######## fnd_digit_driver ########
==> src/rtl/fnd_pkg.sv <==
// Shared types and constants for the Basys3 4-digit 7-segment display driver.
package fnd_pkg;

  typedef enum logic {
    ST_BLANK = 1'b0,
    ST_DRIVE = 1'b1
  } fnd_state_e;

  localparam logic [7:0] SEG_OFF = 8'hFF;
  localparam logic [3:0] COM_OFF = 4'hF;

  // Active-low hex glyphs with dp off; entry i holds the pattern for nibble value i.
  localparam logic [15:0][7:0] HEX_FONT = {
    8'h8E, 8'h86, 8'hA1, 8'hC6, 8'h83, 8'h88, 8'h90, 8'h80,
    8'hF8, 8'h82, 8'h92, 8'h99, 8'hB0, 8'hA4, 8'hF9, 8'hC0
  };

endpackage

==> src/rtl/fnd_hex_font.sv <==
// Combinational nibble-to-segment decoder with decimal point and blanking control.
module fnd_hex_font
  import fnd_pkg::*;
(
  input  logic [3:0] nibble,
  input  logic       dp,
  input  logic       blank,
  output logic [7:0] font
);

  logic [7:0] glyph;

  always_comb begin
    glyph = HEX_FONT[nibble];
    font  = {~dp, (blank ? 7'h7F : glyph[6:0])};
  end

endmodule

==> src/rtl/fnd_digit_driver.sv <==
// Scan-select consumer for the 4-digit common-anode display: blanking after every
// select change, per-frame data snapshot and optional leading-zero suppression.
module fnd_digit_driver
  import fnd_pkg::*;
#(
  parameter int BLANK_CYCLES = 4,
  parameter int CNT_W        = $clog2(BLANK_CYCLES + 1)
) (
  input  logic        clk,
  input  logic        rst,
  input  logic [1:0]  fnd_sel,
  input  logic [15:0] digit_in,
  input  logic [3:0]  dp_in,
  input  logic        lz_en,
  output logic [3:0]  fnd_com,
  output logic [7:0]  fnd_font,
  output logic        frame_tick
);

  fnd_state_e       state_q, state_d;
  logic [CNT_W-1:0] cnt_q, cnt_d;
  logic [1:0]       sel_q, sel_d;
  logic [15:0]      shadow_q, shadow_d;
  logic [3:0]       shadow_dp_q, shadow_dp_d;
  logic [3:0]       com_q, com_d;
  logic [7:0]       font_q, font_d;
  logic             tick_q, tick_d;

  logic [3:0]       cur_nibble;
  logic             cur_blank;
  logic [7:0]       cur_font;

  // Digit currently addressed by sel_q, plus live leading-zero decision.
  always_comb begin
    cur_nibble = shadow_q[3:0];
    cur_blank  = 1'b0;
    case (sel_q)
      2'd0: cur_nibble = shadow_q[3:0];
      2'd1: cur_nibble = shadow_q[7:4];
      2'd2: cur_nibble = shadow_q[11:8];
      2'd3: cur_nibble = shadow_q[15:12];
      default: cur_nibble = shadow_q[3:0];
    endcase
    case (sel_q)
      2'd1: cur_blank = lz_en && (shadow_q[15:4] == 12'h000);
      2'd2: cur_blank = lz_en && (shadow_q[15:8] == 8'h00);
      2'd3: cur_blank = lz_en && (shadow_q[15:12] == 4'h0);
      default: cur_blank = 1'b0;
    endcase
  end

  fnd_hex_font u_font (
    .nibble (cur_nibble),
    .dp     (shadow_dp_q[sel_q]),
    .blank  (cur_blank),
    .font   (cur_font)
  );

  always_comb begin
    state_d     = state_q;
    cnt_d       = cnt_q;
    sel_d       = sel_q;
    shadow_d    = shadow_q;
    shadow_dp_d = shadow_dp_q;
    com_d       = com_q;
    font_d      = font_q;
    tick_d      = 1'b0;

    if (fnd_sel != sel_q) begin
      sel_d   = fnd_sel;
      state_d = ST_BLANK;
      cnt_d   = '0;
      com_d   = COM_OFF;
      font_d  = SEG_OFF;
      // Digit 0 starts a new frame: latch the whole value so the frame cannot tear.
      if (fnd_sel == 2'd0) begin
        shadow_d    = digit_in;
        shadow_dp_d = dp_in;
        tick_d      = 1'b1;
      end
    end else if (state_q == ST_BLANK) begin
      cnt_d = cnt_q + 1'b1;
      if (cnt_q == CNT_W'(BLANK_CYCLES - 1)) begin
        state_d = ST_DRIVE;
        com_d   = ~(4'b0001 << sel_q);
        font_d  = cur_font;
      end
    end else begin
      com_d  = ~(4'b0001 << sel_q);
      font_d = cur_font;
    end
  end

  always_ff @(posedge clk or posedge rst) begin
    if (rst) begin
      state_q     <= ST_BLANK;
      cnt_q       <= '0;
      sel_q       <= 2'd0;
      shadow_q    <= 16'h0000;
      shadow_dp_q <= 4'h0;
      com_q       <= COM_OFF;
      font_q      <= SEG_OFF;
      tick_q      <= 1'b0;
    end else begin
      state_q     <= state_d;
      cnt_q       <= cnt_d;
      sel_q       <= sel_d;
      shadow_q    <= shadow_d;
      shadow_dp_q <= shadow_dp_d;
      com_q       <= com_d;
      font_q      <= font_d;
      tick_q      <= tick_d;
    end
  end

  assign fnd_com    = com_q;
  assign fnd_font   = font_q;
  assign frame_tick = tick_q;

endmodule

==> config.mk <==
export PLATFORM = sky130hd
export DESIGN_NAME = fnd_digit_driver
export DESIGN_NICKNAME = d
export VERILOG_FILES = /design/src/rtl/fnd_pkg.sv /design/src/rtl/fnd_hex_font.sv /design/src/rtl/fnd_digit_driver.sv
export SDC_FILE = /design/constraint.sdc
export NUM_CORES = 1
export LEC_CHECK = 0
export CAP_MARGIN = 5
export CORE_AREA = 4 4 76 78
export CTS_CLUSTER_SIZE = 40
export DETAILED_ROUTE_END_ITERATION = 7
export DIE_AREA = 0 0 80 82
export GPL_TIMING_DRIVEN = 0
export PLACE_DENSITY = 0.64
export SYNTH_ARGS = -nofsm -noshare
export SYNTH_HDL_FRONTEND = slang
export SYNTH_HIERARCHICAL = 1
export SYNTH_SLANG_ARGS = --single-unit
export TNS_END_PERCENT = 10
==> constraint.sdc <==
create_clock -name clk -period 2.5 [get_ports clk]
set_clock_uncertainty 0.1 [all_clocks]
set_input_delay 0.375 -clock clk [delete_from_list [all_inputs] [get_ports clk]]
set_output_delay 0.375 -clock clk [all_outputs]
set_load 0.005 [all_outputs]
==> fnd_digit_driver/met1.png <==
Scale bar: 20 µm. Cells faint in the background.
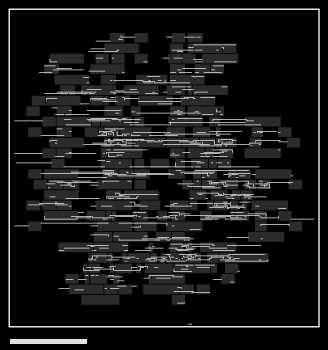
nets with wire on the layer: 208
share of all routed wire: 42%
main direction: horizontal
wire length on this layer: 1620 µm
longest straight run: 19.8 µm
met1 track utilization from global routing: 15.38%
total vias in the final route: 1356
drt total wl: 3.899 mm

-- cell families (layout without fill, tap and decap cells) --
| logic type | after synthesis | count (layout) |
|---|---|---|
| AND-OR/OR-AND | 23 | 23 |
| XOR/XNOR | 3 | 3 |
| adder cells (fa/ha/maj) | 9 | 9 |
| buffers and inverters | 20 | 73 |
| flip-flops | 39 | 39 |
| multiplexers | 31 | 31 |
| AND/OR/NAND/NOR | 25 | 25 |
-- worst register-to-register path: cells and delay by family (launching register included) --
family	cells	cell delay [ns]
AND-OR/OR-AND	2	0.51
adder cells (fa/ha/maj)	1	0.22
buffers and inverters	2	0.31
flip-flops	1	0.38
multiplexers	2	0.84
-- sequential cells by signal, indices dropped and copies added, names as in the netlist --
register	count
cnt_q	3
fnd_com	4
fnd_font	8
sel_q	2
state_q	1
shadow_dp_q	4
shadow_q	16
frame_tick	1
-- power by group through the flow --
stage          sequential (mW)  combinational [mW]  clock (mW)
2_1_floorplan            0.738               0.291           0
3_3_place_gp             0.754               0.378           0
3_5_place_dp             0.758               0.397           0
4_1_cts                  0.745               0.414       0.479
5_1_grt                  0.753               0.463       0.503
6_report                 0.745               0.418       0.458
==> qor.tcl <==
set qor(grt_max_degree) 25
set qor(layout-area-overhead-vs-synth_pct) 32.69
set qor(outcome) {complete, no violations}
set qor(placedInstanceArea_mm2) 0.002494
set qor(layout.cells.non_filler) 273
set qor(finalCoreUtilization_pct) 52.34
set qor(instance_count_after_placement_with_tap_cells_included) 258
set qor(floorplan.die.width_um) 80
set qor(timing.critical_path.required_ns) 2.62
set qor(asyncSetResetFlopFracSynth_pct) 100.0
set qor(grt_use_met3_pct) 3.509
set qor(critPathBufInv) 2
set qor(detail_route.iter0.violations) 51
set qor(power-per-cell-area_mw_per_mm2) 610.3
set qor(post_route_cells_drive_above_1_share_pct) 24.63
set qor(grt_setup_unrepaired) {no}
set qor(nonClockBufferCount) 55
set qor(total_power_mw) 1.621
set qor(detail_route.drc_violations) 0
set qor(critPathKind) {flip-flop to flip-flop}
set qor(rows) 26
set qor(timing.critical_path.fanout_max) 8
set qor(worst_skew_pair.late_latency_ns) 0.29
set qor(power_switching_mw) 0.4390
set qor(seqPwrFrac_pct) 45.9
set qor(warning_count) 32
set qor(aoi_share_pct) 9.938
set qor(port_buffers) 37
set qor(final-hold-violation-count) 0
set qor(synthTopCellsByCount) {dfrtp_1, mux2_1, dfstp_2}
set qor(final-nonclk-buf-share_pct) 20.40
set qor(floorplan.io_pins) 38
set qor(cts_inserted_buffers) 5
set qor(ys_cells) 150
set qor(maxCapViolations) 0
set qor(clock_sink_count) 39
set qor(clockRootBuffer) {clkbuf_8}

######## lgn_frame_ctrl_flat ########
--- config.mk ---
export PLATFORM = sky130hd
export DESIGN_NAME = lgn_frame_ctrl_flat
export DESIGN_NICKNAME = d
export VERILOG_FILES = /design/src/rtl/lgn_pkg.sv /design/src/rtl/lgn_frame_ctrl_if.sv /design/src/rtl/lgn_out_serializer.sv /design/src/rtl/lgn_frame_ctrl.sv /design/src/flat_wrapper.sv
export SDC_FILE = /design/constraint.sdc
export NUM_CORES = 1
export LEC_CHECK = 0
export ABC_AREA = 0
export CAP_MARGIN = 20
export CORE_MARGIN = 4
export CORE_UTILIZATION = 35
export CTS_CLUSTER_DIAMETER = 150
export CTS_CLUSTER_SIZE = 16
export DETAILED_ROUTE_END_ITERATION = 7
export GPL_TIMING_DRIVEN = 0
export MAX_ROUTING_LAYER = met4
export PLACE_DENSITY = 0.65
export SYNTH_ARGS = -nofsm -noshare
export SYNTH_HDL_FRONTEND = slang
export SYNTH_SLANG_ARGS = --single-unit
--- constraint.sdc ---
create_clock -name clk -period 3.95 [get_ports clk]
set_input_delay 0.9875 -clock clk [delete_from_list [all_inputs] [get_ports clk]]
set_output_delay 0.9875 -clock clk [all_outputs]
set_load 0.1 [all_outputs]
--- src/rtl/lgn_pkg.sv ---
// Shared types and sizing helpers for the logic-gate-network framing controller.
package lgn_pkg;

  localparam int unsigned BYTE_W = 8;

  typedef enum logic [1:0] {
    RECV,
    EVAL,
    SEND,
    WAIT_TX
  } lgn_state_e;

  function automatic int unsigned out_bytes(input int unsigned net_out_w);
    return (net_out_w + BYTE_W - 1) / BYTE_W;
  endfunction

  // Counter width able to index 0..n-1, never narrower than one bit.
  function automatic int unsigned cnt_w(input int unsigned n);
    return (n > 1) ? $clog2(n) : 1;
  endfunction

endpackage

--- src/rtl/lgn_frame_ctrl_if.sv ---
// UART-side and network-side signal bundle of the framing controller.
interface lgn_frame_ctrl_if #(
  parameter int unsigned NET_IN_W  = 400,
  parameter int unsigned NET_OUT_W = 50
);
  logic [7:0]           rx_byte;
  logic                 rx_valid;
  logic [NET_IN_W-1:0]  net_in;
  logic [NET_OUT_W-1:0] net_out;
  logic [7:0]           tx_byte;
  logic                 tx_start;
  logic                 tx_done;
  logic                 busy;
  logic                 frame_done;
  logic                 timeout_err;
  logic [7:0]           drop_cnt;

  modport master (
    output rx_byte, rx_valid, net_out, tx_done,
    input  net_in, tx_byte, tx_start, busy, frame_done, timeout_err, drop_cnt
  );

  modport slave (
    input  rx_byte, rx_valid, net_out, tx_done,
    output net_in, tx_byte, tx_start, busy, frame_done, timeout_err, drop_cnt
  );
endinterface

--- src/rtl/lgn_out_serializer.sv ---
// Captures the network result left-aligned and emits it MSB byte first,
// one tx_start per byte, advancing only on the transmitter's tx_done.
module lgn_out_serializer
  import lgn_pkg::*;
#(
  parameter int unsigned NET_OUT_W = 50
) (
  input  logic                 clk,
  input  logic                 rst,
  input  logic                 load,
  input  logic                 send,
  input  logic                 ack,
  input  logic [NET_OUT_W-1:0] net_out,
  output logic [7:0]           tx_byte,
  output logic                 tx_start,
  output logic                 frame_done,
  output logic                 last_c
);
  localparam int unsigned OUT_BYTES = out_bytes(NET_OUT_W);
  localparam int unsigned OUT_W     = OUT_BYTES * BYTE_W;
  localparam int unsigned PAD       = OUT_W - NET_OUT_W;
  localparam int unsigned OC_W      = cnt_w(OUT_BYTES);

  logic [OUT_W-1:0] out_shreg_q;
  logic [OC_W-1:0]  out_cnt_q;

  assign last_c = (out_cnt_q == OC_W'(OUT_BYTES - 1));

  always_ff @(posedge clk) begin
    if (rst) begin
      out_shreg_q <= '0;
      out_cnt_q   <= '0;
      tx_byte     <= '0;
      tx_start    <= 1'b0;
      frame_done  <= 1'b0;
    end else begin
      tx_start   <= send;
      frame_done <= ack && last_c;
      if (load) begin
        out_shreg_q <= OUT_W'(net_out) << PAD;
        out_cnt_q   <= '0;
      end else if (ack) begin
        out_shreg_q <= out_shreg_q << BYTE_W;
        out_cnt_q   <= out_cnt_q + OC_W'(1);
      end
      // tx_byte only changes when a new byte is launched
      if (send) begin
        tx_byte <= out_shreg_q[OUT_W-1 -: BYTE_W];
      end
    end
  end

endmodule

--- src/rtl/lgn_frame_ctrl.sv ---
// Frame controller: assembles rx bytes into net_in, waits NET_LAT, serialises net_out.
// Optional sync-header qualification is enabled with LGN_SYNC_HDR_EN.
module lgn_frame_ctrl
  import lgn_pkg::*;
#(
  parameter int unsigned NET_IN_W    = 400,
  parameter int unsigned NET_OUT_W   = 50,
  parameter int unsigned NET_LAT     = 1,
  parameter int unsigned TIMEOUT_CYC = 1000000,
  parameter logic [7:0]  SYNC_BYTE   = 8'hA5
) (
  input logic            clk,
  input logic            rst,
  lgn_frame_ctrl_if.slave bus
);
  localparam int unsigned IN_BYTES = NET_IN_W / BYTE_W;
  localparam int unsigned BC_W     = cnt_w(IN_BYTES);
  localparam int unsigned LAT_W    = cnt_w(NET_LAT);
  localparam int unsigned IDLE_W   = cnt_w(TIMEOUT_CYC + 1);

  lgn_state_e          state_q, state_d;
  logic [BC_W-1:0]     byte_cnt_q;
  logic [LAT_W-1:0]    lat_cnt_q;
  logic [IDLE_W-1:0]   idle_cnt_q;
  logic [NET_IN_W-1:0] net_in_q;
  logic [7:0]          drop_cnt_q;
  logic                timeout_err_q;
  logic                busy_q;
  logic                load_c, store_c, expire_c, armed_c, payload_ok_c, last_c;

`ifdef LGN_SYNC_HDR_EN
  logic hdr_seen_q, hdr_c;

  // A seen header arms the timeout even before any payload byte arrives
  assign armed_c      = (byte_cnt_q != '0) || hdr_seen_q;
  assign payload_ok_c = armed_c;

  always_ff @(posedge clk) begin
    if (rst) begin
      hdr_seen_q <= 1'b0;
    end else if (hdr_c) begin
      hdr_seen_q <= 1'b1;
    end else if (expire_c || (state_d == EVAL)) begin
      hdr_seen_q <= 1'b0;
    end
  end
`else
  logic unused_sync_c;

  assign armed_c       = (byte_cnt_q != '0);
  assign payload_ok_c  = 1'b1;
  assign unused_sync_c = ^SYNC_BYTE;
`endif

  always_comb begin
    state_d  = state_q;
    load_c   = 1'b0;
    store_c  = 1'b0;
    expire_c = 1'b0;
`ifdef LGN_SYNC_HDR_EN
    hdr_c    = 1'b0;
`endif
    case (state_q)
      RECV: begin
        if (bus.rx_valid) begin
          if (payload_ok_c) begin
            store_c = 1'b1;
            if (byte_cnt_q == BC_W'(IN_BYTES - 1)) state_d = EVAL;
          end
`ifdef LGN_SYNC_HDR_EN
          else if (bus.rx_byte == SYNC_BYTE) begin
            hdr_c = 1'b1;
          end
`endif
        end else if (armed_c && (TIMEOUT_CYC != 0) &&
                     (idle_cnt_q == IDLE_W'(TIMEOUT_CYC - 1))) begin
          expire_c = 1'b1;
        end
      end
      EVAL: begin
        if (lat_cnt_q == LAT_W'(NET_LAT - 1)) begin
          load_c  = 1'b1;
          state_d = SEND;
        end
      end
      SEND:    state_d = WAIT_TX;
      WAIT_TX: if (bus.tx_done) state_d = last_c ? RECV : SEND;
      default: state_d = RECV;
    endcase
  end

  always_ff @(posedge clk) begin
    if (rst) begin
      state_q       <= RECV;
      byte_cnt_q    <= '0;
      lat_cnt_q     <= '0;
      idle_cnt_q    <= '0;
      net_in_q      <= '0;
      drop_cnt_q    <= '0;
      timeout_err_q <= 1'b0;
      busy_q        <= 1'b0;
    end else begin
      state_q       <= state_d;
      busy_q        <= (state_d != RECV);
      timeout_err_q <= expire_c;

      if (store_c) begin
        for (int unsigned i = 0; i < IN_BYTES; i++) begin
          if (byte_cnt_q == BC_W'(i)) net_in_q[(IN_BYTES-1-i)*BYTE_W +: BYTE_W] <= bus.rx_byte;
        end
        byte_cnt_q <= (state_d == EVAL) ? '0 : byte_cnt_q + BC_W'(1);
      end else if (expire_c) begin
        byte_cnt_q <= '0;
      end

      // Idle counter runs only while a partial frame is pending
      if ((TIMEOUT_CYC == 0) || (state_q != RECV) || bus.rx_valid || !armed_c || expire_c) begin
        idle_cnt_q <= '0;
      end else begin
        idle_cnt_q <= idle_cnt_q + IDLE_W'(1);
      end

      lat_cnt_q <= (state_q == EVAL) ? lat_cnt_q + LAT_W'(1) : '0;

      if (bus.rx_valid && (state_q != RECV) && (drop_cnt_q != 8'hFF)) begin
        drop_cnt_q <= drop_cnt_q + 8'd1;
      end
    end
  end

  lgn_out_serializer #(
    .NET_OUT_W (NET_OUT_W)
  ) u_ser (
    .clk        (clk),
    .rst        (rst),
    .load       (load_c),
    .send       (state_q == SEND),
    .ack        ((state_q == WAIT_TX) && bus.tx_done),
    .net_out    (bus.net_out),
    .tx_byte    (bus.tx_byte),
    .tx_start   (bus.tx_start),
    .frame_done (bus.frame_done),
    .last_c     (last_c)
  );

  assign bus.net_in      = net_in_q;
  assign bus.drop_cnt    = drop_cnt_q;
  assign bus.busy        = busy_q;
  assign bus.timeout_err = timeout_err_q;

endmodule
--- src/flat_wrapper.sv ---
// flat-port wrapper written by rule: the top's interface ports become plain ports
module lgn_frame_ctrl_flat import lgn_pkg::*;
#(
  parameter int unsigned NET_IN_W    = 400,
  parameter int unsigned NET_OUT_W   = 50,
  parameter int unsigned NET_LAT     = 1,
  parameter int unsigned TIMEOUT_CYC = 1000000,
  parameter logic [7:0]  SYNC_BYTE   = 8'hA5
)
  (clk, rst, bus_rx_byte, bus_rx_valid, bus_net_out, bus_tx_done, bus_net_in, bus_tx_byte, bus_tx_start, bus_busy, bus_frame_done, bus_timeout_err, bus_drop_cnt);
  lgn_frame_ctrl_if #(.NET_IN_W(NET_IN_W), .NET_OUT_W(NET_OUT_W)) bus_i ();
  input logic clk;
  input logic rst;
  input wire logic [$bits(bus_i.rx_byte)-1:0] bus_rx_byte;
  input wire logic [$bits(bus_i.rx_valid)-1:0] bus_rx_valid;
  input wire logic [$bits(bus_i.net_out)-1:0] bus_net_out;
  input wire logic [$bits(bus_i.tx_done)-1:0] bus_tx_done;
  output wire logic [$bits(bus_i.net_in)-1:0] bus_net_in;
  output wire logic [$bits(bus_i.tx_byte)-1:0] bus_tx_byte;
  output wire logic [$bits(bus_i.tx_start)-1:0] bus_tx_start;
  output wire logic [$bits(bus_i.busy)-1:0] bus_busy;
  output wire logic [$bits(bus_i.frame_done)-1:0] bus_frame_done;
  output wire logic [$bits(bus_i.timeout_err)-1:0] bus_timeout_err;
  output wire logic [$bits(bus_i.drop_cnt)-1:0] bus_drop_cnt;
  assign bus_i.rx_byte = bus_rx_byte;
  assign bus_i.rx_valid = bus_rx_valid;
  assign bus_i.net_out = bus_net_out;
  assign bus_i.tx_done = bus_tx_done;
  assign bus_net_in = bus_i.net_in;
  assign bus_tx_byte = bus_i.tx_byte;
  assign bus_tx_start = bus_i.tx_start;
  assign bus_busy = bus_i.busy;
  assign bus_frame_done = bus_i.frame_done;
  assign bus_timeout_err = bus_i.timeout_err;
  assign bus_drop_cnt = bus_i.drop_cnt;
  lgn_frame_ctrl #(.NET_IN_W(NET_IN_W), .NET_OUT_W(NET_OUT_W), .NET_LAT(NET_LAT), .TIMEOUT_CYC(TIMEOUT_CYC), .SYNC_BYTE(SYNC_BYTE)) u_core (.clk(clk), .rst(rst), .bus(bus_i));
endmodule
==> qor.tcl <==
set qor(outcome) {complete, no violations}
set qor(standard_cell_core_area_mm2) 0.05381
set qor(worst_r2r_endpoint) {u_core.bus.net_in[141]}
set qor(clockNetworkAreaShare_pct) 3.888
set qor(chipHeight_um) 241.1
set qor(ys_sh_adder_pct) 0.5264
set qor(layout-area-overhead-vs-synth_pct) 34.71
set qor(netlist-cell-type-count) 57
set qor(post_drt_wl_per_cell_um) 21.25
set qor(path_clk_slew_ns) 0.07
set qor(dp_slack_ns) 0.08047
set qor(power_frac_clock_pct) 38.6
set qor(aoi_share_pct) 4.698
set qor(top_usage_layer) {met2}
set qor(critPathBufInv) 1
set qor(regToRegStartpoint) {u_core.byte_cnt_q[0]}
set qor(post_synth_instance_area_mm2) 0.01902
set qor(worst_max_slew_pin_slew_ns) 1.115
set qor(ys_cells) 1885
set qor(int_power_mw) 6.973
set qor(nonClockBufferCount) 628
set qor(final-hold-violation-count) 0
set qor(worstHoldPathCells) 2
set qor(pg_seq_mw) 5.08
set qor(cts_setup_buffers) 0
set qor(grt_util_all_layers_pct) 22.08
set qor(final-nonclk-buf-share_pct) 21.19
set qor(detail_route.drc_violations) 0
set qor(instance_count_after_placement_with_tap_cells_included) 3054
set qor(crit_chain) {clkdlybuf4s50_1}
set qor(accumulated_negative_setup_slack_ns) 0
set qor(area.share.sequential_pct) 39.23
set qor(ant_nets) 0
set qor(dominant_power_group) {sequential cells}
set qor(lay_top_cells) {dfxtp_1, clkdlybuf4s50_1, nor2_1, mux2i_1, clkbuf_1}
set qor(worst_path_max_delay_cell) {clkdlybuf4s50_1}
-- sequential cells by signal, indices dropped and copies added (netlist names), 2 cells and up --
| register | count |
|---|---|
| u_core.bus.drop_cnt | 8 |
| u_core.u_ser.out_cnt_q | 3 |
| u_core.state_q | 2 |
| u_core.u_ser.out_shreg_q | 50 |
| u_core.idle_cnt_q | 20 |
| u_core.byte_cnt_q | 6 |
| u_core.bus.net_in | 400 |
| u_core.u_ser.tx_byte | 8 |
-- how the worst max path moves through the flow --
stage                                   end  slack (ns)  cells past startpoint                    from
2_1_floorplan        u_core.bus.net_in[144]        1.43                      7            bus_rx_valid
3_3_place_gp    u_core.u_ser.out_shreg_q[9]        0.15                      5                     rst
3_5_place_dp   u_core.u_ser.out_shreg_q[12]        0.08                      5                     rst
4_1_cts                     bus_drop_cnt[5]        0.63                      1  u_core.bus.drop_cnt[5]
5_1_grt                     bus_drop_cnt[5]        0.61                      1  u_core.bus.drop_cnt[5]
6_report                    bus_drop_cnt[5]        0.66                      1  u_core.bus.drop_cnt[5]
-- tightest hold or removal path, stage by stage, from the launching register on --
cell,delay [ns]
dfxtp_1,0.31
nand2_1,0.05
a21oi_1,0.05
==> lgn_frame_ctrl_flat/met1.png <==
Scale bar: 50 µm. Cells faint in the background.
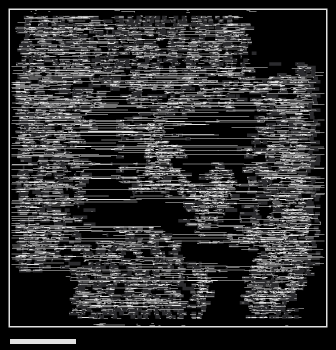
nets with wire on the layer: 2287
longest straight run: 100 µm
main direction: horizontal
share of all routed wire: 42%
drt total wl: 65.78 mm
met1 track utilization from global routing: 26.64%
total vias in the final route: 15400

==> lgn_frame_ctrl_flat/met2.png <==
Cells faint in the background.
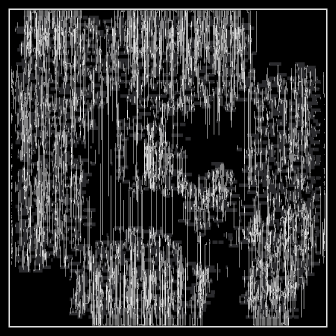
wire length on this layer: 31.0 mm
main direction: vertical
fraction of met2 tracks used by global routing: 36.03%

==> lgn_frame_ctrl_flat/met3.png <==
Scale bar: 50 µm. Cells faint in the background.
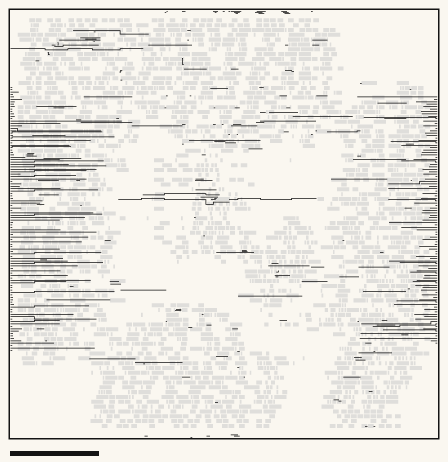
longest straight run: 62.3 µm
nets with wire on the layer: 308
routing usage on met3: 5.417%


######## gost89_cfb_decrypt ########
$ cat src/rtl/gost89_cfb_decrypt.sv
// gost89_cfb_decrypt: GOST 28147-89 cipher-feedback (CFB) decryptor.
// A single-round core iterates 32 cycles per 64-bit block. The keystream
// for block i is E_K(C(i-1)), and the chained value is the received
// ciphertext, so C(0) = IV.
//
// Ports:
//   clk        rising-edge clock
//   reset      synchronous active-high reset, dominates all inputs
//   load_data  start strobe, sampled only while idle
//   load_IV    with load_data: feedback := IV before the block
//   key        256-bit key, K_j = key[255-32j -: 32]; hold while busy
//   in         64-bit ciphertext block, captured on the accepted load
//   IV         64-bit initialisation vector
//   sbox       (only with GOST89_CFB_SBOX_PORT_EN) S_k[v] = sbox[64k+4v +: 4]
//   out        64-bit plaintext, updated only on completion or reset
//   busy       high while rounds are in progress
//
// Build option: define GOST89_CFB_SBOX_PORT_EN to take the S-boxes from
// the sbox port. Otherwise the id-GostR3411-94-TestParamSet table is fixed.
module gost89_cfb_decrypt (
  input  logic         clk,
  input  logic         reset,
  input  logic         load_data,
  input  logic         load_IV,
  input  logic [255:0] key,
  input  logic [63:0]  in,
  input  logic [63:0]  IV,
`ifdef GOST89_CFB_SBOX_PORT_EN
  input  logic [511:0] sbox,
`endif
  output logic [63:0]  out,
  output logic         busy
);

`ifndef GOST89_CFB_SBOX_PORT_EN
  localparam logic [3:0] SBOX [8][16] = '{
    '{4'h4, 4'ha, 4'h9, 4'h2, 4'hd, 4'h8, 4'h0, 4'he, 4'h6, 4'hb, 4'h1, 4'hc, 4'h7, 4'hf, 4'h5, 4'h3},
    '{4'he, 4'hb, 4'h4, 4'hc, 4'h6, 4'hd, 4'hf, 4'ha, 4'h2, 4'h3, 4'h8, 4'h1, 4'h0, 4'h7, 4'h5, 4'h9},
    '{4'h5, 4'h8, 4'h1, 4'hd, 4'ha, 4'h3, 4'h4, 4'h2, 4'he, 4'hf, 4'hc, 4'h7, 4'h6, 4'h0, 4'h9, 4'hb},
    '{4'h7, 4'hd, 4'ha, 4'h1, 4'h0, 4'h8, 4'h9, 4'hf, 4'he, 4'h4, 4'h6, 4'hc, 4'hb, 4'h2, 4'h5, 4'h3},
    '{4'h6, 4'hc, 4'h7, 4'h1, 4'h5, 4'hf, 4'hd, 4'h8, 4'h4, 4'ha, 4'h9, 4'he, 4'h0, 4'h3, 4'hb, 4'h2},
    '{4'h4, 4'hb, 4'ha, 4'h0, 4'h7, 4'h2, 4'h1, 4'hd, 4'h3, 4'h6, 4'h8, 4'h5, 4'h9, 4'hc, 4'hf, 4'he},
    '{4'hd, 4'hb, 4'h4, 4'h1, 4'h3, 4'hf, 4'h5, 4'h9, 4'h0, 4'ha, 4'he, 4'h7, 4'h6, 4'h8, 4'h2, 4'hc},
    '{4'h1, 4'hf, 4'hd, 4'h0, 4'h5, 4'h7, 4'ha, 4'h4, 4'h9, 4'h2, 4'h3, 4'he, 4'h6, 4'hb, 4'h8, 4'hc}
  };
`endif

  typedef enum logic {IDLE, RUN} state_t;

  state_t      state_q, state_d;
  logic [63:0] fb_q, ct_q, out_q;
  logic [31:0] n1_q, n2_q;
  logic [4:0]  rnd_q;
  logic        start, last;

  logic [2:0]  kpos;
  logic [31:0] subkey, t, s, res;
  logic [63:0] x;

  // Encryption schedule: K0..K7 three times, then K7..K0. K_j sits at
  // word position 7-j of the key vector, hence the inverted index.
  assign kpos   = (rnd_q < 5'd24) ? ~rnd_q[2:0] : rnd_q[2:0];
  assign subkey = key[{kpos, 5'b00000} +: 32];
  assign x      = load_IV ? IV : fb_q;

  always_comb begin
    t = n1_q + subkey;
    s = '0;
    for (int k = 0; k < 8; k++) begin
`ifdef GOST89_CFB_SBOX_PORT_EN
      s[4*k +: 4] = sbox[64*k + 4*int'(t[4*k +: 4]) +: 4];
`else
      s[4*k +: 4] = SBOX[k][t[4*k +: 4]];
`endif
    end
    res = {s[20:0], s[31:21]} ^ n2_q;
  end

  always_comb begin
    state_d = state_q;
    start   = 1'b0;
    last    = 1'b0;
    case (state_q)
      IDLE: if (load_data) begin
        start   = 1'b1;
        state_d = RUN;
      end
      RUN: if (rnd_q == 5'd31) begin
        last    = 1'b1;
        state_d = IDLE;
      end
      default: state_d = IDLE;
    endcase
  end

  always_ff @(posedge clk) begin
    if (reset) begin
      state_q <= IDLE;
      fb_q    <= '0;
      ct_q    <= '0;
      out_q   <= '0;
      n1_q    <= '0;
      n2_q    <= '0;
      rnd_q   <= '0;
    end else begin
      state_q <= state_d;
      if (start) begin
        ct_q  <= in;
        if (load_IV) fb_q <= IV;
        n1_q  <= x[31:0];
        n2_q  <= x[63:32];
        rnd_q <= '0;
      end else if (state_q == RUN) begin
        rnd_q <= rnd_q + 5'd1;
        if (last) begin
          // No final swap: gamma is {result, N1}.
          n2_q  <= res;
          out_q <= {res, n1_q} ^ ct_q;
          fb_q  <= ct_q;
        end else begin
          n2_q <= n1_q;
          n1_q <= res;
        end
      end
    end
  end

  assign out  = out_q;
  assign busy = (state_q == RUN);

endmodule

$ cat config.mk
export PLATFORM = sky130hd
export DESIGN_NAME = gost89_cfb_decrypt
export DESIGN_NICKNAME = d
export VERILOG_FILES = /design/src/rtl/gost89_cfb_decrypt.sv
export SDC_FILE = /design/constraint.sdc
export NUM_CORES = 1
export LEC_CHECK = 0
export CORE_UTILIZATION = 40
export CTS_BUF_LIST = sky130_fd_sc_hd__clkbuf_4
export DETAILED_ROUTE_END_ITERATION = 10
export HOLD_SLACK_MARGIN = 0.03
export PLACE_DENSITY = 0.76
export SYNTH_ARGS = -nofsm -noshare
export SYNTH_HDL_FRONTEND = slang
export SYNTH_SLANG_ARGS = --single-unit
$ cat constraint.sdc
create_clock -name clk -period 6.9 [get_ports clk]
set_clock_uncertainty 0.1 [all_clocks]
set_input_delay 1.38 -clock clk [delete_from_list [all_inputs] [get_ports clk]]
set_output_delay 1.38 -clock clk [all_outputs]
set_load 0.1 [all_outputs]
==> gost89_cfb_decrypt/met1.png <==
Scale bar: 50 µm. Cells faint in the background.
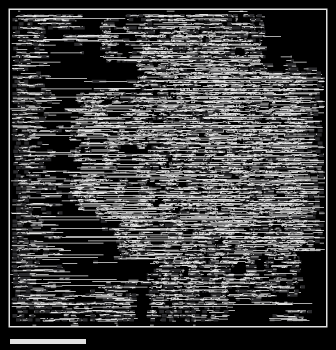
main direction: horizontal
longest straight run: 53.4 µm
nets with wire on the layer: 2602
share of all routed wire: 39%
drt total wl: 67.09 mm
met1 track utilization from global routing: 35.83%
total vias in the final route: 17070

==> gost89_cfb_decrypt/met2.png <==
Cells faint in the background.
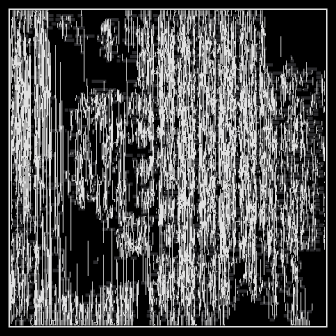
nets with wire on the layer: 2463
wire length on this layer: 32.7 mm
main direction: vertical
longest straight run: 106 µm
share of all routed wire: 49%
fraction of met2 tracks used by global routing: 51.68%

==> gost89_cfb_decrypt/met3.png <==
Scale bar: 50 µm. Cells faint in the background.
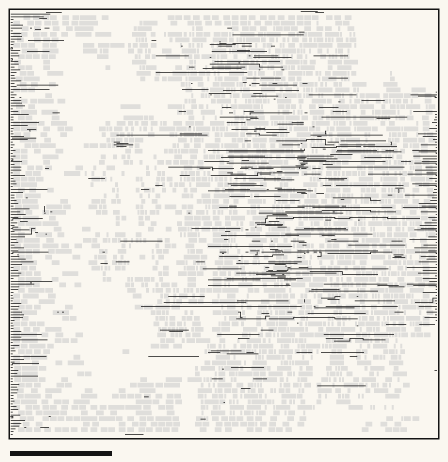
share of all routed wire: 7.4%
nets with wire on the layer: 412
wire length on this layer: 4990 µm
longest straight run: 78.2 µm
routing usage on met3: 4.974%

==> qor.tcl <==
set qor(pg_seq_mw) 1.99
set qor(taps) 539
set qor(synth-seq-cells) 262
set qor(area.share.sequential_pct) 22.79
set qor(post_synth_mux_area_share_pct) 17.81
set qor(power.combinational.total_mw) 5.24
set qor(layout-area-overhead-vs-synth_pct) 34.20
set qor(dominant_power_group) {combinational cells}
set qor(critPathBufInv) 2
set qor(comb-cell-share_pct) 48.84
set qor(dr.pass1.iters) 6
set qor(ys_cells) 2000
set qor(outcome) {complete, no violations}
set qor(cts_setup_buffers) 0
set qor(critPathLaunch) {rnd_q[3]}
set qor(multi_input_comb_area_mm2) 0.01124
set qor(first_global_vias) 17090
set qor(cp_top_family) {AND-OR/OR-AND gates}
set qor(worst-r2r-cell-count) 21
set qor(final.setup.worst_slack_ns) 0.7763
set qor(grt_max_degree) 125
set qor(timing.fmax_ghz) 0.1633
set qor(setup.worst_path.end) {n1_q[2]}
set qor(worst_path_max_delay_cell) {mux4_2}
set qor(grt_util_all_layers_pct) 30.03
[layer usage]
layer  up-vias  GRT usage (%)  share of wire [%]
met4         0          15.82                5.2
met2       799          51.68                 49
met3       149          4.974                7.4
met1      8115          35.83                 39
li1       8005              -                  -
met5         -              0                  0
[layout by cell type, fill, tap and decap left out, types with 5 or more instances in the layout]
cell and count:
xor2_1 31, xnor2_1 87, clkdlybuf4s50_1 449, a21oi_1 168
a311oi_1 16, and2_1 9, inv_1 39, nand2_1 309
nand3_1 34, nor3_1 16, or3_1 5, clkinv_1 9
nand2b_1 7, dfxtp_1 261, nor3b_1 5, o211ai_1 11
clkbuf_4 98, a31oi_1 13, nor4_1 25, mux2i_1 87
nor2_1 214, buf_4 38, or2_2 10, mux4_2 75
nand3b_1 6, a211oi_1 91, a21o_1 24, o21a_1 10
nand4_1 10, a32o_1 11, and3b_1 14, o21ai_0 49
nor2b_1 19, a21boi_0 6, mux2_2 37, ha_1 75
o22ai_1 6
[sequential cells by signal, summed over array words and instances (netlist names)]
name,flops
ct_q,64
rnd_q,5
n2_q,32
busy,1
out,64
fb_q,64
n1_q,32

######## toy_stu_sbuf ########
## src/rtl/toy_stu_sbuf.sv

```systemverilog
// toy_stu_sbuf: store unit with an in-order circular store buffer.
// Computes the effective address, byte strobe and lane-shifted data for each
// store. Each store waits in the buffer until the ROB commits it. It then
// drains to the memory port over a valid/ready handshake. A flush discards
// every store that has not been committed yet.
// Optional feature macro: TOY_STU_FWD_EN adds a store-to-load forwarding
// lookup port (fwd_req_addr / fwd_hit / fwd_data / fwd_strb).
module toy_stu_sbuf #(
  parameter int DATA_WIDTH = 32,
  parameter int ADDR_WIDTH = 32,
  parameter int DEPTH      = 8,
  parameter int LSID_WIDTH = 4
) (
  input  logic                      clk,
  input  logic                      rst_n,
  input  logic                      s_store_vld,
  output logic                      s_store_rdy,
  input  logic [ADDR_WIDTH-1:0]     s_store_base,
  input  logic [ADDR_WIDTH-1:0]     s_store_imm,
  input  logic [DATA_WIDTH-1:0]     s_store_data,
  input  logic [2:0]                s_store_funct3,
  input  logic [LSID_WIDTH-1:0]     s_store_lsid,
  input  logic                      commit_vld,
  input  logic                      flush,
  output logic                      m_mem_vld,
  input  logic                      m_mem_rdy,
  output logic [ADDR_WIDTH-1:0]     m_mem_addr,
  output logic [DATA_WIDTH-1:0]     m_mem_data,
  output logic [DATA_WIDTH/8-1:0]   m_mem_strb,
  output logic [LSID_WIDTH-1:0]     m_mem_lsid,
  output logic                      m_excp_vld,
  output logic [LSID_WIDTH-1:0]     m_excp_lsid,
  output logic [$clog2(DEPTH):0]    sbuf_cnt
`ifdef TOY_STU_FWD_EN
  ,
  input  logic [ADDR_WIDTH-1:0]     fwd_req_addr,
  output logic                      fwd_hit,
  output logic [DATA_WIDTH-1:0]     fwd_data,
  output logic [DATA_WIDTH/8-1:0]   fwd_strb
`endif
);

  localparam int NB   = DATA_WIDTH / 8;
  localparam int OFFW = $clog2(NB);
  localparam int IW   = $clog2(DEPTH);
  localparam int PTRW = IW + 1;

  // Buffer storage, indexed by the low pointer bits
  logic [ADDR_WIDTH-1:0] r_addrMem [DEPTH];
  logic [DATA_WIDTH-1:0] r_dataMem [DEPTH];
  logic [NB-1:0]         r_strbMem [DEPTH];
  logic [LSID_WIDTH-1:0] r_lsidMem [DEPTH];

  // Pointers carry an extra wrap bit so that full and empty can be told apart
  logic [PTRW-1:0] r_wrPtr;
  logic [PTRW-1:0] r_cmtPtr;
  logic [PTRW-1:0] r_rdPtr;
  logic [PTRW-1:0] r_cnt;
  logic            r_excpVld;
  logic [LSID_WIDTH-1:0] r_excpLsid;

  logic [ADDR_WIDTH-1:0] w_addr;
  logic [ADDR_WIDTH-1:0] w_alignedAddr;
  logic [OFFW-1:0]       w_off;
  logic [3:0]            w_lowMask;
  logic [7:0]            w_strbBase;
  logic [NB-1:0]         w_strb;
  logic [DATA_WIDTH-1:0] w_shData;
  logic                  w_legal;
  logic                  w_misalign;
  logic                  w_ok;
  logic                  w_full;
  logic                  w_accept;
  logic                  w_enq;
  logic                  w_excp;
  logic                  w_cmtDo;
  logic                  w_drain;
  logic [PTRW-1:0]       w_cmtNext;
  logic [PTRW-1:0]       w_rdNext;
  logic [PTRW-1:0]       w_wrNext;

  // Decode the incoming store: address, size, strobe, lane shift and legality
  always_comb begin
    w_addr        = s_store_base + s_store_imm;
    w_off         = w_addr[OFFW-1:0];
    w_alignedAddr = {w_addr[ADDR_WIDTH-1:OFFW], {OFFW{1'b0}}};
    w_lowMask     = 4'd0;
    w_strbBase    = 8'h00;
    w_legal       = 1'b0;
    case (s_store_funct3)
      3'b000: begin w_lowMask = 4'd0; w_strbBase = 8'h01; w_legal = 1'b1; end
      3'b001: begin w_lowMask = 4'd1; w_strbBase = 8'h03; w_legal = 1'b1; end
      3'b010: begin w_lowMask = 4'd3; w_strbBase = 8'h0F; w_legal = 1'b1; end
      3'b011: begin w_lowMask = 4'd7; w_strbBase = 8'hFF; w_legal = (DATA_WIDTH == 64); end
      default: begin w_lowMask = 4'd0; w_strbBase = 8'h00; w_legal = 1'b0; end
    endcase
    w_misalign = (w_off & w_lowMask[OFFW-1:0]) != '0;
    w_ok       = w_legal & ~w_misalign;
    w_strb     = w_strbBase[NB-1:0] << w_off;
    w_shData   = s_store_data << {w_off, 3'b000};
  end

  // Handshake, commit, drain and next-pointer computation
  always_comb begin
    w_full      = (r_wrPtr - r_rdPtr) == PTRW'(DEPTH);
    s_store_rdy = ~w_full & ~flush;
    w_accept    = s_store_vld & s_store_rdy;
    w_enq       = w_accept & w_ok;
    w_excp      = w_accept & ~w_ok;
    w_cmtDo     = commit_vld & (r_cmtPtr != r_wrPtr);
    w_cmtNext   = r_cmtPtr + PTRW'(w_cmtDo);
    m_mem_vld   = r_rdPtr != r_cmtPtr;
    w_drain     = m_mem_vld & m_mem_rdy;
    w_rdNext    = r_rdPtr + PTRW'(w_drain);
    w_wrNext    = flush ? w_cmtNext : (r_wrPtr + PTRW'(w_enq));
  end

  assign m_mem_addr  = r_addrMem[r_rdPtr[IW-1:0]];
  assign m_mem_data  = r_dataMem[r_rdPtr[IW-1:0]];
  assign m_mem_strb  = r_strbMem[r_rdPtr[IW-1:0]];
  assign m_mem_lsid  = r_lsidMem[r_rdPtr[IW-1:0]];
  assign m_excp_vld  = r_excpVld;
  assign m_excp_lsid = r_excpLsid;
  assign sbuf_cnt    = r_cnt;

  // Advance the write, commit and read pointers and the occupancy count
  always_ff @(posedge clk or negedge rst_n) begin
    if (!rst_n) begin
      r_wrPtr  <= '0;
      r_cmtPtr <= '0;
      r_rdPtr  <= '0;
      r_cnt    <= '0;
    end else begin
      r_wrPtr  <= w_wrNext;
      r_cmtPtr <= w_cmtNext;
      r_rdPtr  <= w_rdNext;
      r_cnt    <= w_wrNext - w_rdNext;
    end
  end

  // Write a legal accepted store into the entry at the write pointer
  always_ff @(posedge clk or negedge rst_n) begin
    if (!rst_n) begin
      for (int i = 0; i < DEPTH; i++) begin
        r_addrMem[i] <= '0;
        r_dataMem[i] <= '0;
        r_strbMem[i] <= '0;
        r_lsidMem[i] <= '0;
      end
    end else if (w_enq) begin
      r_addrMem[r_wrPtr[IW-1:0]] <= w_alignedAddr;
      r_dataMem[r_wrPtr[IW-1:0]] <= w_shData;
      r_strbMem[r_wrPtr[IW-1:0]] <= w_strb;
      r_lsidMem[r_wrPtr[IW-1:0]] <= s_store_lsid;
    end
  end

  // Raise a one-cycle exception for a misaligned or illegal accepted store
  always_ff @(posedge clk or negedge rst_n) begin
    if (!rst_n) begin
      r_excpVld  <= 1'b0;
      r_excpLsid <= '0;
    end else begin
      r_excpVld <= w_excp;
      if (w_excp) begin
        r_excpLsid <= s_store_lsid;
      end
    end
  end

`ifdef TOY_STU_FWD_EN
  logic [PTRW-1:0]       w_occ;
  logic [ADDR_WIDTH-1:0] w_fwdAligned;
  logic [IW-1:0]         w_fwdIdx;

  // Scan live entries oldest to youngest so the youngest match wins
  always_comb begin
    w_occ        = r_wrPtr - r_rdPtr;
    w_fwdAligned = {fwd_req_addr[ADDR_WIDTH-1:OFFW], {OFFW{1'b0}}};
    w_fwdIdx     = '0;
    fwd_hit      = 1'b0;
    fwd_data     = '0;
    fwd_strb     = '0;
    for (int k = 0; k < DEPTH; k++) begin
      w_fwdIdx = r_rdPtr[IW-1:0] + IW'(k);
      if ((PTRW'(k) < w_occ) && (r_addrMem[w_fwdIdx] == w_fwdAligned)) begin
        fwd_hit  = 1'b1;
        fwd_data = r_dataMem[w_fwdIdx];
        fwd_strb = r_strbMem[w_fwdIdx];
      end
    end
  end
`endif

endmodule

```

## config.mk

```make
export PLATFORM = sky130hd
export DESIGN_NAME = toy_stu_sbuf
export DESIGN_NICKNAME = d
export VERILOG_FILES = /design/src/rtl/toy_stu_sbuf.sv
export SDC_FILE = /design/constraint.sdc
export NUM_CORES = 1
export LEC_CHECK = 0
export ABC_AREA = 1
export CAP_MARGIN = 20
export CELL_PAD_IN_SITES_DETAIL_PLACEMENT = 0
export CELL_PAD_IN_SITES_GLOBAL_PLACEMENT = 1
export CORE_MARGIN = 1.5
export CORE_UTILIZATION = 40
export CTS_BUF_LIST = sky130_fd_sc_hd__clkbuf_16
export CTS_CLUSTER_SIZE = 14
export DETAILED_ROUTE_END_ITERATION = 12
export PLACE_DENSITY_LB_ADDON = 0.3
export SYNTH_ARGS = -nofsm -noshare
export SYNTH_HDL_FRONTEND = slang
export SYNTH_SLANG_ARGS = --single-unit
```

## constraint.sdc

```tcl
create_clock -name clk -period 10.74 [get_ports clk]
set_clock_uncertainty 0.1 [all_clocks]
set_input_delay 2.148 -clock clk [delete_from_list [all_inputs] [get_ports clk]]
set_output_delay 2.148 -clock clk [all_outputs]
set_load 0.03 [all_outputs]
```

==> toy_stu_sbuf/met1.png <==
Scale bar: 100 µm. Cells faint in the background.
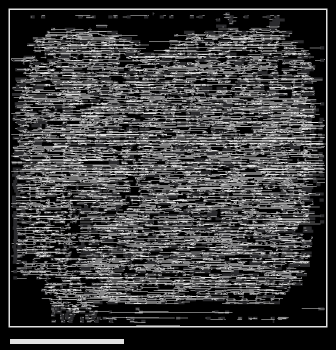
nets with wire on the layer: 3899
wire length on this layer: 44.0 mm
main direction: horizontal
total vias in the final route: 26290
met1 track utilization from global routing: 35.15%
drt total wl: 95.53 mm

==> qor.tcl <==
set qor(synthDominantCellAreaShare_pct) 48.55
set qor(most_common_flop_cell_mapped_by_yosys) {dfrtp_1}
set qor(maxCapViolations) 0
set qor(synthDominantAreaCellType) {dfrtp_1}
set qor(regToRegStartpoint) {r_rdPtr[0]}
set qor(comb_power_share_pct) 44.4
set qor(accumulated_negative_setup_slack_ns) 0
set qor(hpwl_mm) 56.18
set qor(final.setup.worst_slack_ns) 3.755
set qor(num-nonclk-inverters) 371
set qor(chipHeight_um) 276.6
set qor(power-per-cell-area_mw_per_mm2) 297.9
set qor(outcome) {complete, no violations}
set qor(critPathKind) {flip-flop to output port}
set qor(postCtsResizedCells) 0
set qor(largest_register_ffs) 256
set qor(antennaDiodeCount) 0
set qor(seq_area_mm2) 0.01455
set qor(crit_chain) {buf_4 -> buf_4 -> o21ai_0 -> o22ai_1 -> nor2_1 -> a31oi_1 -> clkdlybuf4s50_1}
set qor(worst_max_slew_pin_slew_ns) 1.180
set qor(detail_route.drc_violations) 0
set qor(nClkBuffers) 70
set qor(ctsHtreeMaxLevel) 3
set qor(synthSimpleGateAreaFrac_pct) 23.94
set qor(worst_ir_drop_vdd_mv) 0.2251
==> toy_stu_sbuf/met2.png <==
Cells faint in the background.
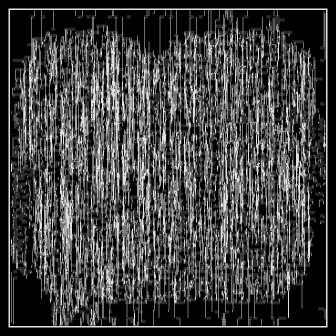
nets with wire on the layer: 3008
wire length on this layer: 43.2 mm
longest straight run: 89.9 µm
share of all routed wire: 45%
main direction: vertical
fraction of met2 tracks used by global routing: 39.72%

-- cells in the mapped netlist (5+ instances only) --
cell type  instances
a21oi_1          259
a22oi_1            6
a31oi_1           72
buf_1             18
buf_2             67
buf_4             21
buf_6             24
clkbuf_1         118
dfrtp_1          581
ha_1              43
inv_1            367
mux2i_1            5
nand2_1         1479
nand3_1           95
nand4_1            6
nor2_1           244
nor3_1            16
o21ai_0          547
o22ai_1           17
xnor2_1           11
xor2_1            18
-- stage by stage --
stage	cell area, µm²	hold slack, ns
after floorplan	29950	0.3366
after global placement	32190	0.3473
after detailed placement	32190	0.3530
after CTS	34330	0.3667
after global routing	34370	0.3752
final	34370	0.3637
-- power groups by stage --
stage / sequential [mW] / clock [mW] / combinational (mW)
2_1_floorplan: 3.35 / 0 / 3.02
3_3_place_gp: 3.45 / 0 / 4.54
3_5_place_dp: 3.47 / 0 / 4.57
4_1_cts: 3.44 / 2.29 / 4.60
5_1_grt: 3.54 / 2.38 / 5.08
6_report: 3.45 / 2.25 / 4.55

######## pipe_hazard_ctrl ########
`src/rtl/pipe_hazard_ctrl.sv`:
```
// ID->EX hazard control: scoreboard of in-flight writes, RAW stall, flush bubble, halt/drain FSM.
// Outputs are combinational from state and ID inputs; define FORWARDING_EN to forward hits on entries >=1.
module pipe_hazard_ctrl #(
   parameter int DEPTH  = 3,
   parameter int ADDR_W = 5,
   parameter int CNT_W  = 16,
   localparam int PW    = $clog2(DEPTH + 1)
) (
   input  logic              clk,
   input  logic              rst,
   input  logic              id_valid,
   input  logic              id_wb,
   input  logic [ADDR_W-1:0] id_dst_addr,
   input  logic [ADDR_W-1:0] id_src_addr,
   input  logic [ADDR_W-1:0] id_tar_addr,
   input  logic              id_src_used,
   input  logic              id_tar_used,
   input  logic              flush,
   input  logic              halt_req,
   output logic              stall,
   output logic              bubble,
   output logic              halted,
   output logic [PW-1:0]     pend_cnt,
   output logic [CNT_W-1:0]  stall_cnt
`ifdef FORWARDING_EN
   ,
   output logic [PW-1:0]     fwd_src_sel,
   output logic [PW-1:0]     fwd_tar_sel
`endif
);

   typedef enum logic [1:0] {RUN, DRAIN, HALTED} state_t;

   state_t            state_q, state_d;
   logic [DEPTH-1:0]  vld_q;
   logic [ADDR_W-1:0] dst_q [DEPTH];
   logic [CNT_W-1:0]  cnt_q, cnt_d;

   logic [DEPTH-1:0]  hit_src, hit_tar;
   logic              hazard;
   logic              run;
   logic              issue;
   logic [PW-1:0]     pend;

   always_comb begin
      hit_src = '0;
      hit_tar = '0;
      pend    = '0;
      for (int i = 0; i < DEPTH; i++) begin
         hit_src[i] = vld_q[i] && (dst_q[i] == id_src_addr) && id_src_used && (id_src_addr != '0);
         hit_tar[i] = vld_q[i] && (dst_q[i] == id_tar_addr) && id_tar_used && (id_tar_addr != '0);
         pend       = pend + PW'(vld_q[i]);
      end
   end

`ifdef FORWARDING_EN
   logic [PW-1:0] src_sel, tar_sel;

   // Walk oldest to youngest so the youngest producer with a result wins.
   always_comb begin
      src_sel = '0;
      tar_sel = '0;
      for (int k = DEPTH - 1; k >= 1; k--) begin
         if (hit_src[k]) src_sel = PW'(k);
         if (hit_tar[k]) tar_sel = PW'(k);
      end
      hazard = hit_src[0] | hit_tar[0];
   end

   assign fwd_src_sel = src_sel;
   assign fwd_tar_sel = tar_sel;
`else
   assign hazard = (|hit_src) | (|hit_tar);
`endif

   assign run      = (state_q == RUN);
   assign stall    = (id_valid & hazard & ~flush & run) | ~run;
   assign bubble   = flush | stall;
   assign halted   = (state_q == HALTED);
   assign issue    = id_valid & ~stall & ~flush & run;
   assign pend_cnt = pend;
   assign stall_cnt = cnt_q;

   always_comb begin
      state_d = state_q;
      case (state_q)
         RUN:     if (halt_req) state_d = DRAIN;
         DRAIN:   if (!halt_req) state_d = RUN;
                  else if (pend == '0) state_d = HALTED;
         HALTED:  if (!halt_req) state_d = RUN;
         default: state_d = RUN;
      endcase
   end

   always_comb begin
      cnt_d = cnt_q;
      if (stall && (cnt_q != '1)) cnt_d = cnt_q + 1'b1;
   end

   always_ff @(posedge clk) begin
      if (rst) begin
         state_q <= RUN;
         vld_q   <= '0;
         cnt_q   <= '0;
         for (int i = 0; i < DEPTH; i++) dst_q[i] <= '0;
      end else begin
         state_q <= state_d;
         cnt_q   <= cnt_d;
         vld_q   <= {vld_q[DEPTH-2:0], issue & id_wb & (id_dst_addr != '0)};
         dst_q[0] <= id_dst_addr;
         for (int i = 1; i < DEPTH; i++) dst_q[i] <= dst_q[i-1];
      end
   end

endmodule
```
`config.mk`:
```
export PLATFORM = sky130hd
export DESIGN_NAME = pipe_hazard_ctrl
export DESIGN_NICKNAME = d
export VERILOG_FILES = /design/src/rtl/pipe_hazard_ctrl.sv
export SDC_FILE = /design/constraint.sdc
export NUM_CORES = 1
export LEC_CHECK = 0
export ABC_AREA = 1
export CAP_MARGIN = 20
export CORE_ASPECT_RATIO = 0.9
export CORE_MARGIN = 4
export CORE_UTILIZATION = 51
export DETAILED_ROUTE_END_ITERATION = 10
export PLACE_DENSITY_LB_ADDON = 0.2
export SKIP_CTS_REPAIR_TIMING = 1
export SLEW_MARGIN = 10
export SYNTH_ARGS = -nofsm -noshare
export SYNTH_HDL_FRONTEND = slang
export SYNTH_SLANG_ARGS = --single-unit
```
`constraint.sdc`:
```
create_clock -name clk -period 2.3 [get_ports clk]
set_clock_uncertainty 0.1 [all_clocks]
set_input_delay 0.46 -clock clk [delete_from_list [all_inputs] [get_ports clk]]
set_output_delay 0.46 -clock clk [all_outputs]
set_load 0.02 [all_outputs]
```
==> qor.tcl <==
set qor(finalCriticalPeriod_ns) 2.276
set qor(standard_cell_core_area_mm2) 0.004074
set qor(edf_count) 0
set qor(synth-seq-cells) 36
set qor(netlist-cell-type-count) 28
set qor(fp-utilization_pct) 52.83
set qor(timing.fmax_ghz) 0.4393
set qor(worst_skew_pair.late_latency_ns) 0.28
set qor(outcome) {complete, no violations}
set qor(final-hold-violation-count) 0
set qor(worst_r2r_endpoint) {stall_cnt[3]}
set qor(maxCapViolations) 0
set qor(layout-area-overhead-vs-synth_pct) 33.66
set qor(rows) 22
set qor(multi_input_comb_area_mm2) 0.001229
set qor(detail_route.drc_violations) 0
set qor(clock_sink_count) 36
set qor(power.share.switching_pct) 25.95
set qor(worst_ir_drop_vdd_mv) 0.4567
set qor(place.gp.congestion) 0.9441
set qor(synth-seq-area-share_pct) 33.49
set qor(power-per-cell-area_mw_per_mm2) 477.4
set qor(synth.cellmix.xorXnorShare_pct) 5.291
set qor(warning_count) 27
set qor(via_per_inst) 5.161
set qor(synthSimpleGateAreaFrac_pct) 41.80
set qor(layout_top_cell) {nand2_1}
set qor(ys_cells) 340
set qor(finalSetupViolations) 0
==> area by class of cell <==
class / count / share of cell area (%)
clock buffer: 7 / 3.349
inverter: 47 / 6.133
multi-input combinational: 249 / 42.71
sequential: 36 / 25.58
tap: 48 / 2.088
timing repair buffer: 60 / 20.14
==> through the flow <==
stage	hold slack [ns]	setup TNS, ns	instance area (µm²)	power (mW)	utilization [%]
global placement	0.3440	-5.661	2676	0.8772	65.69
floorplan	0.3225	0	2152	0.7812	-
CTS	0.3735	-1.934	2773	1.354	68.06
detailed placement	0.3602	-6.016	2676	0.8785	65.69
finish	0.3676	0	2877	1.373	70.61
global route	0.3833	-0.1065	2877	1.430	70.61
==> layer usage <==
metal,share of wire [%],up-vias
met5,0,-
met4,0.84,0
met3,7.8,8
met2,43,100
met1,48,1026
li1,-,1173
==> worst max-delay path, stage by stage (launching register included) <==
cell and delay, ns:
dfxtp_2 0.33, buf_4 0.13, o21ai_2 0.13, nor2_1 0.05
nand3_1 0.07, nand3_1 0.08, nand2_1 0.08, nand2_1 0.07
nand2_2 0.08, nand2_4 0.06, or2_1 0.22, buf_6 0.13
==> state kept, by name, summed over array words and instances, names as in the netlist <==
register   cells
stall_cnt     16
dst_q         15
vld_q          3
state_q        2
==> pipe_hazard_ctrl/met1.png <==
Scale bar: 20 µm. Cells faint in the background.
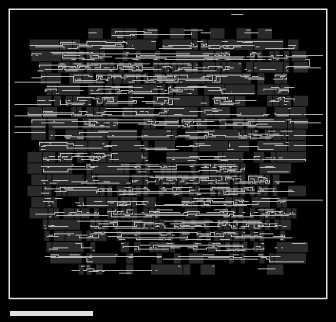
share of all routed wire: 48%
nets with wire on the layer: 382
main direction: horizontal
wire length on this layer: 2920 µm
longest straight run: 29.9 µm
met1 track utilization from global routing: 33.81%
drt total wl: 6.066 mm
total vias in the final route: 2307


######## conv_buf_reader ########
==> conv_buf_reader/final_placement.png <==
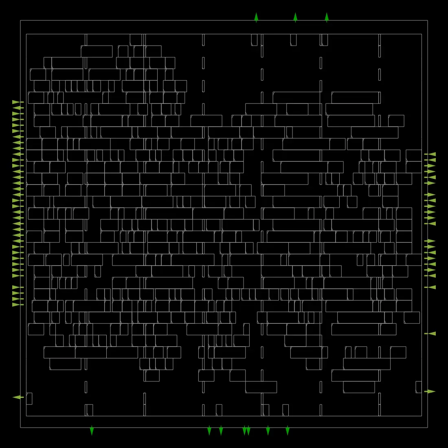
==> conv_buf_reader/met2.png <==
Cells faint in the background.
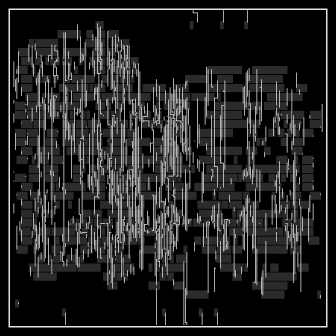
### src/rtl/conv_pkg.sv
// conv_pkg: shared types for the convolution buffer reader and its pixel FIFO.
package conv_pkg;
  typedef logic [7:0] pixel_t;
  typedef logic [7:0] idx_t;
  typedef enum logic [1:0] {IDLE, SCAN, DRAIN, FIN} reader_state_t;
  typedef struct packed {logic last_col; logic last;} tag_t;
  typedef struct packed {pixel_t data; tag_t tag;} beat_t;
endpackage

### src/rtl/conv_pix_fifo.sv
// conv_pix_fifo: synchronous FIFO whose empty head shows the incoming push, so data reaches the consumer the cycle it arrives.
module conv_pix_fifo #(
  parameter int DEPTH = 2,
  parameter int W = 10
) (
  input  logic                     clk,
  input  logic                     rst,
  input  logic                     push_i,
  input  logic [W-1:0]             din_i,
  input  logic                     pop_i,
  output logic [W-1:0]             dout_o,
  output logic                     empty_o,
  output logic                     full_o,
  output logic [$clog2(DEPTH):0]   count_o
);
  localparam int AW = $clog2(DEPTH);
  logic [W-1:0] mem_q [DEPTH];
  logic [AW-1:0] rd_q, wr_q;
  logic [AW:0] cnt_q;
  logic byp, wr, rd;
  // A push popped in the same cycle while empty passes straight through.
  assign byp = cnt_q == '0;
  assign wr = push_i && !(byp && pop_i);
  assign rd = pop_i && !byp;
  assign dout_o = byp ? din_i : mem_q[rd_q];
  assign empty_o = byp && !push_i;
  assign full_o = cnt_q == (AW+1)'(DEPTH);
  assign count_o = cnt_q;
  always_ff @(posedge clk) begin
    if (rst) begin
      rd_q <= '0;
      wr_q <= '0;
      cnt_q <= '0;
    end else begin
      if (wr) mem_q[wr_q] <= din_i;
      if (wr) wr_q <= wr_q + 1'b1;
      if (rd) rd_q <= rd_q + 1'b1;
      cnt_q <= cnt_q + (AW+1)'(wr) - (AW+1)'(rd);
    end
  end
endmodule

### src/rtl/conv_buf_reader.sv
// conv_buf_reader: raster-scan reader of the buffer SRAM, streaming pixels (optionally transposed) on valid/ready.
module conv_buf_reader
  import conv_pkg::*;
#(
  parameter int FIFO_DEPTH = 2
) (
  input  logic       clk,
  input  logic       rst,
  input  logic       start,
  input  logic [7:0] nrows,
  input  logic [7:0] ncols,
  input  logic       transpose,
  output logic       busy,
  output logic       done,
  output logic [7:0] sram_row,
  output logic [7:0] sram_col,
  output logic [7:0] sram_din,
  input  logic [7:0] sram_dout,
  output logic       sram_write_en,
  output logic       sram_sense_en,
  output logic [7:0] m_data,
  output logic       m_valid,
  input  logic       m_ready,
  output logic       m_last_col,
  output logic       m_last
);
  localparam int CW = $clog2(FIFO_DEPTH) + 1;
  reader_state_t state_q, state_d;
  idx_t o_q, o_d, i_q, i_d, nr_q, nr_d, nc_q, nc_d;
  logic tr_q, tr_d, infl_q;
  tag_t tag_q, tag_d;
  beat_t head, beat_in;
  logic [CW-1:0] cnt;
  logic [CW:0] occ;
  logic empty, full, pop, issue, last_i, last_o;
  assign pop = m_valid && m_ready;
  assign last_i = i_q == nc_q - 8'd1;
  assign last_o = o_q == nr_q - 8'd1;
  // Occupancy after this cycle's push and pop; a new read must still find a free slot.
  assign occ = (CW+1)'(cnt) + (CW+1)'(infl_q) - (CW+1)'(pop);
  assign issue = state_q == SCAN && occ < (CW+1)'(FIFO_DEPTH);
  assign tag_d = '{last_col: last_i, last: last_i && last_o};
  assign beat_in = '{data: sram_dout, tag: tag_q};
  assign sram_row = tr_q ? i_q : o_q;
  assign sram_col = tr_q ? o_q : i_q;
  assign sram_din = '0;
  assign sram_write_en = 1'b0;
  assign sram_sense_en = issue;
  assign busy = state_q != IDLE;
  assign done = state_q == FIN;
  assign m_valid = !empty;
  assign m_data = m_valid ? head.data : '0;
  assign m_last_col = m_valid && head.tag.last_col;
  assign m_last = m_valid && head.tag.last;
  always_comb begin
    state_d = state_q;
    o_d = o_q;
    i_d = i_q;
    nr_d = nr_q;
    nc_d = nc_q;
    tr_d = tr_q;
    case (state_q)
      IDLE: if (start) begin
        state_d = (nrows == '0 || ncols == '0) ? FIN : SCAN;
        nr_d = nrows;
        nc_d = ncols;
        tr_d = transpose;
        o_d = '0;
        i_d = '0;
      end
      SCAN: if (issue) begin
        i_d = last_i ? '0 : i_q + 8'd1;
        o_d = !last_i ? o_q : last_o ? '0 : o_q + 8'd1;
        state_d = (last_i && last_o) ? DRAIN : SCAN;
      end
      DRAIN: state_d = (pop && head.tag.last) ? FIN : DRAIN;
      default: state_d = IDLE;
    endcase
  end
  always_ff @(posedge clk) begin
    if (rst) begin
      state_q <= IDLE;
      o_q <= '0;
      i_q <= '0;
      nr_q <= '0;
      nc_q <= '0;
      tr_q <= 1'b0;
      infl_q <= 1'b0;
      tag_q <= '0;
    end else begin
      state_q <= state_d;
      o_q <= o_d;
      i_q <= i_d;
      nr_q <= nr_d;
      nc_q <= nc_d;
      tr_q <= tr_d;
      infl_q <= issue;
      tag_q <= tag_d;
    end
  end
  always_ff @(posedge clk) if (!rst) assert (!(full && infl_q && !pop));
  conv_pix_fifo #(.DEPTH(FIFO_DEPTH), .W($bits(beat_t))) u_fifo (
    .clk(clk),
    .rst(rst),
    .push_i(infl_q),
    .din_i(beat_in),
    .pop_i(pop),
    .dout_o(head),
    .empty_o(empty),
    .full_o(full),
    .count_o(cnt)
  );
endmodule

### config.mk
export PLATFORM = sky130hd
export DESIGN_NAME = conv_buf_reader
export DESIGN_NICKNAME = d
export VERILOG_FILES = /design/src/rtl/conv_pkg.sv /design/src/rtl/conv_pix_fifo.sv /design/src/rtl/conv_buf_reader.sv
export SDC_FILE = /design/constraint.sdc
export NUM_CORES = 1
export LEC_CHECK = 0
export CAP_MARGIN = 20
export CORE_UTILIZATION = 41
export DETAILED_ROUTE_END_ITERATION = 8
export PLACE_DENSITY = 0.77
export SLEW_MARGIN = 20
export SYNTH_ARGS = -nofsm -noshare
export SYNTH_HDL_FRONTEND = slang
export SYNTH_HIERARCHICAL = 1
export SYNTH_SLANG_ARGS = --single-unit
export TNS_END_PERCENT = 1
### constraint.sdc
create_clock -name clk -period 8 [get_ports clk]
set_input_delay 0.8 -clock clk [delete_from_list [all_inputs] [get_ports clk]]
set_output_delay 0.8 -clock clk [all_outputs]
set_load 0.02 [all_outputs]
==> qor.tcl <==
set qor(outcome) {complete, no violations}
set qor(critPathBufInv) 1
set qor(floorplan.die.width_um) 95.70
set qor(cts_inserted_buffers) 9
set qor(clockRootBuffer) {clkbuf_8}
set qor(number_of_instances_in_the_synthesized_netlist) 403
set qor(final_count_of_pins_violating_max_slew) 0
set qor(total_power_mw) 1.134
set qor(worst_slew_margin_rel_pct) 48.99
set qor(place.gp.congestion) 0.8181
set qor(worst_skew_pair.late_latency_ns) 0.34
set qor(dr.pass1.iters) 4
set qor(ant_nets) 0
set qor(port_buffers) 58
set qor(min_period_over_period_pct) 57.70
set qor(worst_path_max_delay_cell) {clkdlybuf4s50_1}
set qor(non_filler_cell_area_final_mm2) 0.004436
set qor(via_per_inst) 5.373
set qor(nClkBuffers) 12
set qor(seq_area_mm2) 0.001461
set qor(grt_use_met3_pct) 3.712
set qor(post_synth_instance_area_mm2) 0.003600
set qor(worst_ir_drop_vdd_mv) 0.1078
set qor(layout_top_cell) {clkdlybuf4s50_1}
set qor(warning_count) 26
set qor(post_route_cells_drive_above_1_share_pct) 8.952
set qor(grt-ovfl-total) 0
set qor(cpMostUsedCell) {nor2_1}
set qor(grt_util_all_layers_pct) 18.92
set qor(dominant_cells) {logic gates}
set qor(power-per-cell-area_mw_per_mm2) 255.6
set qor(final-nonclk-buf-share_pct) 13.77
## Picture notes: conv_buf_reader/final_placement.png
post-route non-filler standard cell count: 563
Cell Rows: 33
standard cell core area: 0.008341 mm²
fraction of area in registers: 32.95%
sequential cell count of the final layout: 63

## Picture notes: conv_buf_reader/met2.png
share of all routed wire: 46%
wire length on this layer: 3700 µm
main direction: vertical
longest straight run: 58.8 µm
nets with wire on the layer: 409
drt total wl: 8.000 mm
fraction of met2 tracks used by global routing: 31.25%
total vias in the final route: 3025

[per-layer routing]
layer	share of wire [%]	routed length, µm	up-vias
met5	0	0	-
met3	7.0	564	10
li1	-	-	1509
met2	46	3702	108
met4	1.2	99	0
met1	45	3634	1398
[final timing paths]
| kind | start | endpoint | slack, ns | depth (start not counted) |
|---|---|---|---|---|
| max | u_fifo/count_o[1] | sram_sense_en | 3.38 | 10 |
| min | beat_in[0] | u_fifo/mem_q[0][0] | 0.47 | 0 |
| max reg2reg | u_fifo/count_o[1] | o_q[2] | 3.68 | 12 |
| min reg2reg | beat_in[0] | u_fifo/mem_q[0][0] | 0.47 | 0 |
[report_power, final]
group | switching [mW] | internal, mW
Sequential | 0.0374 | 0.362
Combinational | 0.225 | 0.185
Clock | 0.118 | 0.206
[sequential cells by signal, indices dropped and copies added, names as in the netlist, named ones only]
register        cells
u_fifo/rd_q         1
tr_q                1
beat_in             2
nc_q                8
u_fifo/wr_q         1
i_q                 8
infl_q              1
u_fifo/count_o      2
state_q             2
o_q                 8
u_fifo/mem_q       20
nr_q                8

######## seq_shifter ########
==> seq_shifter/met1.png <==
Scale bar: 20 µm. Cells faint in the background.
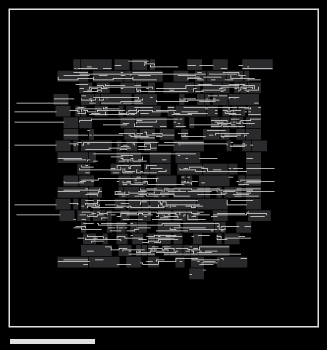
==> seq_shifter/met2.png <==
Cells faint in the background.
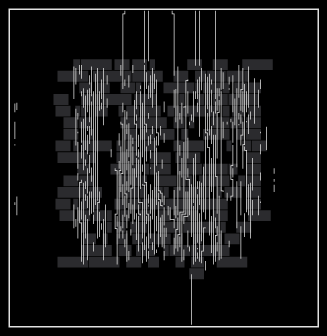
--- src/rtl/seq_shifter.sv ---
// seq_shifter: multi-cycle shift/rotate unit, one bit position per clock.
// A request (din, mode, amt) is taken on start while idle. The result is
// presented on dout/carry_out with a one-cycle done pulse and held there until
// the next done.
//
// Ports:
//   clk       - clock, rising edge
//   rst       - synchronous active-high reset
//   start     - request strobe, honoured only while idle
//   mode      - 0 none, 1 lsr, 2 lsl, 3 asr, 4 ror, 5 rol, 6/7 none
//   amt       - number of single-bit steps
//   din       - operand
//   busy      - high whenever not idle
//   done      - one-cycle result-valid pulse
//   dout      - result, held until the next done
//   carry_out - last bit shifted/rotated out, held with dout
module seq_shifter #(
  parameter int unsigned WIDTH = 7,
  parameter int unsigned AMT_W = 3
) (
  input  logic             clk,
  input  logic             rst,
  input  logic             start,
  input  logic [2:0]       mode,
  input  logic [AMT_W-1:0] amt,
  input  logic [WIDTH-1:0] din,
  output logic             busy,
  output logic             done,
  output logic [WIDTH-1:0] dout,
  output logic             carry_out
);

  typedef enum logic [1:0] {StIdle, StShift, StDone} state_e;

  localparam logic [2:0] MdLsr = 3'd1;
  localparam logic [2:0] MdLsl = 3'd2;
  localparam logic [2:0] MdAsr = 3'd3;
  localparam logic [2:0] MdRor = 3'd4;
  localparam logic [2:0] MdRol = 3'd5;

  state_e           state_q, state_d;
  logic [WIDTH-1:0] sreg_q, sreg_d;
  logic [AMT_W-1:0] cnt_q, cnt_d;
  logic [2:0]       mode_q, mode_d;
  logic             carry_q, carry_d;
  logic [WIDTH-1:0] dout_q, dout_d;
  logic             cout_q, cout_d;

  logic [WIDTH-1:0] shifted;
  logic             bit_out;
  logic             real_shift;

  // One-position step of the working register for the latched mode.
  always_comb begin
    shifted = sreg_q;
    bit_out = carry_q;
    case (mode_q)
      MdLsr: begin
        shifted = {1'b0, sreg_q[WIDTH-1:1]};
        bit_out = sreg_q[0];
      end
      MdLsl: begin
        shifted = {sreg_q[WIDTH-2:0], 1'b0};
        bit_out = sreg_q[WIDTH-1];
      end
      MdAsr: begin
        shifted = {sreg_q[WIDTH-1], sreg_q[WIDTH-1:1]};
        bit_out = sreg_q[0];
      end
      MdRor: begin
        shifted = {sreg_q[0], sreg_q[WIDTH-1:1]};
        bit_out = sreg_q[0];
      end
      MdRol: begin
        shifted = {sreg_q[WIDTH-2:0], sreg_q[WIDTH-1]};
        bit_out = sreg_q[WIDTH-1];
      end
      default: begin
        shifted = sreg_q;
        bit_out = carry_q;
      end
    endcase
  end

  // Requests with no real work skip SHIFT and go straight to DONE.
  assign real_shift = (amt != '0) && (mode >= MdLsr) && (mode <= MdRol);

  always_comb begin
    state_d = state_q;
    sreg_d  = sreg_q;
    cnt_d   = cnt_q;
    mode_d  = mode_q;
    carry_d = carry_q;
    dout_d  = dout_q;
    cout_d  = cout_q;
    case (state_q)
      StIdle: begin
        if (start) begin
          sreg_d  = din;
          cnt_d   = amt;
          mode_d  = mode;
          carry_d = 1'b0;
          if (real_shift) begin
            state_d = StShift;
          end else begin
            state_d = StDone;
            dout_d  = din;
            cout_d  = 1'b0;
          end
        end
      end
      StShift: begin
        sreg_d  = shifted;
        carry_d = bit_out;
        cnt_d   = cnt_q - AMT_W'(1);
        if (cnt_q == AMT_W'(1)) begin
          // Outputs are loaded on the edge that enters DONE.
          state_d = StDone;
          dout_d  = shifted;
          cout_d  = bit_out;
        end
      end
      StDone: begin
        state_d = StIdle;
      end
      default: begin
        state_d = StIdle;
      end
    endcase
  end

  always_ff @(posedge clk) begin
    if (rst) begin
      state_q <= StIdle;
      sreg_q  <= '0;
      cnt_q   <= '0;
      mode_q  <= '0;
      carry_q <= 1'b0;
      dout_q  <= '0;
      cout_q  <= 1'b0;
    end else begin
      state_q <= state_d;
      sreg_q  <= sreg_d;
      cnt_q   <= cnt_d;
      mode_q  <= mode_d;
      carry_q <= carry_d;
      dout_q  <= dout_d;
      cout_q  <= cout_d;
    end
  end

  assign busy      = (state_q != StIdle);
  assign done      = (state_q == StDone);
  assign dout      = dout_q;
  assign carry_out = cout_q;

endmodule

--- config.mk ---
export PLATFORM = sky130hd
export DESIGN_NAME = seq_shifter
export DESIGN_NICKNAME = d
export VERILOG_FILES = /design/src/rtl/seq_shifter.sv
export SDC_FILE = /design/constraint.sdc
export NUM_CORES = 1
export LEC_CHECK = 0
export CORE_AREA = 10 10 62 64
export CTS_BUF_LIST = sky130_fd_sc_hd__clkbuf_8
export CTS_CLUSTER_SIZE = 16
export DETAILED_ROUTE_END_ITERATION = 10
export DIE_AREA = 0 0 72 74
export PLACE_DENSITY = 0.78
export SYNTH_ARGS = -nofsm -noshare
export SYNTH_HDL_FRONTEND = slang
export SYNTH_SLANG_ARGS = --single-unit
--- constraint.sdc ---
create_clock -name clk -period 4.45 [get_ports clk]
set_clock_uncertainty 0.15 [all_clocks]
set_input_delay 0.445 -clock clk [delete_from_list [all_inputs] [get_ports clk]]
set_output_delay 0.445 -clock clk [all_outputs]
set_load 0.005 [all_outputs]
==> qor.tcl <==
set qor(outcome) {complete, no violations}
set qor(worst_hold_path.endpoint) {cnt_q[1]}
set qor(hold_path.startpoint) {cnt_q[1]}
set qor(fp-utilization_pct) 53.85
set qor(setup.worst_path.end_class) {flip-flop}
set qor(detail_route.iter0.violations) 71
set qor(port_buffers) 25
set qor(seqPwrFrac_pct) 44.6
set qor(min_period_over_period_pct) 47.65
set qor(non_filler_cell_area_final_mm2) 0.001718
set qor(standard_cell_core_area_mm2) 0.002663
set qor(crit_chain) {clkdlybuf4s50_1 -> nor3_1 -> a2111oi_2 -> a21oi_4 -> a311oi_1}
set qor(cts-hold-fix-buffers) 0
set qor(cts_inserted_buffers) 3
set qor(rows) 19
set qor(seq_area_um2) 480.5
set qor(clock_sink_count) 24
About seq_shifter/met1.png:
share of all routed wire: 43%
longest straight run: 29.4 µm
wire length on this layer: 1620 µm
drt total wl: 3.793 mm
total vias in the final route: 1361
met1 track utilization from global routing: 15.40%

About seq_shifter/met2.png:
longest straight run: 34.7 µm
main direction: vertical
wire length on this layer: 1930 µm
share of all routed wire: 51%
nets with wire on the layer: 180
fraction of met2 tracks used by global routing: 25.39%

worst max-delay path by stage:
stage	startpoint	end
after floorplan	amt[1]	dout[5]
after global placement	amt[0]	dout[5]
after detailed placement	mode[1]	dout[1]
after CTS	mode[1]	dout[1]
after global routing	mode[1]	dout[2]
final	mode[1]	dout[1]
registers in the layout, indices dropped and copies added (netlist names):
| name | cells |
|---|---|
| mode_q | 3 |
| carry_out | 1 |
| carry_q | 1 |
| state_q | 2 |
| dout | 7 |
| cnt_q | 3 |
| sreg_q | 7 |
layout make-up:
| type | instances | area share (%) |
|---|---|---|
| inverters | 11 | 2.403 |
| flip-flops and latches | 24 | 27.97 |
| multi-input cells | 120 | 49.60 |
| clock buffers | 4 | 3.205 |
| well taps | 31 | 2.258 |
| repair buffers | 25 | 14.57 |
cells in the mapped netlist (all sizes together) (2+ instances only):
cell      n
a21oi    11
o21ai     5
or2       3
o22a      2
buf       7
mux2i     9
ha        2
nor3      5
a2bb2oi   5
a211oi    2
nand2    17
o211ai    7
dfxtp    24
nor2     12
a31oi     6
inv      11
a311oi   12
clkbuf    3
a2111oi   2
nor2b     4
o32ai     4

######## softusb_rx_bitproc ########
## config.mk

```make
export PLATFORM = sky130hd
export DESIGN_NAME = softusb_rx_bitproc
export DESIGN_NICKNAME = d
export VERILOG_FILES = /design/src/rtl/softusb_rx_bitproc_pkg.sv /design/src/rtl/softusb_rx_bitproc_unstuff.sv /design/src/rtl/softusb_rx_bitproc.sv
export SDC_FILE = /design/constraint.sdc
export NUM_CORES = 1
export LEC_CHECK = 0
export CAP_MARGIN = 20
export CORE_ASPECT_RATIO = 2
export CORE_MARGIN = 2
export CORE_UTILIZATION = 30
export DETAILED_ROUTE_END_ITERATION = 10
export HOLD_SLACK_MARGIN = 0.1
export SYNTH_ARGS = -nofsm -noshare
export SYNTH_HDL_FRONTEND = slang
export SYNTH_HIERARCHICAL = 1
export SYNTH_SLANG_ARGS = --single-unit
```

## constraint.sdc

```tcl
create_clock -name usb_clk -period 2.7 [get_ports usb_clk]
set_clock_uncertainty 0.1 [all_clocks]
set_input_delay 0.54 -clock usb_clk [delete_from_list [all_inputs] [get_ports usb_clk]]
set_output_delay 0.54 -clock usb_clk [all_outputs]
set_load 0.02 [all_outputs]
```

## src/rtl/softusb_rx_bitproc_pkg.sv

```systemverilog
// Shared definitions for the softusb receive bit processor: FSM states and
// default line-protocol constants.
package softusb_rx_bitproc_pkg;

   localparam int unsigned STUFF_LEN_DEF = 6;
   localparam int unsigned SYNC_MIN_DEF  = 5;
   localparam int unsigned MAX_BYTES_DEF = 1027;

   typedef enum logic [2:0] {
      ST_IDLE = 3'd0,
      ST_SYNC = 3'd1,
      ST_DATA = 3'd2,
      ST_ERR  = 3'd3,
      ST_EOP  = 3'd4
   } rx_state_t;

endpackage

```

## src/rtl/softusb_rx_bitproc_unstuff.sv

```systemverilog
// NRZI decoder with consecutive-ones counter and stuffed-bit removal.
// Outputs are combinational on the current sample; the parent registers them.
module softusb_rx_bitproc_unstuff
   import softusb_rx_bitproc_pkg::*;
#(
   parameter int unsigned STUFF_LEN = STUFF_LEN_DEF
) (
   input  logic clk,
   input  logic rst_n,
   input  logic ce,
   input  logic line_j,
   input  logic se0,
   input  logic clear,
   output logic sample,
   output logic dbit,
   output logic bit_strobe,
   output logic stuff_err
);

   localparam int unsigned OW = $clog2(STUFF_LEN + 1);

   logic          prev_j;
   logic [OW-1:0] ones;
   logic          at_stuff;

   always_comb begin
      sample     = ce & ~se0;
      dbit       = (line_j == prev_j);
      at_stuff   = (ones == OW'(STUFF_LEN));
      bit_strobe = sample & ~at_stuff;
      stuff_err  = sample & at_stuff & dbit;
   end

   // The counter runs in every state so the SYNC-final one is already counted
   // when DATA starts; it saturates at STUFF_LEN while the line idles.
   always_ff @(posedge clk or negedge rst_n) begin
      if (!rst_n) begin
         prev_j <= 1'b1;
         ones   <= '0;
      end else if (clear) begin
         prev_j <= 1'b1;
         ones   <= '0;
      end else if (sample) begin
         prev_j <= line_j;
         if (!dbit)
            ones <= '0;
         else if (!at_stuff)
            ones <= ones + 1'b1;
      end
   end

endmodule

```

## src/rtl/softusb_rx_bitproc.sv

```systemverilog
// USB receive bit processor: SYNC detection, byte assembly, EOP handling and
// bit-serial CRC feed, on top of the NRZI/unstuff front end.
module softusb_rx_bitproc
   import softusb_rx_bitproc_pkg::*;
#(
   parameter int unsigned STUFF_LEN = STUFF_LEN_DEF,
   parameter int unsigned SYNC_MIN  = SYNC_MIN_DEF,
   parameter int unsigned MAX_BYTES = MAX_BYTES_DEF
) (
   input  logic       usb_clk,
   input  logic       usb_rst_n,
   input  logic       rx_ce,
   input  logic       rx_j,
   input  logic       rx_se0,
   output logic       rx_active,
   output logic [7:0] rx_data,
   output logic       rx_valid,
   output logic       rx_eop,
   output logic       rx_err,
   output logic       crc_reset,
   output logic       crc_ce,
   output logic       crc_data
);

   localparam int unsigned ZW = $clog2(SYNC_MIN + 1);
   localparam int unsigned BW = $clog2(MAX_BYTES + 1);

   rx_state_t     state, state_n;
   logic [ZW-1:0] zero_cnt, zero_cnt_n;
   logic [2:0]    bit_cnt, bit_cnt_n;
   logic [BW-1:0] byte_cnt, byte_cnt_n;
   logic [6:0]    shreg, shreg_n;
   logic [7:0]    shifted;
   logic          err, err_n;
   logic [7:0]    data_n;
   logic          active_n, valid_n, eop_n, err_out_n;
   logic          crc_reset_n, crc_ce_n, crc_data_n;
   logic          clear;
   logic          sample, dbit, bit_strobe, stuff_err;
   logic          se0_ce;

   softusb_rx_bitproc_unstuff #(
      .STUFF_LEN (STUFF_LEN)
   ) u_unstuff (
      .clk        (usb_clk),
      .rst_n      (usb_rst_n),
      .ce         (rx_ce),
      .line_j     (rx_j),
      .se0        (rx_se0),
      .clear      (clear),
      .sample     (sample),
      .dbit       (dbit),
      .bit_strobe (bit_strobe),
      .stuff_err  (stuff_err)
   );

   always_comb begin
      state_n     = state;
      zero_cnt_n  = zero_cnt;
      bit_cnt_n   = bit_cnt;
      byte_cnt_n  = byte_cnt;
      shreg_n     = shreg;
      err_n       = err;
      data_n      = rx_data;
      crc_data_n  = crc_data;
      valid_n     = 1'b0;
      eop_n       = 1'b0;
      err_out_n   = 1'b0;
      crc_reset_n = 1'b0;
      crc_ce_n    = 1'b0;
      clear       = 1'b0;
      se0_ce      = rx_ce & rx_se0;
      shifted     = {dbit, shreg};

      case (state)
         ST_IDLE: begin
            if (sample && !dbit) begin
               state_n    = ST_SYNC;
               zero_cnt_n = ZW'(1);
            end
         end
         ST_SYNC: begin
            if (se0_ce) begin
               state_n = ST_IDLE;
            end else if (sample) begin
               if (!dbit) begin
                  if (zero_cnt != ZW'(SYNC_MIN))
                     zero_cnt_n = zero_cnt + 1'b1;
               end else if (zero_cnt >= ZW'(SYNC_MIN)) begin
                  state_n     = ST_DATA;
                  crc_reset_n = 1'b1;
                  bit_cnt_n   = '0;
                  byte_cnt_n  = '0;
               end else begin
                  state_n = ST_IDLE;
               end
            end
         end
         ST_DATA: begin
            if (se0_ce) begin
               state_n = ST_EOP;
               if (bit_cnt != 3'd0)
                  err_n = 1'b1;
            end else if (stuff_err) begin
               err_n   = 1'b1;
               state_n = ST_ERR;
            end else if (bit_strobe) begin
               crc_ce_n   = 1'b1;
               crc_data_n = dbit;
               shreg_n    = shifted[7:1];
               bit_cnt_n  = bit_cnt + 3'd1;
               if (bit_cnt == 3'd7) begin
                  if (byte_cnt == BW'(MAX_BYTES)) begin
                     err_n   = 1'b1;
                     state_n = ST_ERR;
                  end else begin
                     data_n     = shifted;
                     valid_n    = 1'b1;
                     byte_cnt_n = byte_cnt + 1'b1;
                  end
               end
            end
         end
         ST_ERR: begin
            if (se0_ce)
               state_n = ST_EOP;
         end
         ST_EOP: begin
            // Any non-SE0 sample ends EOP; a K here is an illegal EOP.
            if (sample) begin
               state_n    = ST_IDLE;
               eop_n      = 1'b1;
               err_out_n  = err | ~rx_j;
               err_n      = 1'b0;
               bit_cnt_n  = '0;
               byte_cnt_n = '0;
               clear      = 1'b1;
            end
         end
         default: state_n = ST_IDLE;
      endcase

      active_n = (state_n == ST_DATA) || (state_n == ST_ERR) || (state_n == ST_EOP);
   end

   always_ff @(posedge usb_clk or negedge usb_rst_n) begin
      if (!usb_rst_n) begin
         state     <= ST_IDLE;
         zero_cnt  <= '0;
         bit_cnt   <= '0;
         byte_cnt  <= '0;
         shreg     <= '0;
         err       <= 1'b0;
         rx_active <= 1'b0;
         rx_data   <= '0;
         rx_valid  <= 1'b0;
         rx_eop    <= 1'b0;
         rx_err    <= 1'b0;
         crc_reset <= 1'b0;
         crc_ce    <= 1'b0;
         crc_data  <= 1'b0;
      end else begin
         state     <= state_n;
         zero_cnt  <= zero_cnt_n;
         bit_cnt   <= bit_cnt_n;
         byte_cnt  <= byte_cnt_n;
         shreg     <= shreg_n;
         err       <= err_n;
         rx_active <= active_n;
         rx_data   <= data_n;
         rx_valid  <= valid_n;
         rx_eop    <= eop_n;
         rx_err    <= err_out_n;
         crc_reset <= crc_reset_n;
         crc_ce    <= crc_ce_n;
         crc_data  <= crc_data_n;
      end
   end

endmodule

```

==> softusb_rx_bitproc/met1.png <==
Scale bar: 20 µm. Cells faint in the background.
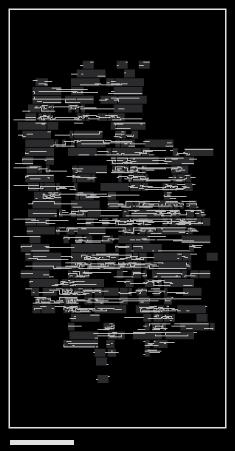
main direction: horizontal
wire length on this layer: 2270 µm
nets with wire on the layer: 260
drt total wl: 5.282 mm
met1 track utilization from global routing: 16.86%

==> softusb_rx_bitproc/met2.png <==
Cells faint in the background.
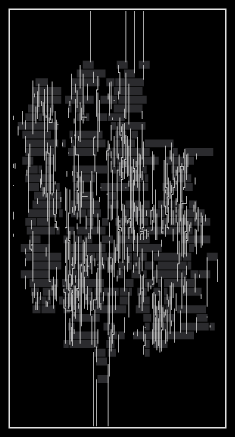
main direction: vertical
longest straight run: 39.9 µm
wire length on this layer: 2760 µm
nets with wire on the layer: 243
total vias in the final route: 1874
fraction of met2 tracks used by global routing: 23.12%

==> softusb_rx_bitproc/met3.png <==
Scale bar: 20 µm. Cells faint in the background.
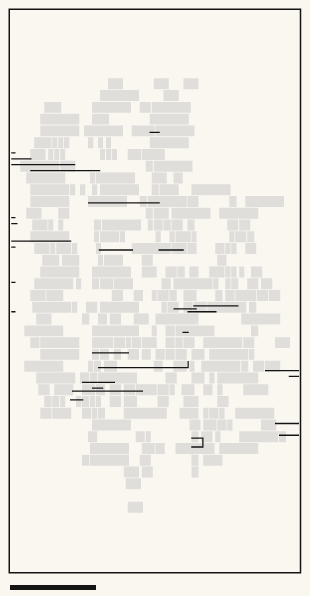
longest straight run: 20.7 µm
wire length on this layer: 193 µm
routing usage on met3: 3.017%

==> qor.tcl <==
set qor(worst_skew_pair.late_latency_ns) 0.29
set qor(most_common_flop_cell_mapped_by_yosys) {dfrtp_1}
set qor(critPathKind) {input port to flip-flop}
set qor(regToRegStartpoint) {byte_cnt[0]}
set qor(edf_count) 0
set qor(layout-area-overhead-vs-synth_pct) 24.97
set qor(worst_path_max_delay_cell) {or4_1}
set qor(outcome) {complete, no violations}
set qor(filler_cell_count) 811
set qor(route.layer.met1.wl_mm) 2.267
set qor(worst-r2r-cell-count) 5
set qor(top_layer) {met4}
set qor(final-nonclk-buf-share_pct) 11.53
set qor(nMultiInputCombCells) 167
set qor(netlist.top_cell.by_instances) {dfrtp_1}
set qor(post_synth_main_area_contributors) {dfrtp_1, nand2_1, ha_1, a21oi_1, mux2_2}
set qor(comb_power_share_pct) 16.2
set qor(route.met2.wl_mm) 2.757
set qor(post_drt_wl_per_cell_um) 14.35
set qor(dominant_power_group) {sequential cells}
set qor(aoi_share_pct) 13.99
set qor(detail_route.iter0.violations) 91
set qor(synth.cellmix.xorXnorShare_pct) 1.052
set qor(detail_route.drc_violations) 0
set qor(ant_nets) 0
set qor(critPathLaunch) {rx_j}
set qor(int_power_mw) 1.333
set qor(critPathBufInv) 1
-- state kept, by name, summed over array words and instances (netlist names) --
signal / flops
bit_cnt: 3
byte_cnt: 11
crc_ce: 1
crc_data: 1
crc_reset: 1
err: 1
rx_active: 1
rx_data: 8
rx_eop: 1
rx_err: 1
rx_valid: 1
shreg: 6
state: 3
u_unstuff/ones: 3
u_unstuff/prev_j: 1
zero_cnt: 3
-- cells in the final DEF, fill, tap and decap left out, drive strengths merged, types with 5 or more instances in the layout --
cell           count
nand4              5
mux2               8
dfrtp             45
nand2b             9
nor2               8
nand3              7
inv               11
buf               22
o21ai              6
clkdlybuf4s50     18
ha                 8
o31ai              6
nand2             40
a21oi             18
clkbuf             5
-- per-stage QoR --
step	setup TNS, ns	utilization [%]
2_1_floorplan	0	-
5_1_grt	-0.0007037	38.00
6_report	0	38.00
3_3_place_gp	-0.5550	35.81
3_5_place_dp	-1.400	35.81
4_1_cts	0	37.92
-- what timing repair did --
| action | CTS | global route |
|---|---|---|
| endpoints found under the setup margin | 0 | 9 |
| resized | 0 | 2 |
| buffers inserted | 0 | 0 |

######## choose_ctrl ########
==> choose_ctrl/met1.png <==
Scale bar: 20 µm. Cells faint in the background.
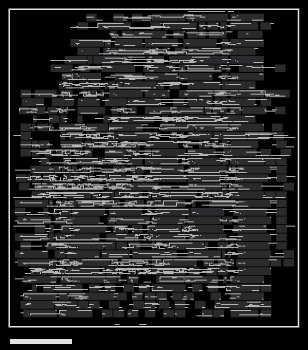
==> choose_ctrl/met2.png <==
Cells faint in the background.
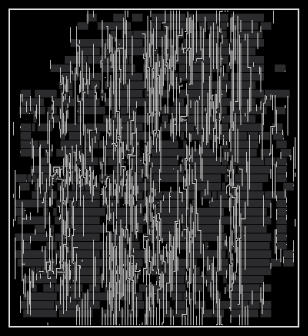
`config.mk`:
```
export PLATFORM = sky130hd
export DESIGN_NAME = choose_ctrl
export DESIGN_NICKNAME = d
export VERILOG_FILES = /design/src/rtl/choose_ctrl.sv
export SDC_FILE = /design/constraint.sdc
export NUM_CORES = 1
export LEC_CHECK = 0
export ABC_CLOCK_PERIOD_IN_PS = 4100
export CAP_MARGIN = 10
export CORE_ASPECT_RATIO = 1.1
export CORE_UTILIZATION = 55
export CTS_CLUSTER_DIAMETER = 80
export CTS_CLUSTER_SIZE = 25
export DETAILED_ROUTE_END_ITERATION = 7
export PLACE_DENSITY = 0.82
export SYNTH_ARGS = -nofsm -noshare
export SYNTH_HDL_FRONTEND = slang
export SYNTH_SLANG_ARGS = --single-unit
export TNS_END_PERCENT = 5
```
`constraint.sdc`:
```
create_clock -name clk -period 4.1 [get_ports clk]
set_clock_uncertainty 0.1 [all_clocks]
set_input_delay 0.82 -clock clk [delete_from_list [all_inputs] [get_ports clk]]
set_output_delay 0.82 -clock clk [all_outputs]
set_load 0.02 [all_outputs]
```
`src/rtl/choose_ctrl.sv`:
```
// choose_ctrl
//   Sequencing controller for the Choose selection datapath. Six operands
//   arrive serially, one per accepted beat, plus a mode sampled on beat 0.
//   They are held as registered operands for one evaluation cycle. The
//   combinational Choose result is then captured into a small FIFO and
//   released to the consumer under a valid/ready handshake.
//
// Ports
//   clk, rst_n           clock, synchronous active-low reset
//   in_valid/in_ready    operand beat handshake
//   in_mode, in_data     batch mode (beat 0 only) and operand data
//   ch_mode, ch_n0..5    registered operands to the Choose instance
//   ch_out               combinational Choose result
//   out_valid/out_ready  result handshake, out_data is the FIFO head
//   busy                 a batch is being loaded or evaluated
module choose_ctrl #(
  parameter int DEPTH = 4
) (
  input  logic       clk,
  input  logic       rst_n,
  input  logic       in_valid,
  input  logic [1:0] in_mode,
  input  logic [9:0] in_data,
  output logic       in_ready,
  output logic [1:0] ch_mode,
  output logic [9:0] ch_n0,
  output logic [9:0] ch_n1,
  output logic [9:0] ch_n2,
  output logic [9:0] ch_n3,
  output logic [9:0] ch_n4,
  output logic [9:0] ch_n5,
  input  logic [9:0] ch_out,
  output logic       out_valid,
  output logic [9:0] out_data,
  input  logic       out_ready,
  output logic       busy
);

  localparam int DATA_W = 10;
  localparam int AW     = $clog2(DEPTH);
  localparam logic [AW:0] C_DEPTH = (AW+1)'(DEPTH);

  typedef enum logic [1:0] {
    S_IDLE,
    S_LOAD,
    S_EVAL
  } state_t;

  state_t              r_state;
  logic [2:0]          r_beat;
  logic [1:0]          r_mode;
  logic [DATA_W-1:0]   r_n   [0:5];
  logic [DATA_W-1:0]   r_mem [0:DEPTH-1];
  logic [AW-1:0]       r_wptr;
  logic [AW-1:0]       r_rptr;
  logic [AW:0]         r_count;

  logic w_in_ready;
  logic w_accept;
  logic w_push;
  logic w_pop;
  logic w_out_valid;

  // The IDLE gate reserves a FIFO slot for the batch it starts; it looks at
  // the registered count only, so a same-cycle pop does not open it early.
  always_comb begin
    w_in_ready = 1'b0;
    if (rst_n) begin
      case (r_state)
        S_IDLE:  w_in_ready = (r_count < C_DEPTH);
        S_LOAD:  w_in_ready = 1'b1;
        default: w_in_ready = 1'b0;
      endcase
    end
  end

  assign w_accept    = in_valid & w_in_ready;
  assign w_push      = (r_state == S_EVAL);
  assign w_out_valid = (r_count != '0);
  assign w_pop       = w_out_valid & out_ready;

  always_ff @(posedge clk) begin
    if (!rst_n) begin
      r_state <= S_IDLE;
      r_beat  <= 3'd0;
      r_mode  <= 2'd0;
      r_wptr  <= '0;
      r_rptr  <= '0;
      r_count <= '0;
      for (int i = 0; i < 6; i++) r_n[i] <= '0;
      // Cleared so a reset never leaves a stale result visible on out_data.
      for (int i = 0; i < DEPTH; i++) r_mem[i] <= '0;
    end else begin
      case (r_state)
        S_IDLE: begin
          if (w_accept) begin
            r_n[0]  <= in_data;
            r_mode  <= in_mode;
            r_beat  <= 3'd1;
            r_state <= S_LOAD;
          end
        end
        S_LOAD: begin
          // Bubbles (in_valid low) simply hold everything.
          if (w_accept) begin
            r_n[r_beat] <= in_data;
            if (r_beat == 3'd5) begin
              r_beat  <= 3'd0;
              r_state <= S_EVAL;
            end else begin
              r_beat <= r_beat + 3'd1;
            end
          end
        end
        S_EVAL: begin
          // Operands have been stable all cycle; capture Choose's answer.
          r_mem[r_wptr] <= ch_out;
          r_wptr        <= r_wptr + 1'b1;
          r_state       <= S_IDLE;
        end
        default: r_state <= S_IDLE;
      endcase

      if (w_pop) r_rptr <= r_rptr + 1'b1;

      case ({w_push, w_pop})
        2'b10:   r_count <= r_count + 1'b1;
        2'b01:   r_count <= r_count - 1'b1;
        default: r_count <= r_count;
      endcase
    end
  end

  assign in_ready  = w_in_ready;
  assign ch_mode   = r_mode;
  assign ch_n0     = r_n[0];
  assign ch_n1     = r_n[1];
  assign ch_n2     = r_n[2];
  assign ch_n3     = r_n[3];
  assign ch_n4     = r_n[4];
  assign ch_n5     = r_n[5];
  assign out_valid = w_out_valid;
  assign out_data  = r_mem[r_rptr];
  assign busy      = (r_state != S_IDLE);

endmodule

```
==> qor.tcl <==
set qor(finalSetupViolations) 0
set qor(grt_max_degree) 33
set qor(clock_sink_count) 116
set qor(final.setup.worst_slack_ns) 0.7426
set qor(floorplan.io_pins) 101
set qor(cp_top_family) {flip-flops}
set qor(layout.cells.non_filler) 590
set qor(chipArea_mm2) 0.009423
set qor(chipHeight_um) 101.7
set qor(synth-seq-area-share_pct) 66.85
set qor(cts-hold-fix-buffers) 0
set qor(instance_count_after_placement_with_tap_cells_included) 558
set qor(rows) 36
set qor(dr.pass1.iters) 5
set qor(maxCapViolations) 0
set qor(worstSetupStartpointType) {flip-flop}
set qor(synthDominantCellAreaShare_pct) 60.41
set qor(standard_cell_core_area_mm2) 0.008828
set qor(netlist-cell-type-count) 47
set qor(total_power_mw) 2.970
set qor(outcome) {complete, no violations}
Notes on choose_ctrl/met1.png above:
share of all routed wire: 40%
wire length on this layer: 4210 µm
main direction: horizontal
longest straight run: 32.7 µm
met1 track utilization from global routing: 30.26%
total vias in the final route: 3277
drt total wl: 10.64 mm

Notes on choose_ctrl/met2.png above:
share of all routed wire: 50%
nets with wire on the layer: 445
main direction: vertical
fraction of met2 tracks used by global routing: 39.03%

-- sequential cells by signal (all words and copies together) (netlist names), named ones only --
name / flops
ch_mode: 2
r_beat: 3
r_count: 3
r_mem: 40
r_n: 60
r_rptr: 2
r_state: 2
r_wptr: 2
-- final cells by class --
class | instances | area (µm²)
inverter | 18 | 67.56
clock buffer | 18 | 417.9
tap | 114 | 142.6
fill | 559 | 2176
sequential | 116 | 3323
multi-input combinational | 201 | 1486
timing repair buffer | 110 | 1074
clock inverter | 13 | 141.4
-- final timing paths --
kind | from | to | slack (ns) | cells past startpoint
max reg2reg | r_state[0] | r_n[4][2] | 1.41 | 4
max | flip-flop | out_data[3] | 0.74 | 2
min | ch_mode[0] | ch_mode[0] | 0.36 | 2
min reg2reg | ch_mode[0] | ch_mode[0] | 0.36 | 2
-- power breakdown --
part	internal (mW)	leakage, nW	total (mW)	switching, mW
Sequential	1.33	1.16	1.35	0.0204
Combinational	0.101	0.978	0.229	0.129
Clock	0.906	0.272	1.39	0.486
Total	2.33	2.41	2.97	0.635
-- per-layer routing --
layer	track usage (%)	vias to the layer above	wire length, µm
met5	0	-	0
met4	11.12	0	275
met3	7.883	26	789
met2	39.03	169	5373
met1	30.26	1577	4206
li1	-	1505	-

######## riscv_lsu_flat ########
==> riscv_lsu_flat/met1.png <==
Scale bar: 50 µm. Cells faint in the background.
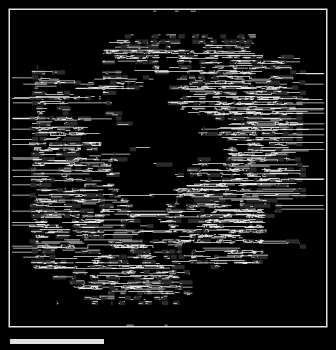
==> riscv_lsu_flat/met2.png <==
Cells faint in the background.
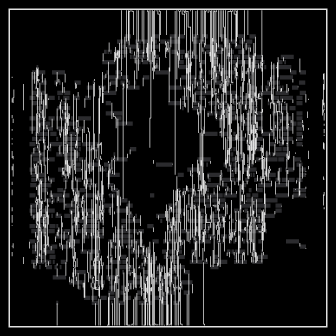
`config.mk`:
```
export PLATFORM = sky130hd
export DESIGN_NAME = riscv_lsu_flat
export DESIGN_NICKNAME = d
export VERILOG_FILES = /design/src/rtl/riscv_lsu_if.sv /design/src/rtl/riscv_lsu.sv /design/src/flat_wrapper.sv
export SDC_FILE = /design/constraint.sdc
export NUM_CORES = 1
export LEC_CHECK = 0
export CELL_PAD_IN_SITES_DETAIL_PLACEMENT = 0
export CELL_PAD_IN_SITES_GLOBAL_PLACEMENT = 2
export CORE_MARGIN = 10
export CORE_UTILIZATION = 24
export CTS_CLUSTER_SIZE = 16
export DETAILED_ROUTE_END_ITERATION = 8
export GPL_TIMING_DRIVEN = 1
export PLACE_DENSITY = 0.9
export SETUP_SLACK_MARGIN = 0.1
export SLEW_MARGIN = 10
export SYNTH_ARGS = -nofsm -noshare
export SYNTH_HDL_FRONTEND = slang
export SYNTH_SLANG_ARGS = --single-unit
```
`constraint.sdc`:
```
create_clock -name clk -period 2.7 [get_ports clk]
set_input_delay 0.405 -clock clk [delete_from_list [all_inputs] [get_ports clk]]
set_output_delay 0.405 -clock clk [all_outputs]
set_load 0.02 [all_outputs]
```
`src/rtl/riscv_lsu_if.sv`:
```
// Data-memory port between the load/store unit (master) and a word-addressed memory (slave).
interface riscv_lsu_if;
   logic        mem_req;
   logic        mem_we;
   logic [31:0] mem_addr;
   logic [3:0]  mem_be;
   logic [31:0] mem_wdata;
   logic        mem_ready;
   logic [31:0] mem_rdata;

   modport master (
      output mem_req, mem_we, mem_addr, mem_be, mem_wdata,
      input  mem_ready, mem_rdata
   );

   modport slave (
      input  mem_req, mem_we, mem_addr, mem_be, mem_wdata,
      output mem_ready, mem_rdata
   );
endinterface

```
`src/rtl/riscv_lsu.sv`:
```
// RV32I load/store unit: one outstanding handshaked access, byte-lane steering,
// load extension, access-error and timeout reporting. All outputs registered.
module riscv_lsu #(
   parameter int TIMEOUT = 16
) (
   input  logic               clk,
   input  logic               rst,
   input  logic               start,
   input  logic               is_store,
   input  logic [2:0]         funct3,
   input  logic [31:0]        addr,
   input  logic [31:0]        wdata,
   output logic               busy,
   output logic               done,
   output logic [31:0]        rdata,
   output logic               err_access,
   output logic               err_timeout,
   riscv_lsu_if.master        mem
);

   typedef enum logic {IDLE, REQ} state_t;

   state_t      state, state_n;
   logic [7:0]  cnt, cnt_n, cnt_inc;
   logic [2:0]  f3_q, f3_n;
   logic [1:0]  lo_q, lo_n;
   logic        we_q, we_n;
   logic [31:0] maddr_q, maddr_n;
   logic [3:0]  be_q, be_n;
   logic [31:0] wd_q, wd_n;
   logic        done_n, ea_n, et_n;
   logic [31:0] rdata_n;

   logic        legal;
   logic [3:0]  be_dec;
   logic [31:0] wd_dec;
   logic [31:0] lane;
   logic [31:0] load_fmt;

   assign cnt_inc       = cnt + 8'd1;
   assign busy          = (state == REQ);
   assign mem.mem_req   = (state == REQ);
   assign mem.mem_we    = we_q;
   assign mem.mem_addr  = maddr_q;
   assign mem.mem_be    = be_q;
   assign mem.mem_wdata = wd_q;

   // Request decode: legality, lane enables and replicated store data.
   always_comb begin
      legal  = 1'b0;
      be_dec = 4'b0000;
      wd_dec = wdata;
      case (funct3)
         3'b000: begin
            legal  = 1'b1;
            be_dec = 4'b0001 << addr[1:0];
            wd_dec = {4{wdata[7:0]}};
         end
         3'b001: begin
            legal  = ~addr[0];
            be_dec = 4'b0011 << addr[1:0];
            wd_dec = {2{wdata[15:0]}};
         end
         3'b010: begin
            legal  = (addr[1:0] == 2'b00);
            be_dec = 4'b1111;
         end
         3'b100: begin
            legal  = ~is_store;
            be_dec = 4'b0001 << addr[1:0];
         end
         3'b101: begin
            legal  = ~is_store & ~addr[0];
            be_dec = 4'b0011 << addr[1:0];
         end
         default: legal = 1'b0;
      endcase
   end

   // Load formatting: shift the addressed lane down, then extend per funct3.
   always_comb begin
      lane = mem.mem_rdata >> {lo_q, 3'b000};
      case (f3_q)
         3'b000:  load_fmt = {{24{lane[7]}}, lane[7:0]};
         3'b001:  load_fmt = {{16{lane[15]}}, lane[15:0]};
         3'b100:  load_fmt = {24'd0, lane[7:0]};
         3'b101:  load_fmt = {16'd0, lane[15:0]};
         default: load_fmt = lane;
      endcase
   end

   always_comb begin
      state_n = state;
      cnt_n   = cnt;
      f3_n    = f3_q;
      lo_n    = lo_q;
      we_n    = we_q;
      maddr_n = maddr_q;
      be_n    = be_q;
      wd_n    = wd_q;
      done_n  = 1'b0;
      ea_n    = 1'b0;
      et_n    = 1'b0;
      rdata_n = rdata;
      case (state)
         IDLE: begin
            if (start) begin
               if (!legal) begin
                  done_n = 1'b1;
                  ea_n   = 1'b1;
               end else begin
                  state_n = REQ;
                  cnt_n   = 8'd0;
                  f3_n    = funct3;
                  lo_n    = addr[1:0];
                  we_n    = is_store;
                  maddr_n = {addr[31:2], 2'b00};
                  be_n    = be_dec;
                  wd_n    = wd_dec;
               end
            end
         end
         REQ: begin
            // A response on the timeout edge still counts as success.
            if (mem.mem_ready) begin
               state_n = IDLE;
               done_n  = 1'b1;
               we_n    = 1'b0;
               if (!we_q) rdata_n = load_fmt;
            end else if (cnt_inc == 8'(TIMEOUT)) begin
               state_n = IDLE;
               done_n  = 1'b1;
               et_n    = 1'b1;
               we_n    = 1'b0;
            end else begin
               cnt_n = cnt_inc;
            end
         end
      endcase
   end

   always_ff @(posedge clk) begin
      if (rst) begin
         state       <= IDLE;
         cnt         <= 8'd0;
         f3_q        <= 3'd0;
         lo_q        <= 2'd0;
         we_q        <= 1'b0;
         maddr_q     <= 32'd0;
         be_q        <= 4'd0;
         wd_q        <= 32'd0;
         done        <= 1'b0;
         err_access  <= 1'b0;
         err_timeout <= 1'b0;
         rdata       <= 32'd0;
      end else begin
         state       <= state_n;
         cnt         <= cnt_n;
         f3_q        <= f3_n;
         lo_q        <= lo_n;
         we_q        <= we_n;
         maddr_q     <= maddr_n;
         be_q        <= be_n;
         wd_q        <= wd_n;
         done        <= done_n;
         err_access  <= ea_n;
         err_timeout <= et_n;
         rdata       <= rdata_n;
      end
   end

endmodule

```
`src/flat_wrapper.sv`:
```
// flat-port wrapper written by rule: the top's interface ports become plain ports
module riscv_lsu_flat 
#(
   parameter int TIMEOUT = 16
)
  (clk, rst, start, is_store, funct3, addr, wdata, busy, done, rdata, err_access, err_timeout, mem_mem_req, mem_mem_we, mem_mem_addr, mem_mem_be, mem_mem_wdata, mem_mem_ready, mem_mem_rdata);
  riscv_lsu_if mem_i ();
  input  logic clk;
  input  logic rst;
  input  logic start;
  input  logic is_store;
  input  logic [2:0] funct3;
  input  logic [31:0] addr;
  input  logic [31:0] wdata;
  output logic busy;
  output logic done;
  output logic [31:0] rdata;
  output logic err_access;
  output logic err_timeout;
  output wire logic [$bits(mem_i.mem_req)-1:0] mem_mem_req;
  output wire logic [$bits(mem_i.mem_we)-1:0] mem_mem_we;
  output wire logic [$bits(mem_i.mem_addr)-1:0] mem_mem_addr;
  output wire logic [$bits(mem_i.mem_be)-1:0] mem_mem_be;
  output wire logic [$bits(mem_i.mem_wdata)-1:0] mem_mem_wdata;
  input wire logic [$bits(mem_i.mem_ready)-1:0] mem_mem_ready;
  input wire logic [$bits(mem_i.mem_rdata)-1:0] mem_mem_rdata;
  assign mem_mem_req = mem_i.mem_req;
  assign mem_mem_we = mem_i.mem_we;
  assign mem_mem_addr = mem_i.mem_addr;
  assign mem_mem_be = mem_i.mem_be;
  assign mem_mem_wdata = mem_i.mem_wdata;
  assign mem_i.mem_ready = mem_mem_ready;
  assign mem_i.mem_rdata = mem_mem_rdata;
  riscv_lsu #(.TIMEOUT(TIMEOUT)) u_core (.clk(clk), .rst(rst), .start(start), .is_store(is_store), .funct3(funct3), .addr(addr), .wdata(wdata), .busy(busy), .done(done), .rdata(rdata), .err_access(err_access), .err_timeout(err_timeout), .mem(mem_i));
endmodule
```
==> qor.tcl <==
set qor(outcome) {complete, no violations}
set qor(final.setup.worst_slack_ns) 0.3796
set qor(port_buffers) 207
set qor(detail_route.iter0.violations) 232
set qor(synth.cellmix.xorXnorShare_pct) 0
set qor(cts_inserted_buffers) 17
set qor(synthSimpleGateAreaFrac_pct) 21.81
set qor(synth-seq-area-share_pct) 44.34
set qor(power.combinational.total_mw) 0.776
set qor(detail_route.drc_violations) 0
set qor(dominant_power_group) {the clock network}
set qor(clockRootBuffer) {clkbuf_16}
set qor(top_layer) {met5}
set qor(netlist.top_cell.by_instances) {nand2_1}
set qor(power_frac_clock_pct) 45.0
set qor(power.leakage_nw) 2.777
set qor(fp-utilization_pct) 24.68
set qor(synth-seq-cells) 116
set qor(hold_path.startpoint) {u_core.mem.mem_addr[6]}
set qor(ctsHtreeMaxLevel) 4
set qor(int_power_mw) 3.436
set qor(worst_path_max_delay_cell) {or4_1}
set qor(setup.worst_path.end) {u_core.cnt[7]}
set qor(worst_ir_drop_vdd_mv) 0.4078
set qor(warning_count) 26
set qor(maximum_number_of_buffers_from_clock_root_to_sink) 2
set qor(grt_use_met3_pct) 7.233
set qor(ant_nets) 0
set qor(power-per-cell-area_mw_per_mm2) 581.7
set qor(worst-r2r-cell-count) 6
set qor(post_synth_main_area_contributors) {dfxtp_1, nand2_1, a21oi_1, mux2i_1, a211oi_1}
set qor(cts_tree) {yes}
set qor(worst_skew_pair.late_latency_ns) 0.42
set qor(asyncSetResetFlopFracSynth_pct) 0
set qor(worst_slew_margin_rel_pct) 55.35
set qor(timing.critical_path.fanout_max) 7
set qor(timing.critical_path.required_ns) 3.02
set qor(dp_slack_ns) 0.2134
set qor(finalSetupViolations) 0
set qor(post_drt_wl_per_cell_um) 17.55
set qor(number_of_instances_in_the_synthesized_netlist) 649
## Picture notes: riscv_lsu_flat/met1.png
nets with wire on the layer: 851
longest straight run: 40.9 µm
main direction: horizontal
wire length on this layer: 8310 µm
share of all routed wire: 42%
drt total wl: 19.79 mm
met1 track utilization from global routing: 15.66%
total vias in the final route: 5249

## Picture notes: riscv_lsu_flat/met2.png
nets with wire on the layer: 751
wire length on this layer: 9230 µm
main direction: vertical
longest straight run: 86.7 µm
share of all routed wire: 47%
fraction of met2 tracks used by global routing: 22.29%

[layout make-up]
type                    count  area share [%]
multi-input cells         472           32.62
clock inverters            15           1.639
flip-flops and latches    116           28.43
well taps                 275           4.212
clock buffers              17           5.208
repair buffers            227           27.63
inverters                   5          0.2297
diodes                      1         0.03063
[cell usage in the layout (no fill, tap or decap), drive strengths merged, types with 6 or more instances in the layout]
| cell | n |
|---|---|
| mux2i | 33 |
| dfxtp | 116 |
| nand2 | 158 |
| a211oi | 26 |
| clkdlybuf4s50 | 206 |
| a311oi | 10 |
| nor2 | 52 |
| o21ai | 19 |
| inv | 8 |
| buf | 21 |
| a21oi | 73 |
| clkbuf | 17 |
| o211ai | 16 |
| mux2 | 9 |
| nor3 | 18 |
| clkinvlp | 6 |
[stage by stage]
stage	util, %	std cells	hold slack (ns)
CTS	38.48	1127	0.4532
global placement	35.85	1095	0.4404
finish	38.50	1128	0.4513
detailed placement	35.85	1095	0.4453
floorplan	-	650	0.4635
global route	38.48	1127	0.4646
[tightest hold or removal path, stage by stage, from the launching register on]
cell and delay, ns:
dfxtp_1 0.30, nand2_1 0.05, a21oi_1 0.05

######## mult_div_unit ########
==> mult_div_unit/met1.png <==
Scale bar: 50 µm. Cells faint in the background.
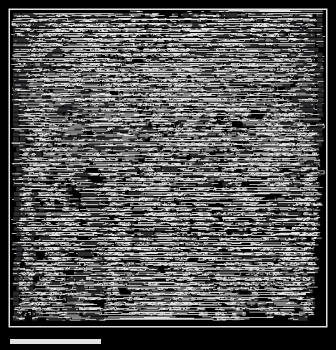
==> mult_div_unit/met2.png <==
Cells faint in the background.
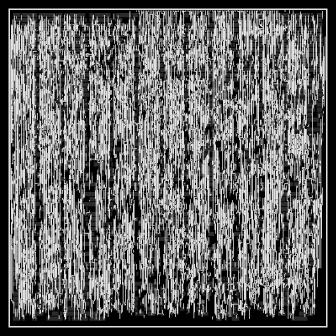
`src/rtl/mult_div_unit.sv`:
```
// Iterative multiply/divide unit owning the HI/LO pair: one bit per clock,
// shift-add multiply and restoring divide over a shared 2*WIDTH accumulator.
module mult_div_unit #(
  parameter int WIDTH = 32
) (
  input  logic             clk,
  input  logic             reset,
  input  logic             start,
  input  logic [1:0]       op,
  input  logic [WIDTH-1:0] operandA,
  input  logic [WIDTH-1:0] operandB,
  input  logic             hiWrite,
  input  logic             loWrite,
  input  logic [WIDTH-1:0] writeValue,
  output logic             busy,
  output logic             done,
  output logic             divByZero,
  output logic [WIDTH-1:0] hi,
  output logic [WIDTH-1:0] lo
);

  localparam int CW = $clog2(WIDTH);
  localparam logic [CW-1:0] CNT_LAST = CW'(WIDTH - 1);
  localparam logic [CW-1:0] CNT_ONE  = CW'(1);
  localparam logic [CW-1:0] CNT_ZERO = CW'(0);

  typedef enum logic {IDLE = 1'b0, RUN = 1'b1} state_t;

  state_t               state_q, state_d;
  logic [CW-1:0]        cnt_q, cnt_d;
  logic [1:0]           op_q, op_d;
  logic [WIDTH-1:0]     opnd_q, opnd_d;
  logic [WIDTH-1:0]     a_orig_q, a_orig_d;
  logic                 neg_q_q, neg_q_d;
  logic                 neg_r_q, neg_r_d;
  logic [2*WIDTH-1:0]   acc_q, acc_d;
  logic [WIDTH-1:0]     hi_q, hi_d, lo_q, lo_d;
  logic                 busy_q, busy_d, done_q, done_d, dbz_q, dbz_d;

  logic                 signed_op_s;
  logic [WIDTH-1:0]     a_mag_s, b_mag_s;
  logic [WIDTH-1:0]     mul_add_s;
  logic [WIDTH:0]       mul_sum_s, div_shift_s, div_diff_s;
  logic [2*WIDTH-1:0]   acc_step_s, prod_fix_s;
  logic [WIDTH-1:0]     quo_s, rem_s, quo_fix_s, rem_fix_s;

  function automatic logic [WIDTH-1:0] mag_of(input logic [WIDTH-1:0] v, input logic sgn);
    if (sgn && v[WIDTH-1]) begin
      return -v;
    end else begin
      return v;
    end
  endfunction

  // Operand magnitudes as they would be latched on an accepted start.
  always_comb begin
    signed_op_s = ~op[0];
    a_mag_s     = mag_of(operandA, signed_op_s);
    b_mag_s     = mag_of(operandB, signed_op_s);
  end

  // One iteration of the datapath plus sign-corrected final results.
  // Multiply: acc = {partial, multiplier}; divide: acc = {remainder, dividend/quotient}.
  always_comb begin
    mul_add_s   = acc_q[0] ? opnd_q : {WIDTH{1'b0}};
    mul_sum_s   = {1'b0, acc_q[2*WIDTH-1:WIDTH]} + {1'b0, mul_add_s};
    div_shift_s = acc_q[2*WIDTH-1:WIDTH-1];
    div_diff_s  = div_shift_s - {1'b0, opnd_q};
    if (op_q[1]) begin
      if (div_diff_s[WIDTH]) begin
        acc_step_s = {div_shift_s[WIDTH-1:0], acc_q[WIDTH-2:0], 1'b0};
      end else begin
        acc_step_s = {div_diff_s[WIDTH-1:0], acc_q[WIDTH-2:0], 1'b1};
      end
    end else begin
      acc_step_s = {mul_sum_s, acc_q[WIDTH-1:1]};
    end
    quo_s      = acc_step_s[WIDTH-1:0];
    rem_s      = acc_step_s[2*WIDTH-1:WIDTH];
    quo_fix_s  = neg_q_q ? -quo_s : quo_s;
    rem_fix_s  = neg_r_q ? -rem_s : rem_s;
    prod_fix_s = neg_q_q ? -acc_step_s : acc_step_s;
  end

  // Next-state logic for the IDLE/RUN controller and HI/LO registers.
  always_comb begin
    state_d  = state_q;
    cnt_d    = cnt_q;
    op_d     = op_q;
    opnd_d   = opnd_q;
    a_orig_d = a_orig_q;
    neg_q_d  = neg_q_q;
    neg_r_d  = neg_r_q;
    acc_d    = acc_q;
    hi_d     = hi_q;
    lo_d     = lo_q;
    busy_d   = busy_q;
    done_d   = 1'b0;
    dbz_d    = dbz_q;
    case (state_q)
      IDLE: begin
        if (start) begin
          op_d     = op;
          a_orig_d = operandA;
          neg_q_d  = signed_op_s & (operandA[WIDTH-1] ^ operandB[WIDTH-1]);
          neg_r_d  = signed_op_s & operandA[WIDTH-1];
          dbz_d    = 1'b0;
          cnt_d    = CNT_LAST;
          busy_d   = 1'b1;
          state_d  = RUN;
          if (op[1]) begin
            opnd_d = b_mag_s;
            acc_d  = {{WIDTH{1'b0}}, a_mag_s};
          end else begin
            opnd_d = a_mag_s;
            acc_d  = {{WIDTH{1'b0}}, b_mag_s};
          end
        end else begin
          if (hiWrite) begin
            hi_d = writeValue;
          end else begin
            hi_d = hi_q;
          end
          if (loWrite) begin
            lo_d = writeValue;
          end else begin
            lo_d = lo_q;
          end
        end
      end
      RUN: begin
        acc_d = acc_step_s;
        if (cnt_q == CNT_ZERO) begin
          done_d  = 1'b1;
          busy_d  = 1'b0;
          state_d = IDLE;
          if (!op_q[1]) begin
            hi_d = prod_fix_s[2*WIDTH-1:WIDTH];
            lo_d = prod_fix_s[WIDTH-1:0];
          end else if (opnd_q == {WIDTH{1'b0}}) begin
            // Divide by zero reports the untouched dividend in HI.
            hi_d  = a_orig_q;
            lo_d  = {WIDTH{1'b1}};
            dbz_d = 1'b1;
          end else begin
            hi_d = rem_fix_s;
            lo_d = quo_fix_s;
          end
        end else begin
          cnt_d = cnt_q - CNT_ONE;
        end
      end
      default: begin
        state_d = IDLE;
        busy_d  = 1'b0;
      end
    endcase
  end

  // State and output registers with asynchronous reset.
  always_ff @(posedge clk or posedge reset) begin
    if (reset) begin
      state_q  <= IDLE;
      cnt_q    <= CNT_ZERO;
      op_q     <= 2'b00;
      opnd_q   <= {WIDTH{1'b0}};
      a_orig_q <= {WIDTH{1'b0}};
      neg_q_q  <= 1'b0;
      neg_r_q  <= 1'b0;
      acc_q    <= {(2*WIDTH){1'b0}};
      hi_q     <= {WIDTH{1'b0}};
      lo_q     <= {WIDTH{1'b0}};
      busy_q   <= 1'b0;
      done_q   <= 1'b0;
      dbz_q    <= 1'b0;
    end else begin
      state_q  <= state_d;
      cnt_q    <= cnt_d;
      op_q     <= op_d;
      opnd_q   <= opnd_d;
      a_orig_q <= a_orig_d;
      neg_q_q  <= neg_q_d;
      neg_r_q  <= neg_r_d;
      acc_q    <= acc_d;
      hi_q     <= hi_d;
      lo_q     <= lo_d;
      busy_q   <= busy_d;
      done_q   <= done_d;
      dbz_q    <= dbz_d;
    end
  end

  assign busy      = busy_q;
  assign done      = done_q;
  assign divByZero = dbz_q;
  assign hi        = hi_q;
  assign lo        = lo_q;

endmodule

```
`config.mk`:
```
export PLATFORM = sky130hd
export DESIGN_NAME = mult_div_unit
export DESIGN_NICKNAME = d
export VERILOG_FILES = /design/src/rtl/mult_div_unit.sv
export SDC_FILE = /design/constraint.sdc
export NUM_CORES = 1
export LEC_CHECK = 0
export ABC_AREA = 0
export CAP_MARGIN = 10
export CORE_UTILIZATION = 64
export CTS_CLUSTER_SIZE = 8
export DETAILED_ROUTE_END_ITERATION = 16
export PLACE_DENSITY = 0.95
export SLEW_MARGIN = 5
export SYNTH_ARGS = -nofsm -noshare
export SYNTH_HDL_FRONTEND = slang
export SYNTH_SLANG_ARGS = --single-unit
export TNS_END_PERCENT = 10
```
`constraint.sdc`:
```
create_clock -name clk -period 17.7 [get_ports clk]
set_input_delay 2.655 -clock clk [delete_from_list [all_inputs] [get_ports clk]]
set_output_delay 2.655 -clock clk [all_outputs]
set_load 0.01 [all_outputs]
```
==> qor.tcl <==
set qor(setup.worst_path.end) {hi[26]}
set qor(filler_cell_count) 2194
set qor(maximum_number_of_buffers_from_clock_root_to_sink) 3
set qor(chipArea_mm2) 0.02985
set qor(grt_util_all_layers_pct) 51.54
set qor(syn_nets) 2619
set qor(post_route_cells_drive_above_1_share_pct) 6.743
set qor(taps) 384
set qor(regToRegStartpoint) {acc_q[31]}
set qor(finalCriticalPeriod_ns) 7.471
set qor(ctsHtreeMaxLevel) 1
set qor(grt-ovfl-total) 0
set qor(outcome) {complete, no violations}
set qor(cts_inserted_buffers) 30
set qor(standard_cell_core_area_mm2) 0.02870
set qor(edf_count) 0
set qor(timing.fmax_ghz) 0.1339
set qor(grt_setup_unrepaired) {no}
set qor(non_filler_cell_area_final_mm2) 0.02136
set qor(worst_endpoint_data_arrival_time_ns) 7.92
set qor(ant_nets) 0
set qor(worstSetupStartpointType) {flip-flop}
set qor(layout-area-overhead-vs-synth_pct) 14.44
set qor(synthDominantAreaCellType) {dfrtp_1}
set qor(ys_cells) 2444
set qor(place.gp.congestion) 1.081
Notes on mult_div_unit/met1.png above:
main direction: horizontal
longest straight run: 72.2 µm
nets with wire on the layer: 2524
total vias in the final route: 21010
met1 track utilization from global routing: 64.15%
drt total wl: 78.79 mm

Notes on mult_div_unit/met2.png above:
share of all routed wire: 41%
main direction: vertical
fraction of met2 tracks used by global routing: 75.94%

-- metrics by stage --
step	utilization, %	worst slack, ns	hold WS (ns)	cells
5_1_grt	74.41	9.959	0.5097	2920
6_report	74.42	10.23	0.4870	2921
3_3_place_gp	71.49	10.68	0.4599	2880
4_1_cts	74.41	10.52	0.4846	2920
2_1_floorplan	-	9.478	0.4497	2444
3_5_place_dp	71.49	10.56	0.4710	2880
-- worst max-delay path, stage by stage (launching register included) --
cell       delay (ns)
dfrtp_1          0.43
inv_1            0.07
ha_1             0.19
inv_1            0.07
fa_1             0.23
a211oi_1         0.12
o211a_1          0.22
or4b_1           0.69
a21bo_2          0.33
a21oi_4          0.61
nor2_1           0.12
buf_4            0.24
mux2_2           0.32
inv_1            0.07
ha_1             0.17
nor3b_1          0.30
o221ai_1         0.20
or2_2            0.34
or3_1            0.38
or2_2            0.36
or2_1            0.28
nor2_1           0.24
nand3_1          0.30
nor3_1           0.40
nor2b_1          0.09
a2111oi_0        0.42
a31oi_1          0.15


==> gallery <==
Placement view.
Plate I
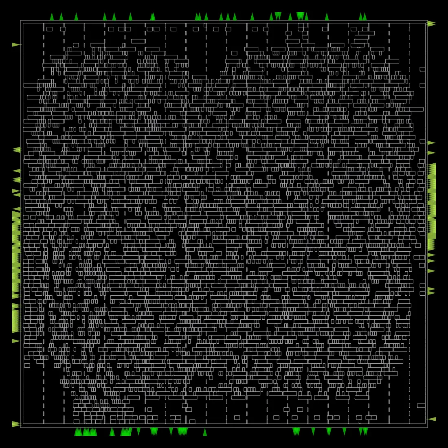
Plate II
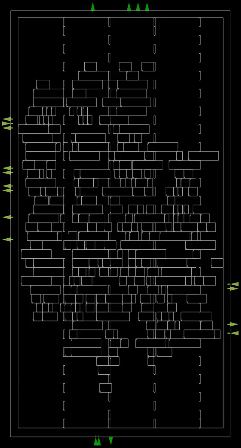
Plate III
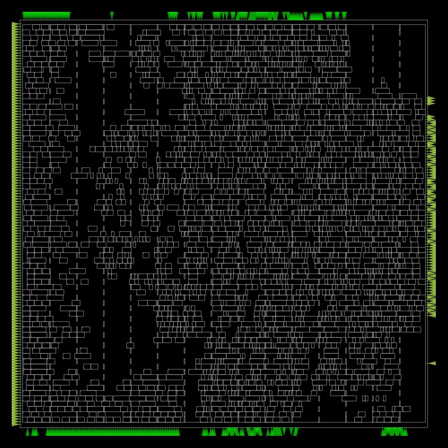
Plate IV
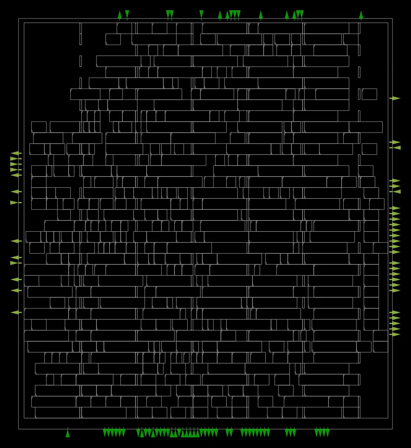
Plate V
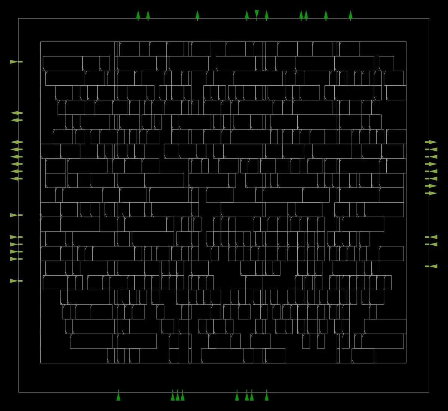
Plate VI
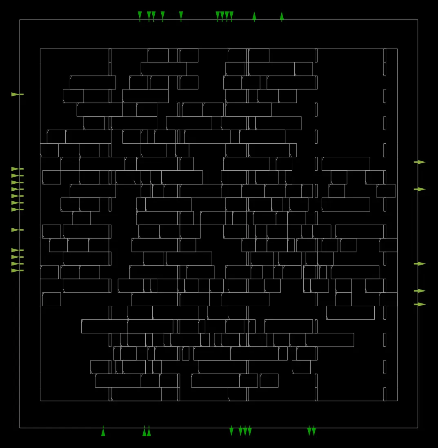
Of these, most cells: Plate I
Of these, lowest utilization: Plate II
- gost89_cfb_decrypt = Plate III
- softusb_rx_bitproc = Plate II
- choose_ctrl = Plate IV
- toy_stu_sbuf = Plate I
- pipe_hazard_ctrl = Plate V
- fnd_digit_driver = Plate VI


## Gallery

Placement view.
picture 1
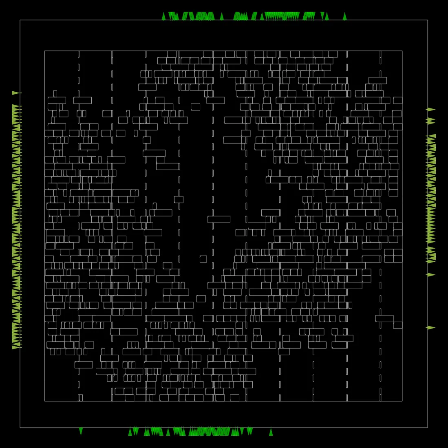
picture 2
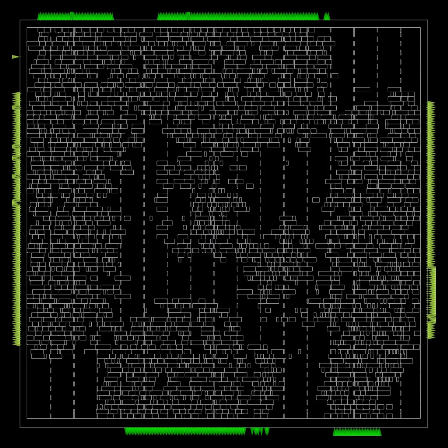
picture 3
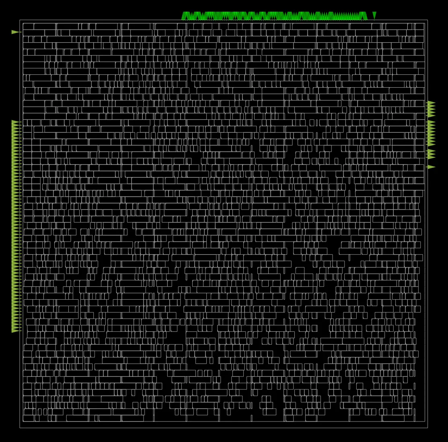
picture 4
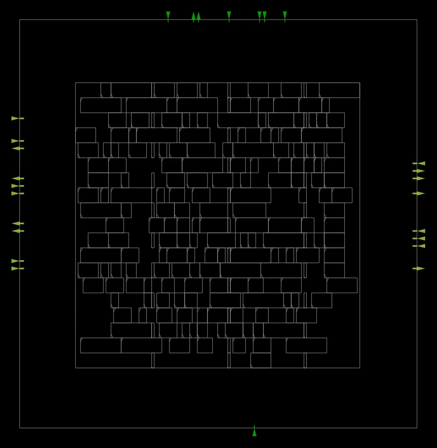
Picture 2 is lgn_frame_ctrl_flat.
Picture 1 is riscv_lsu_flat.
Picture 3 is mult_div_unit.
Picture 4 is seq_shifter.
Of these, highest utilization: picture 3
Of these, fewest cells: picture 4

No activity file was given, so power comes from the tool's default toggle rates.
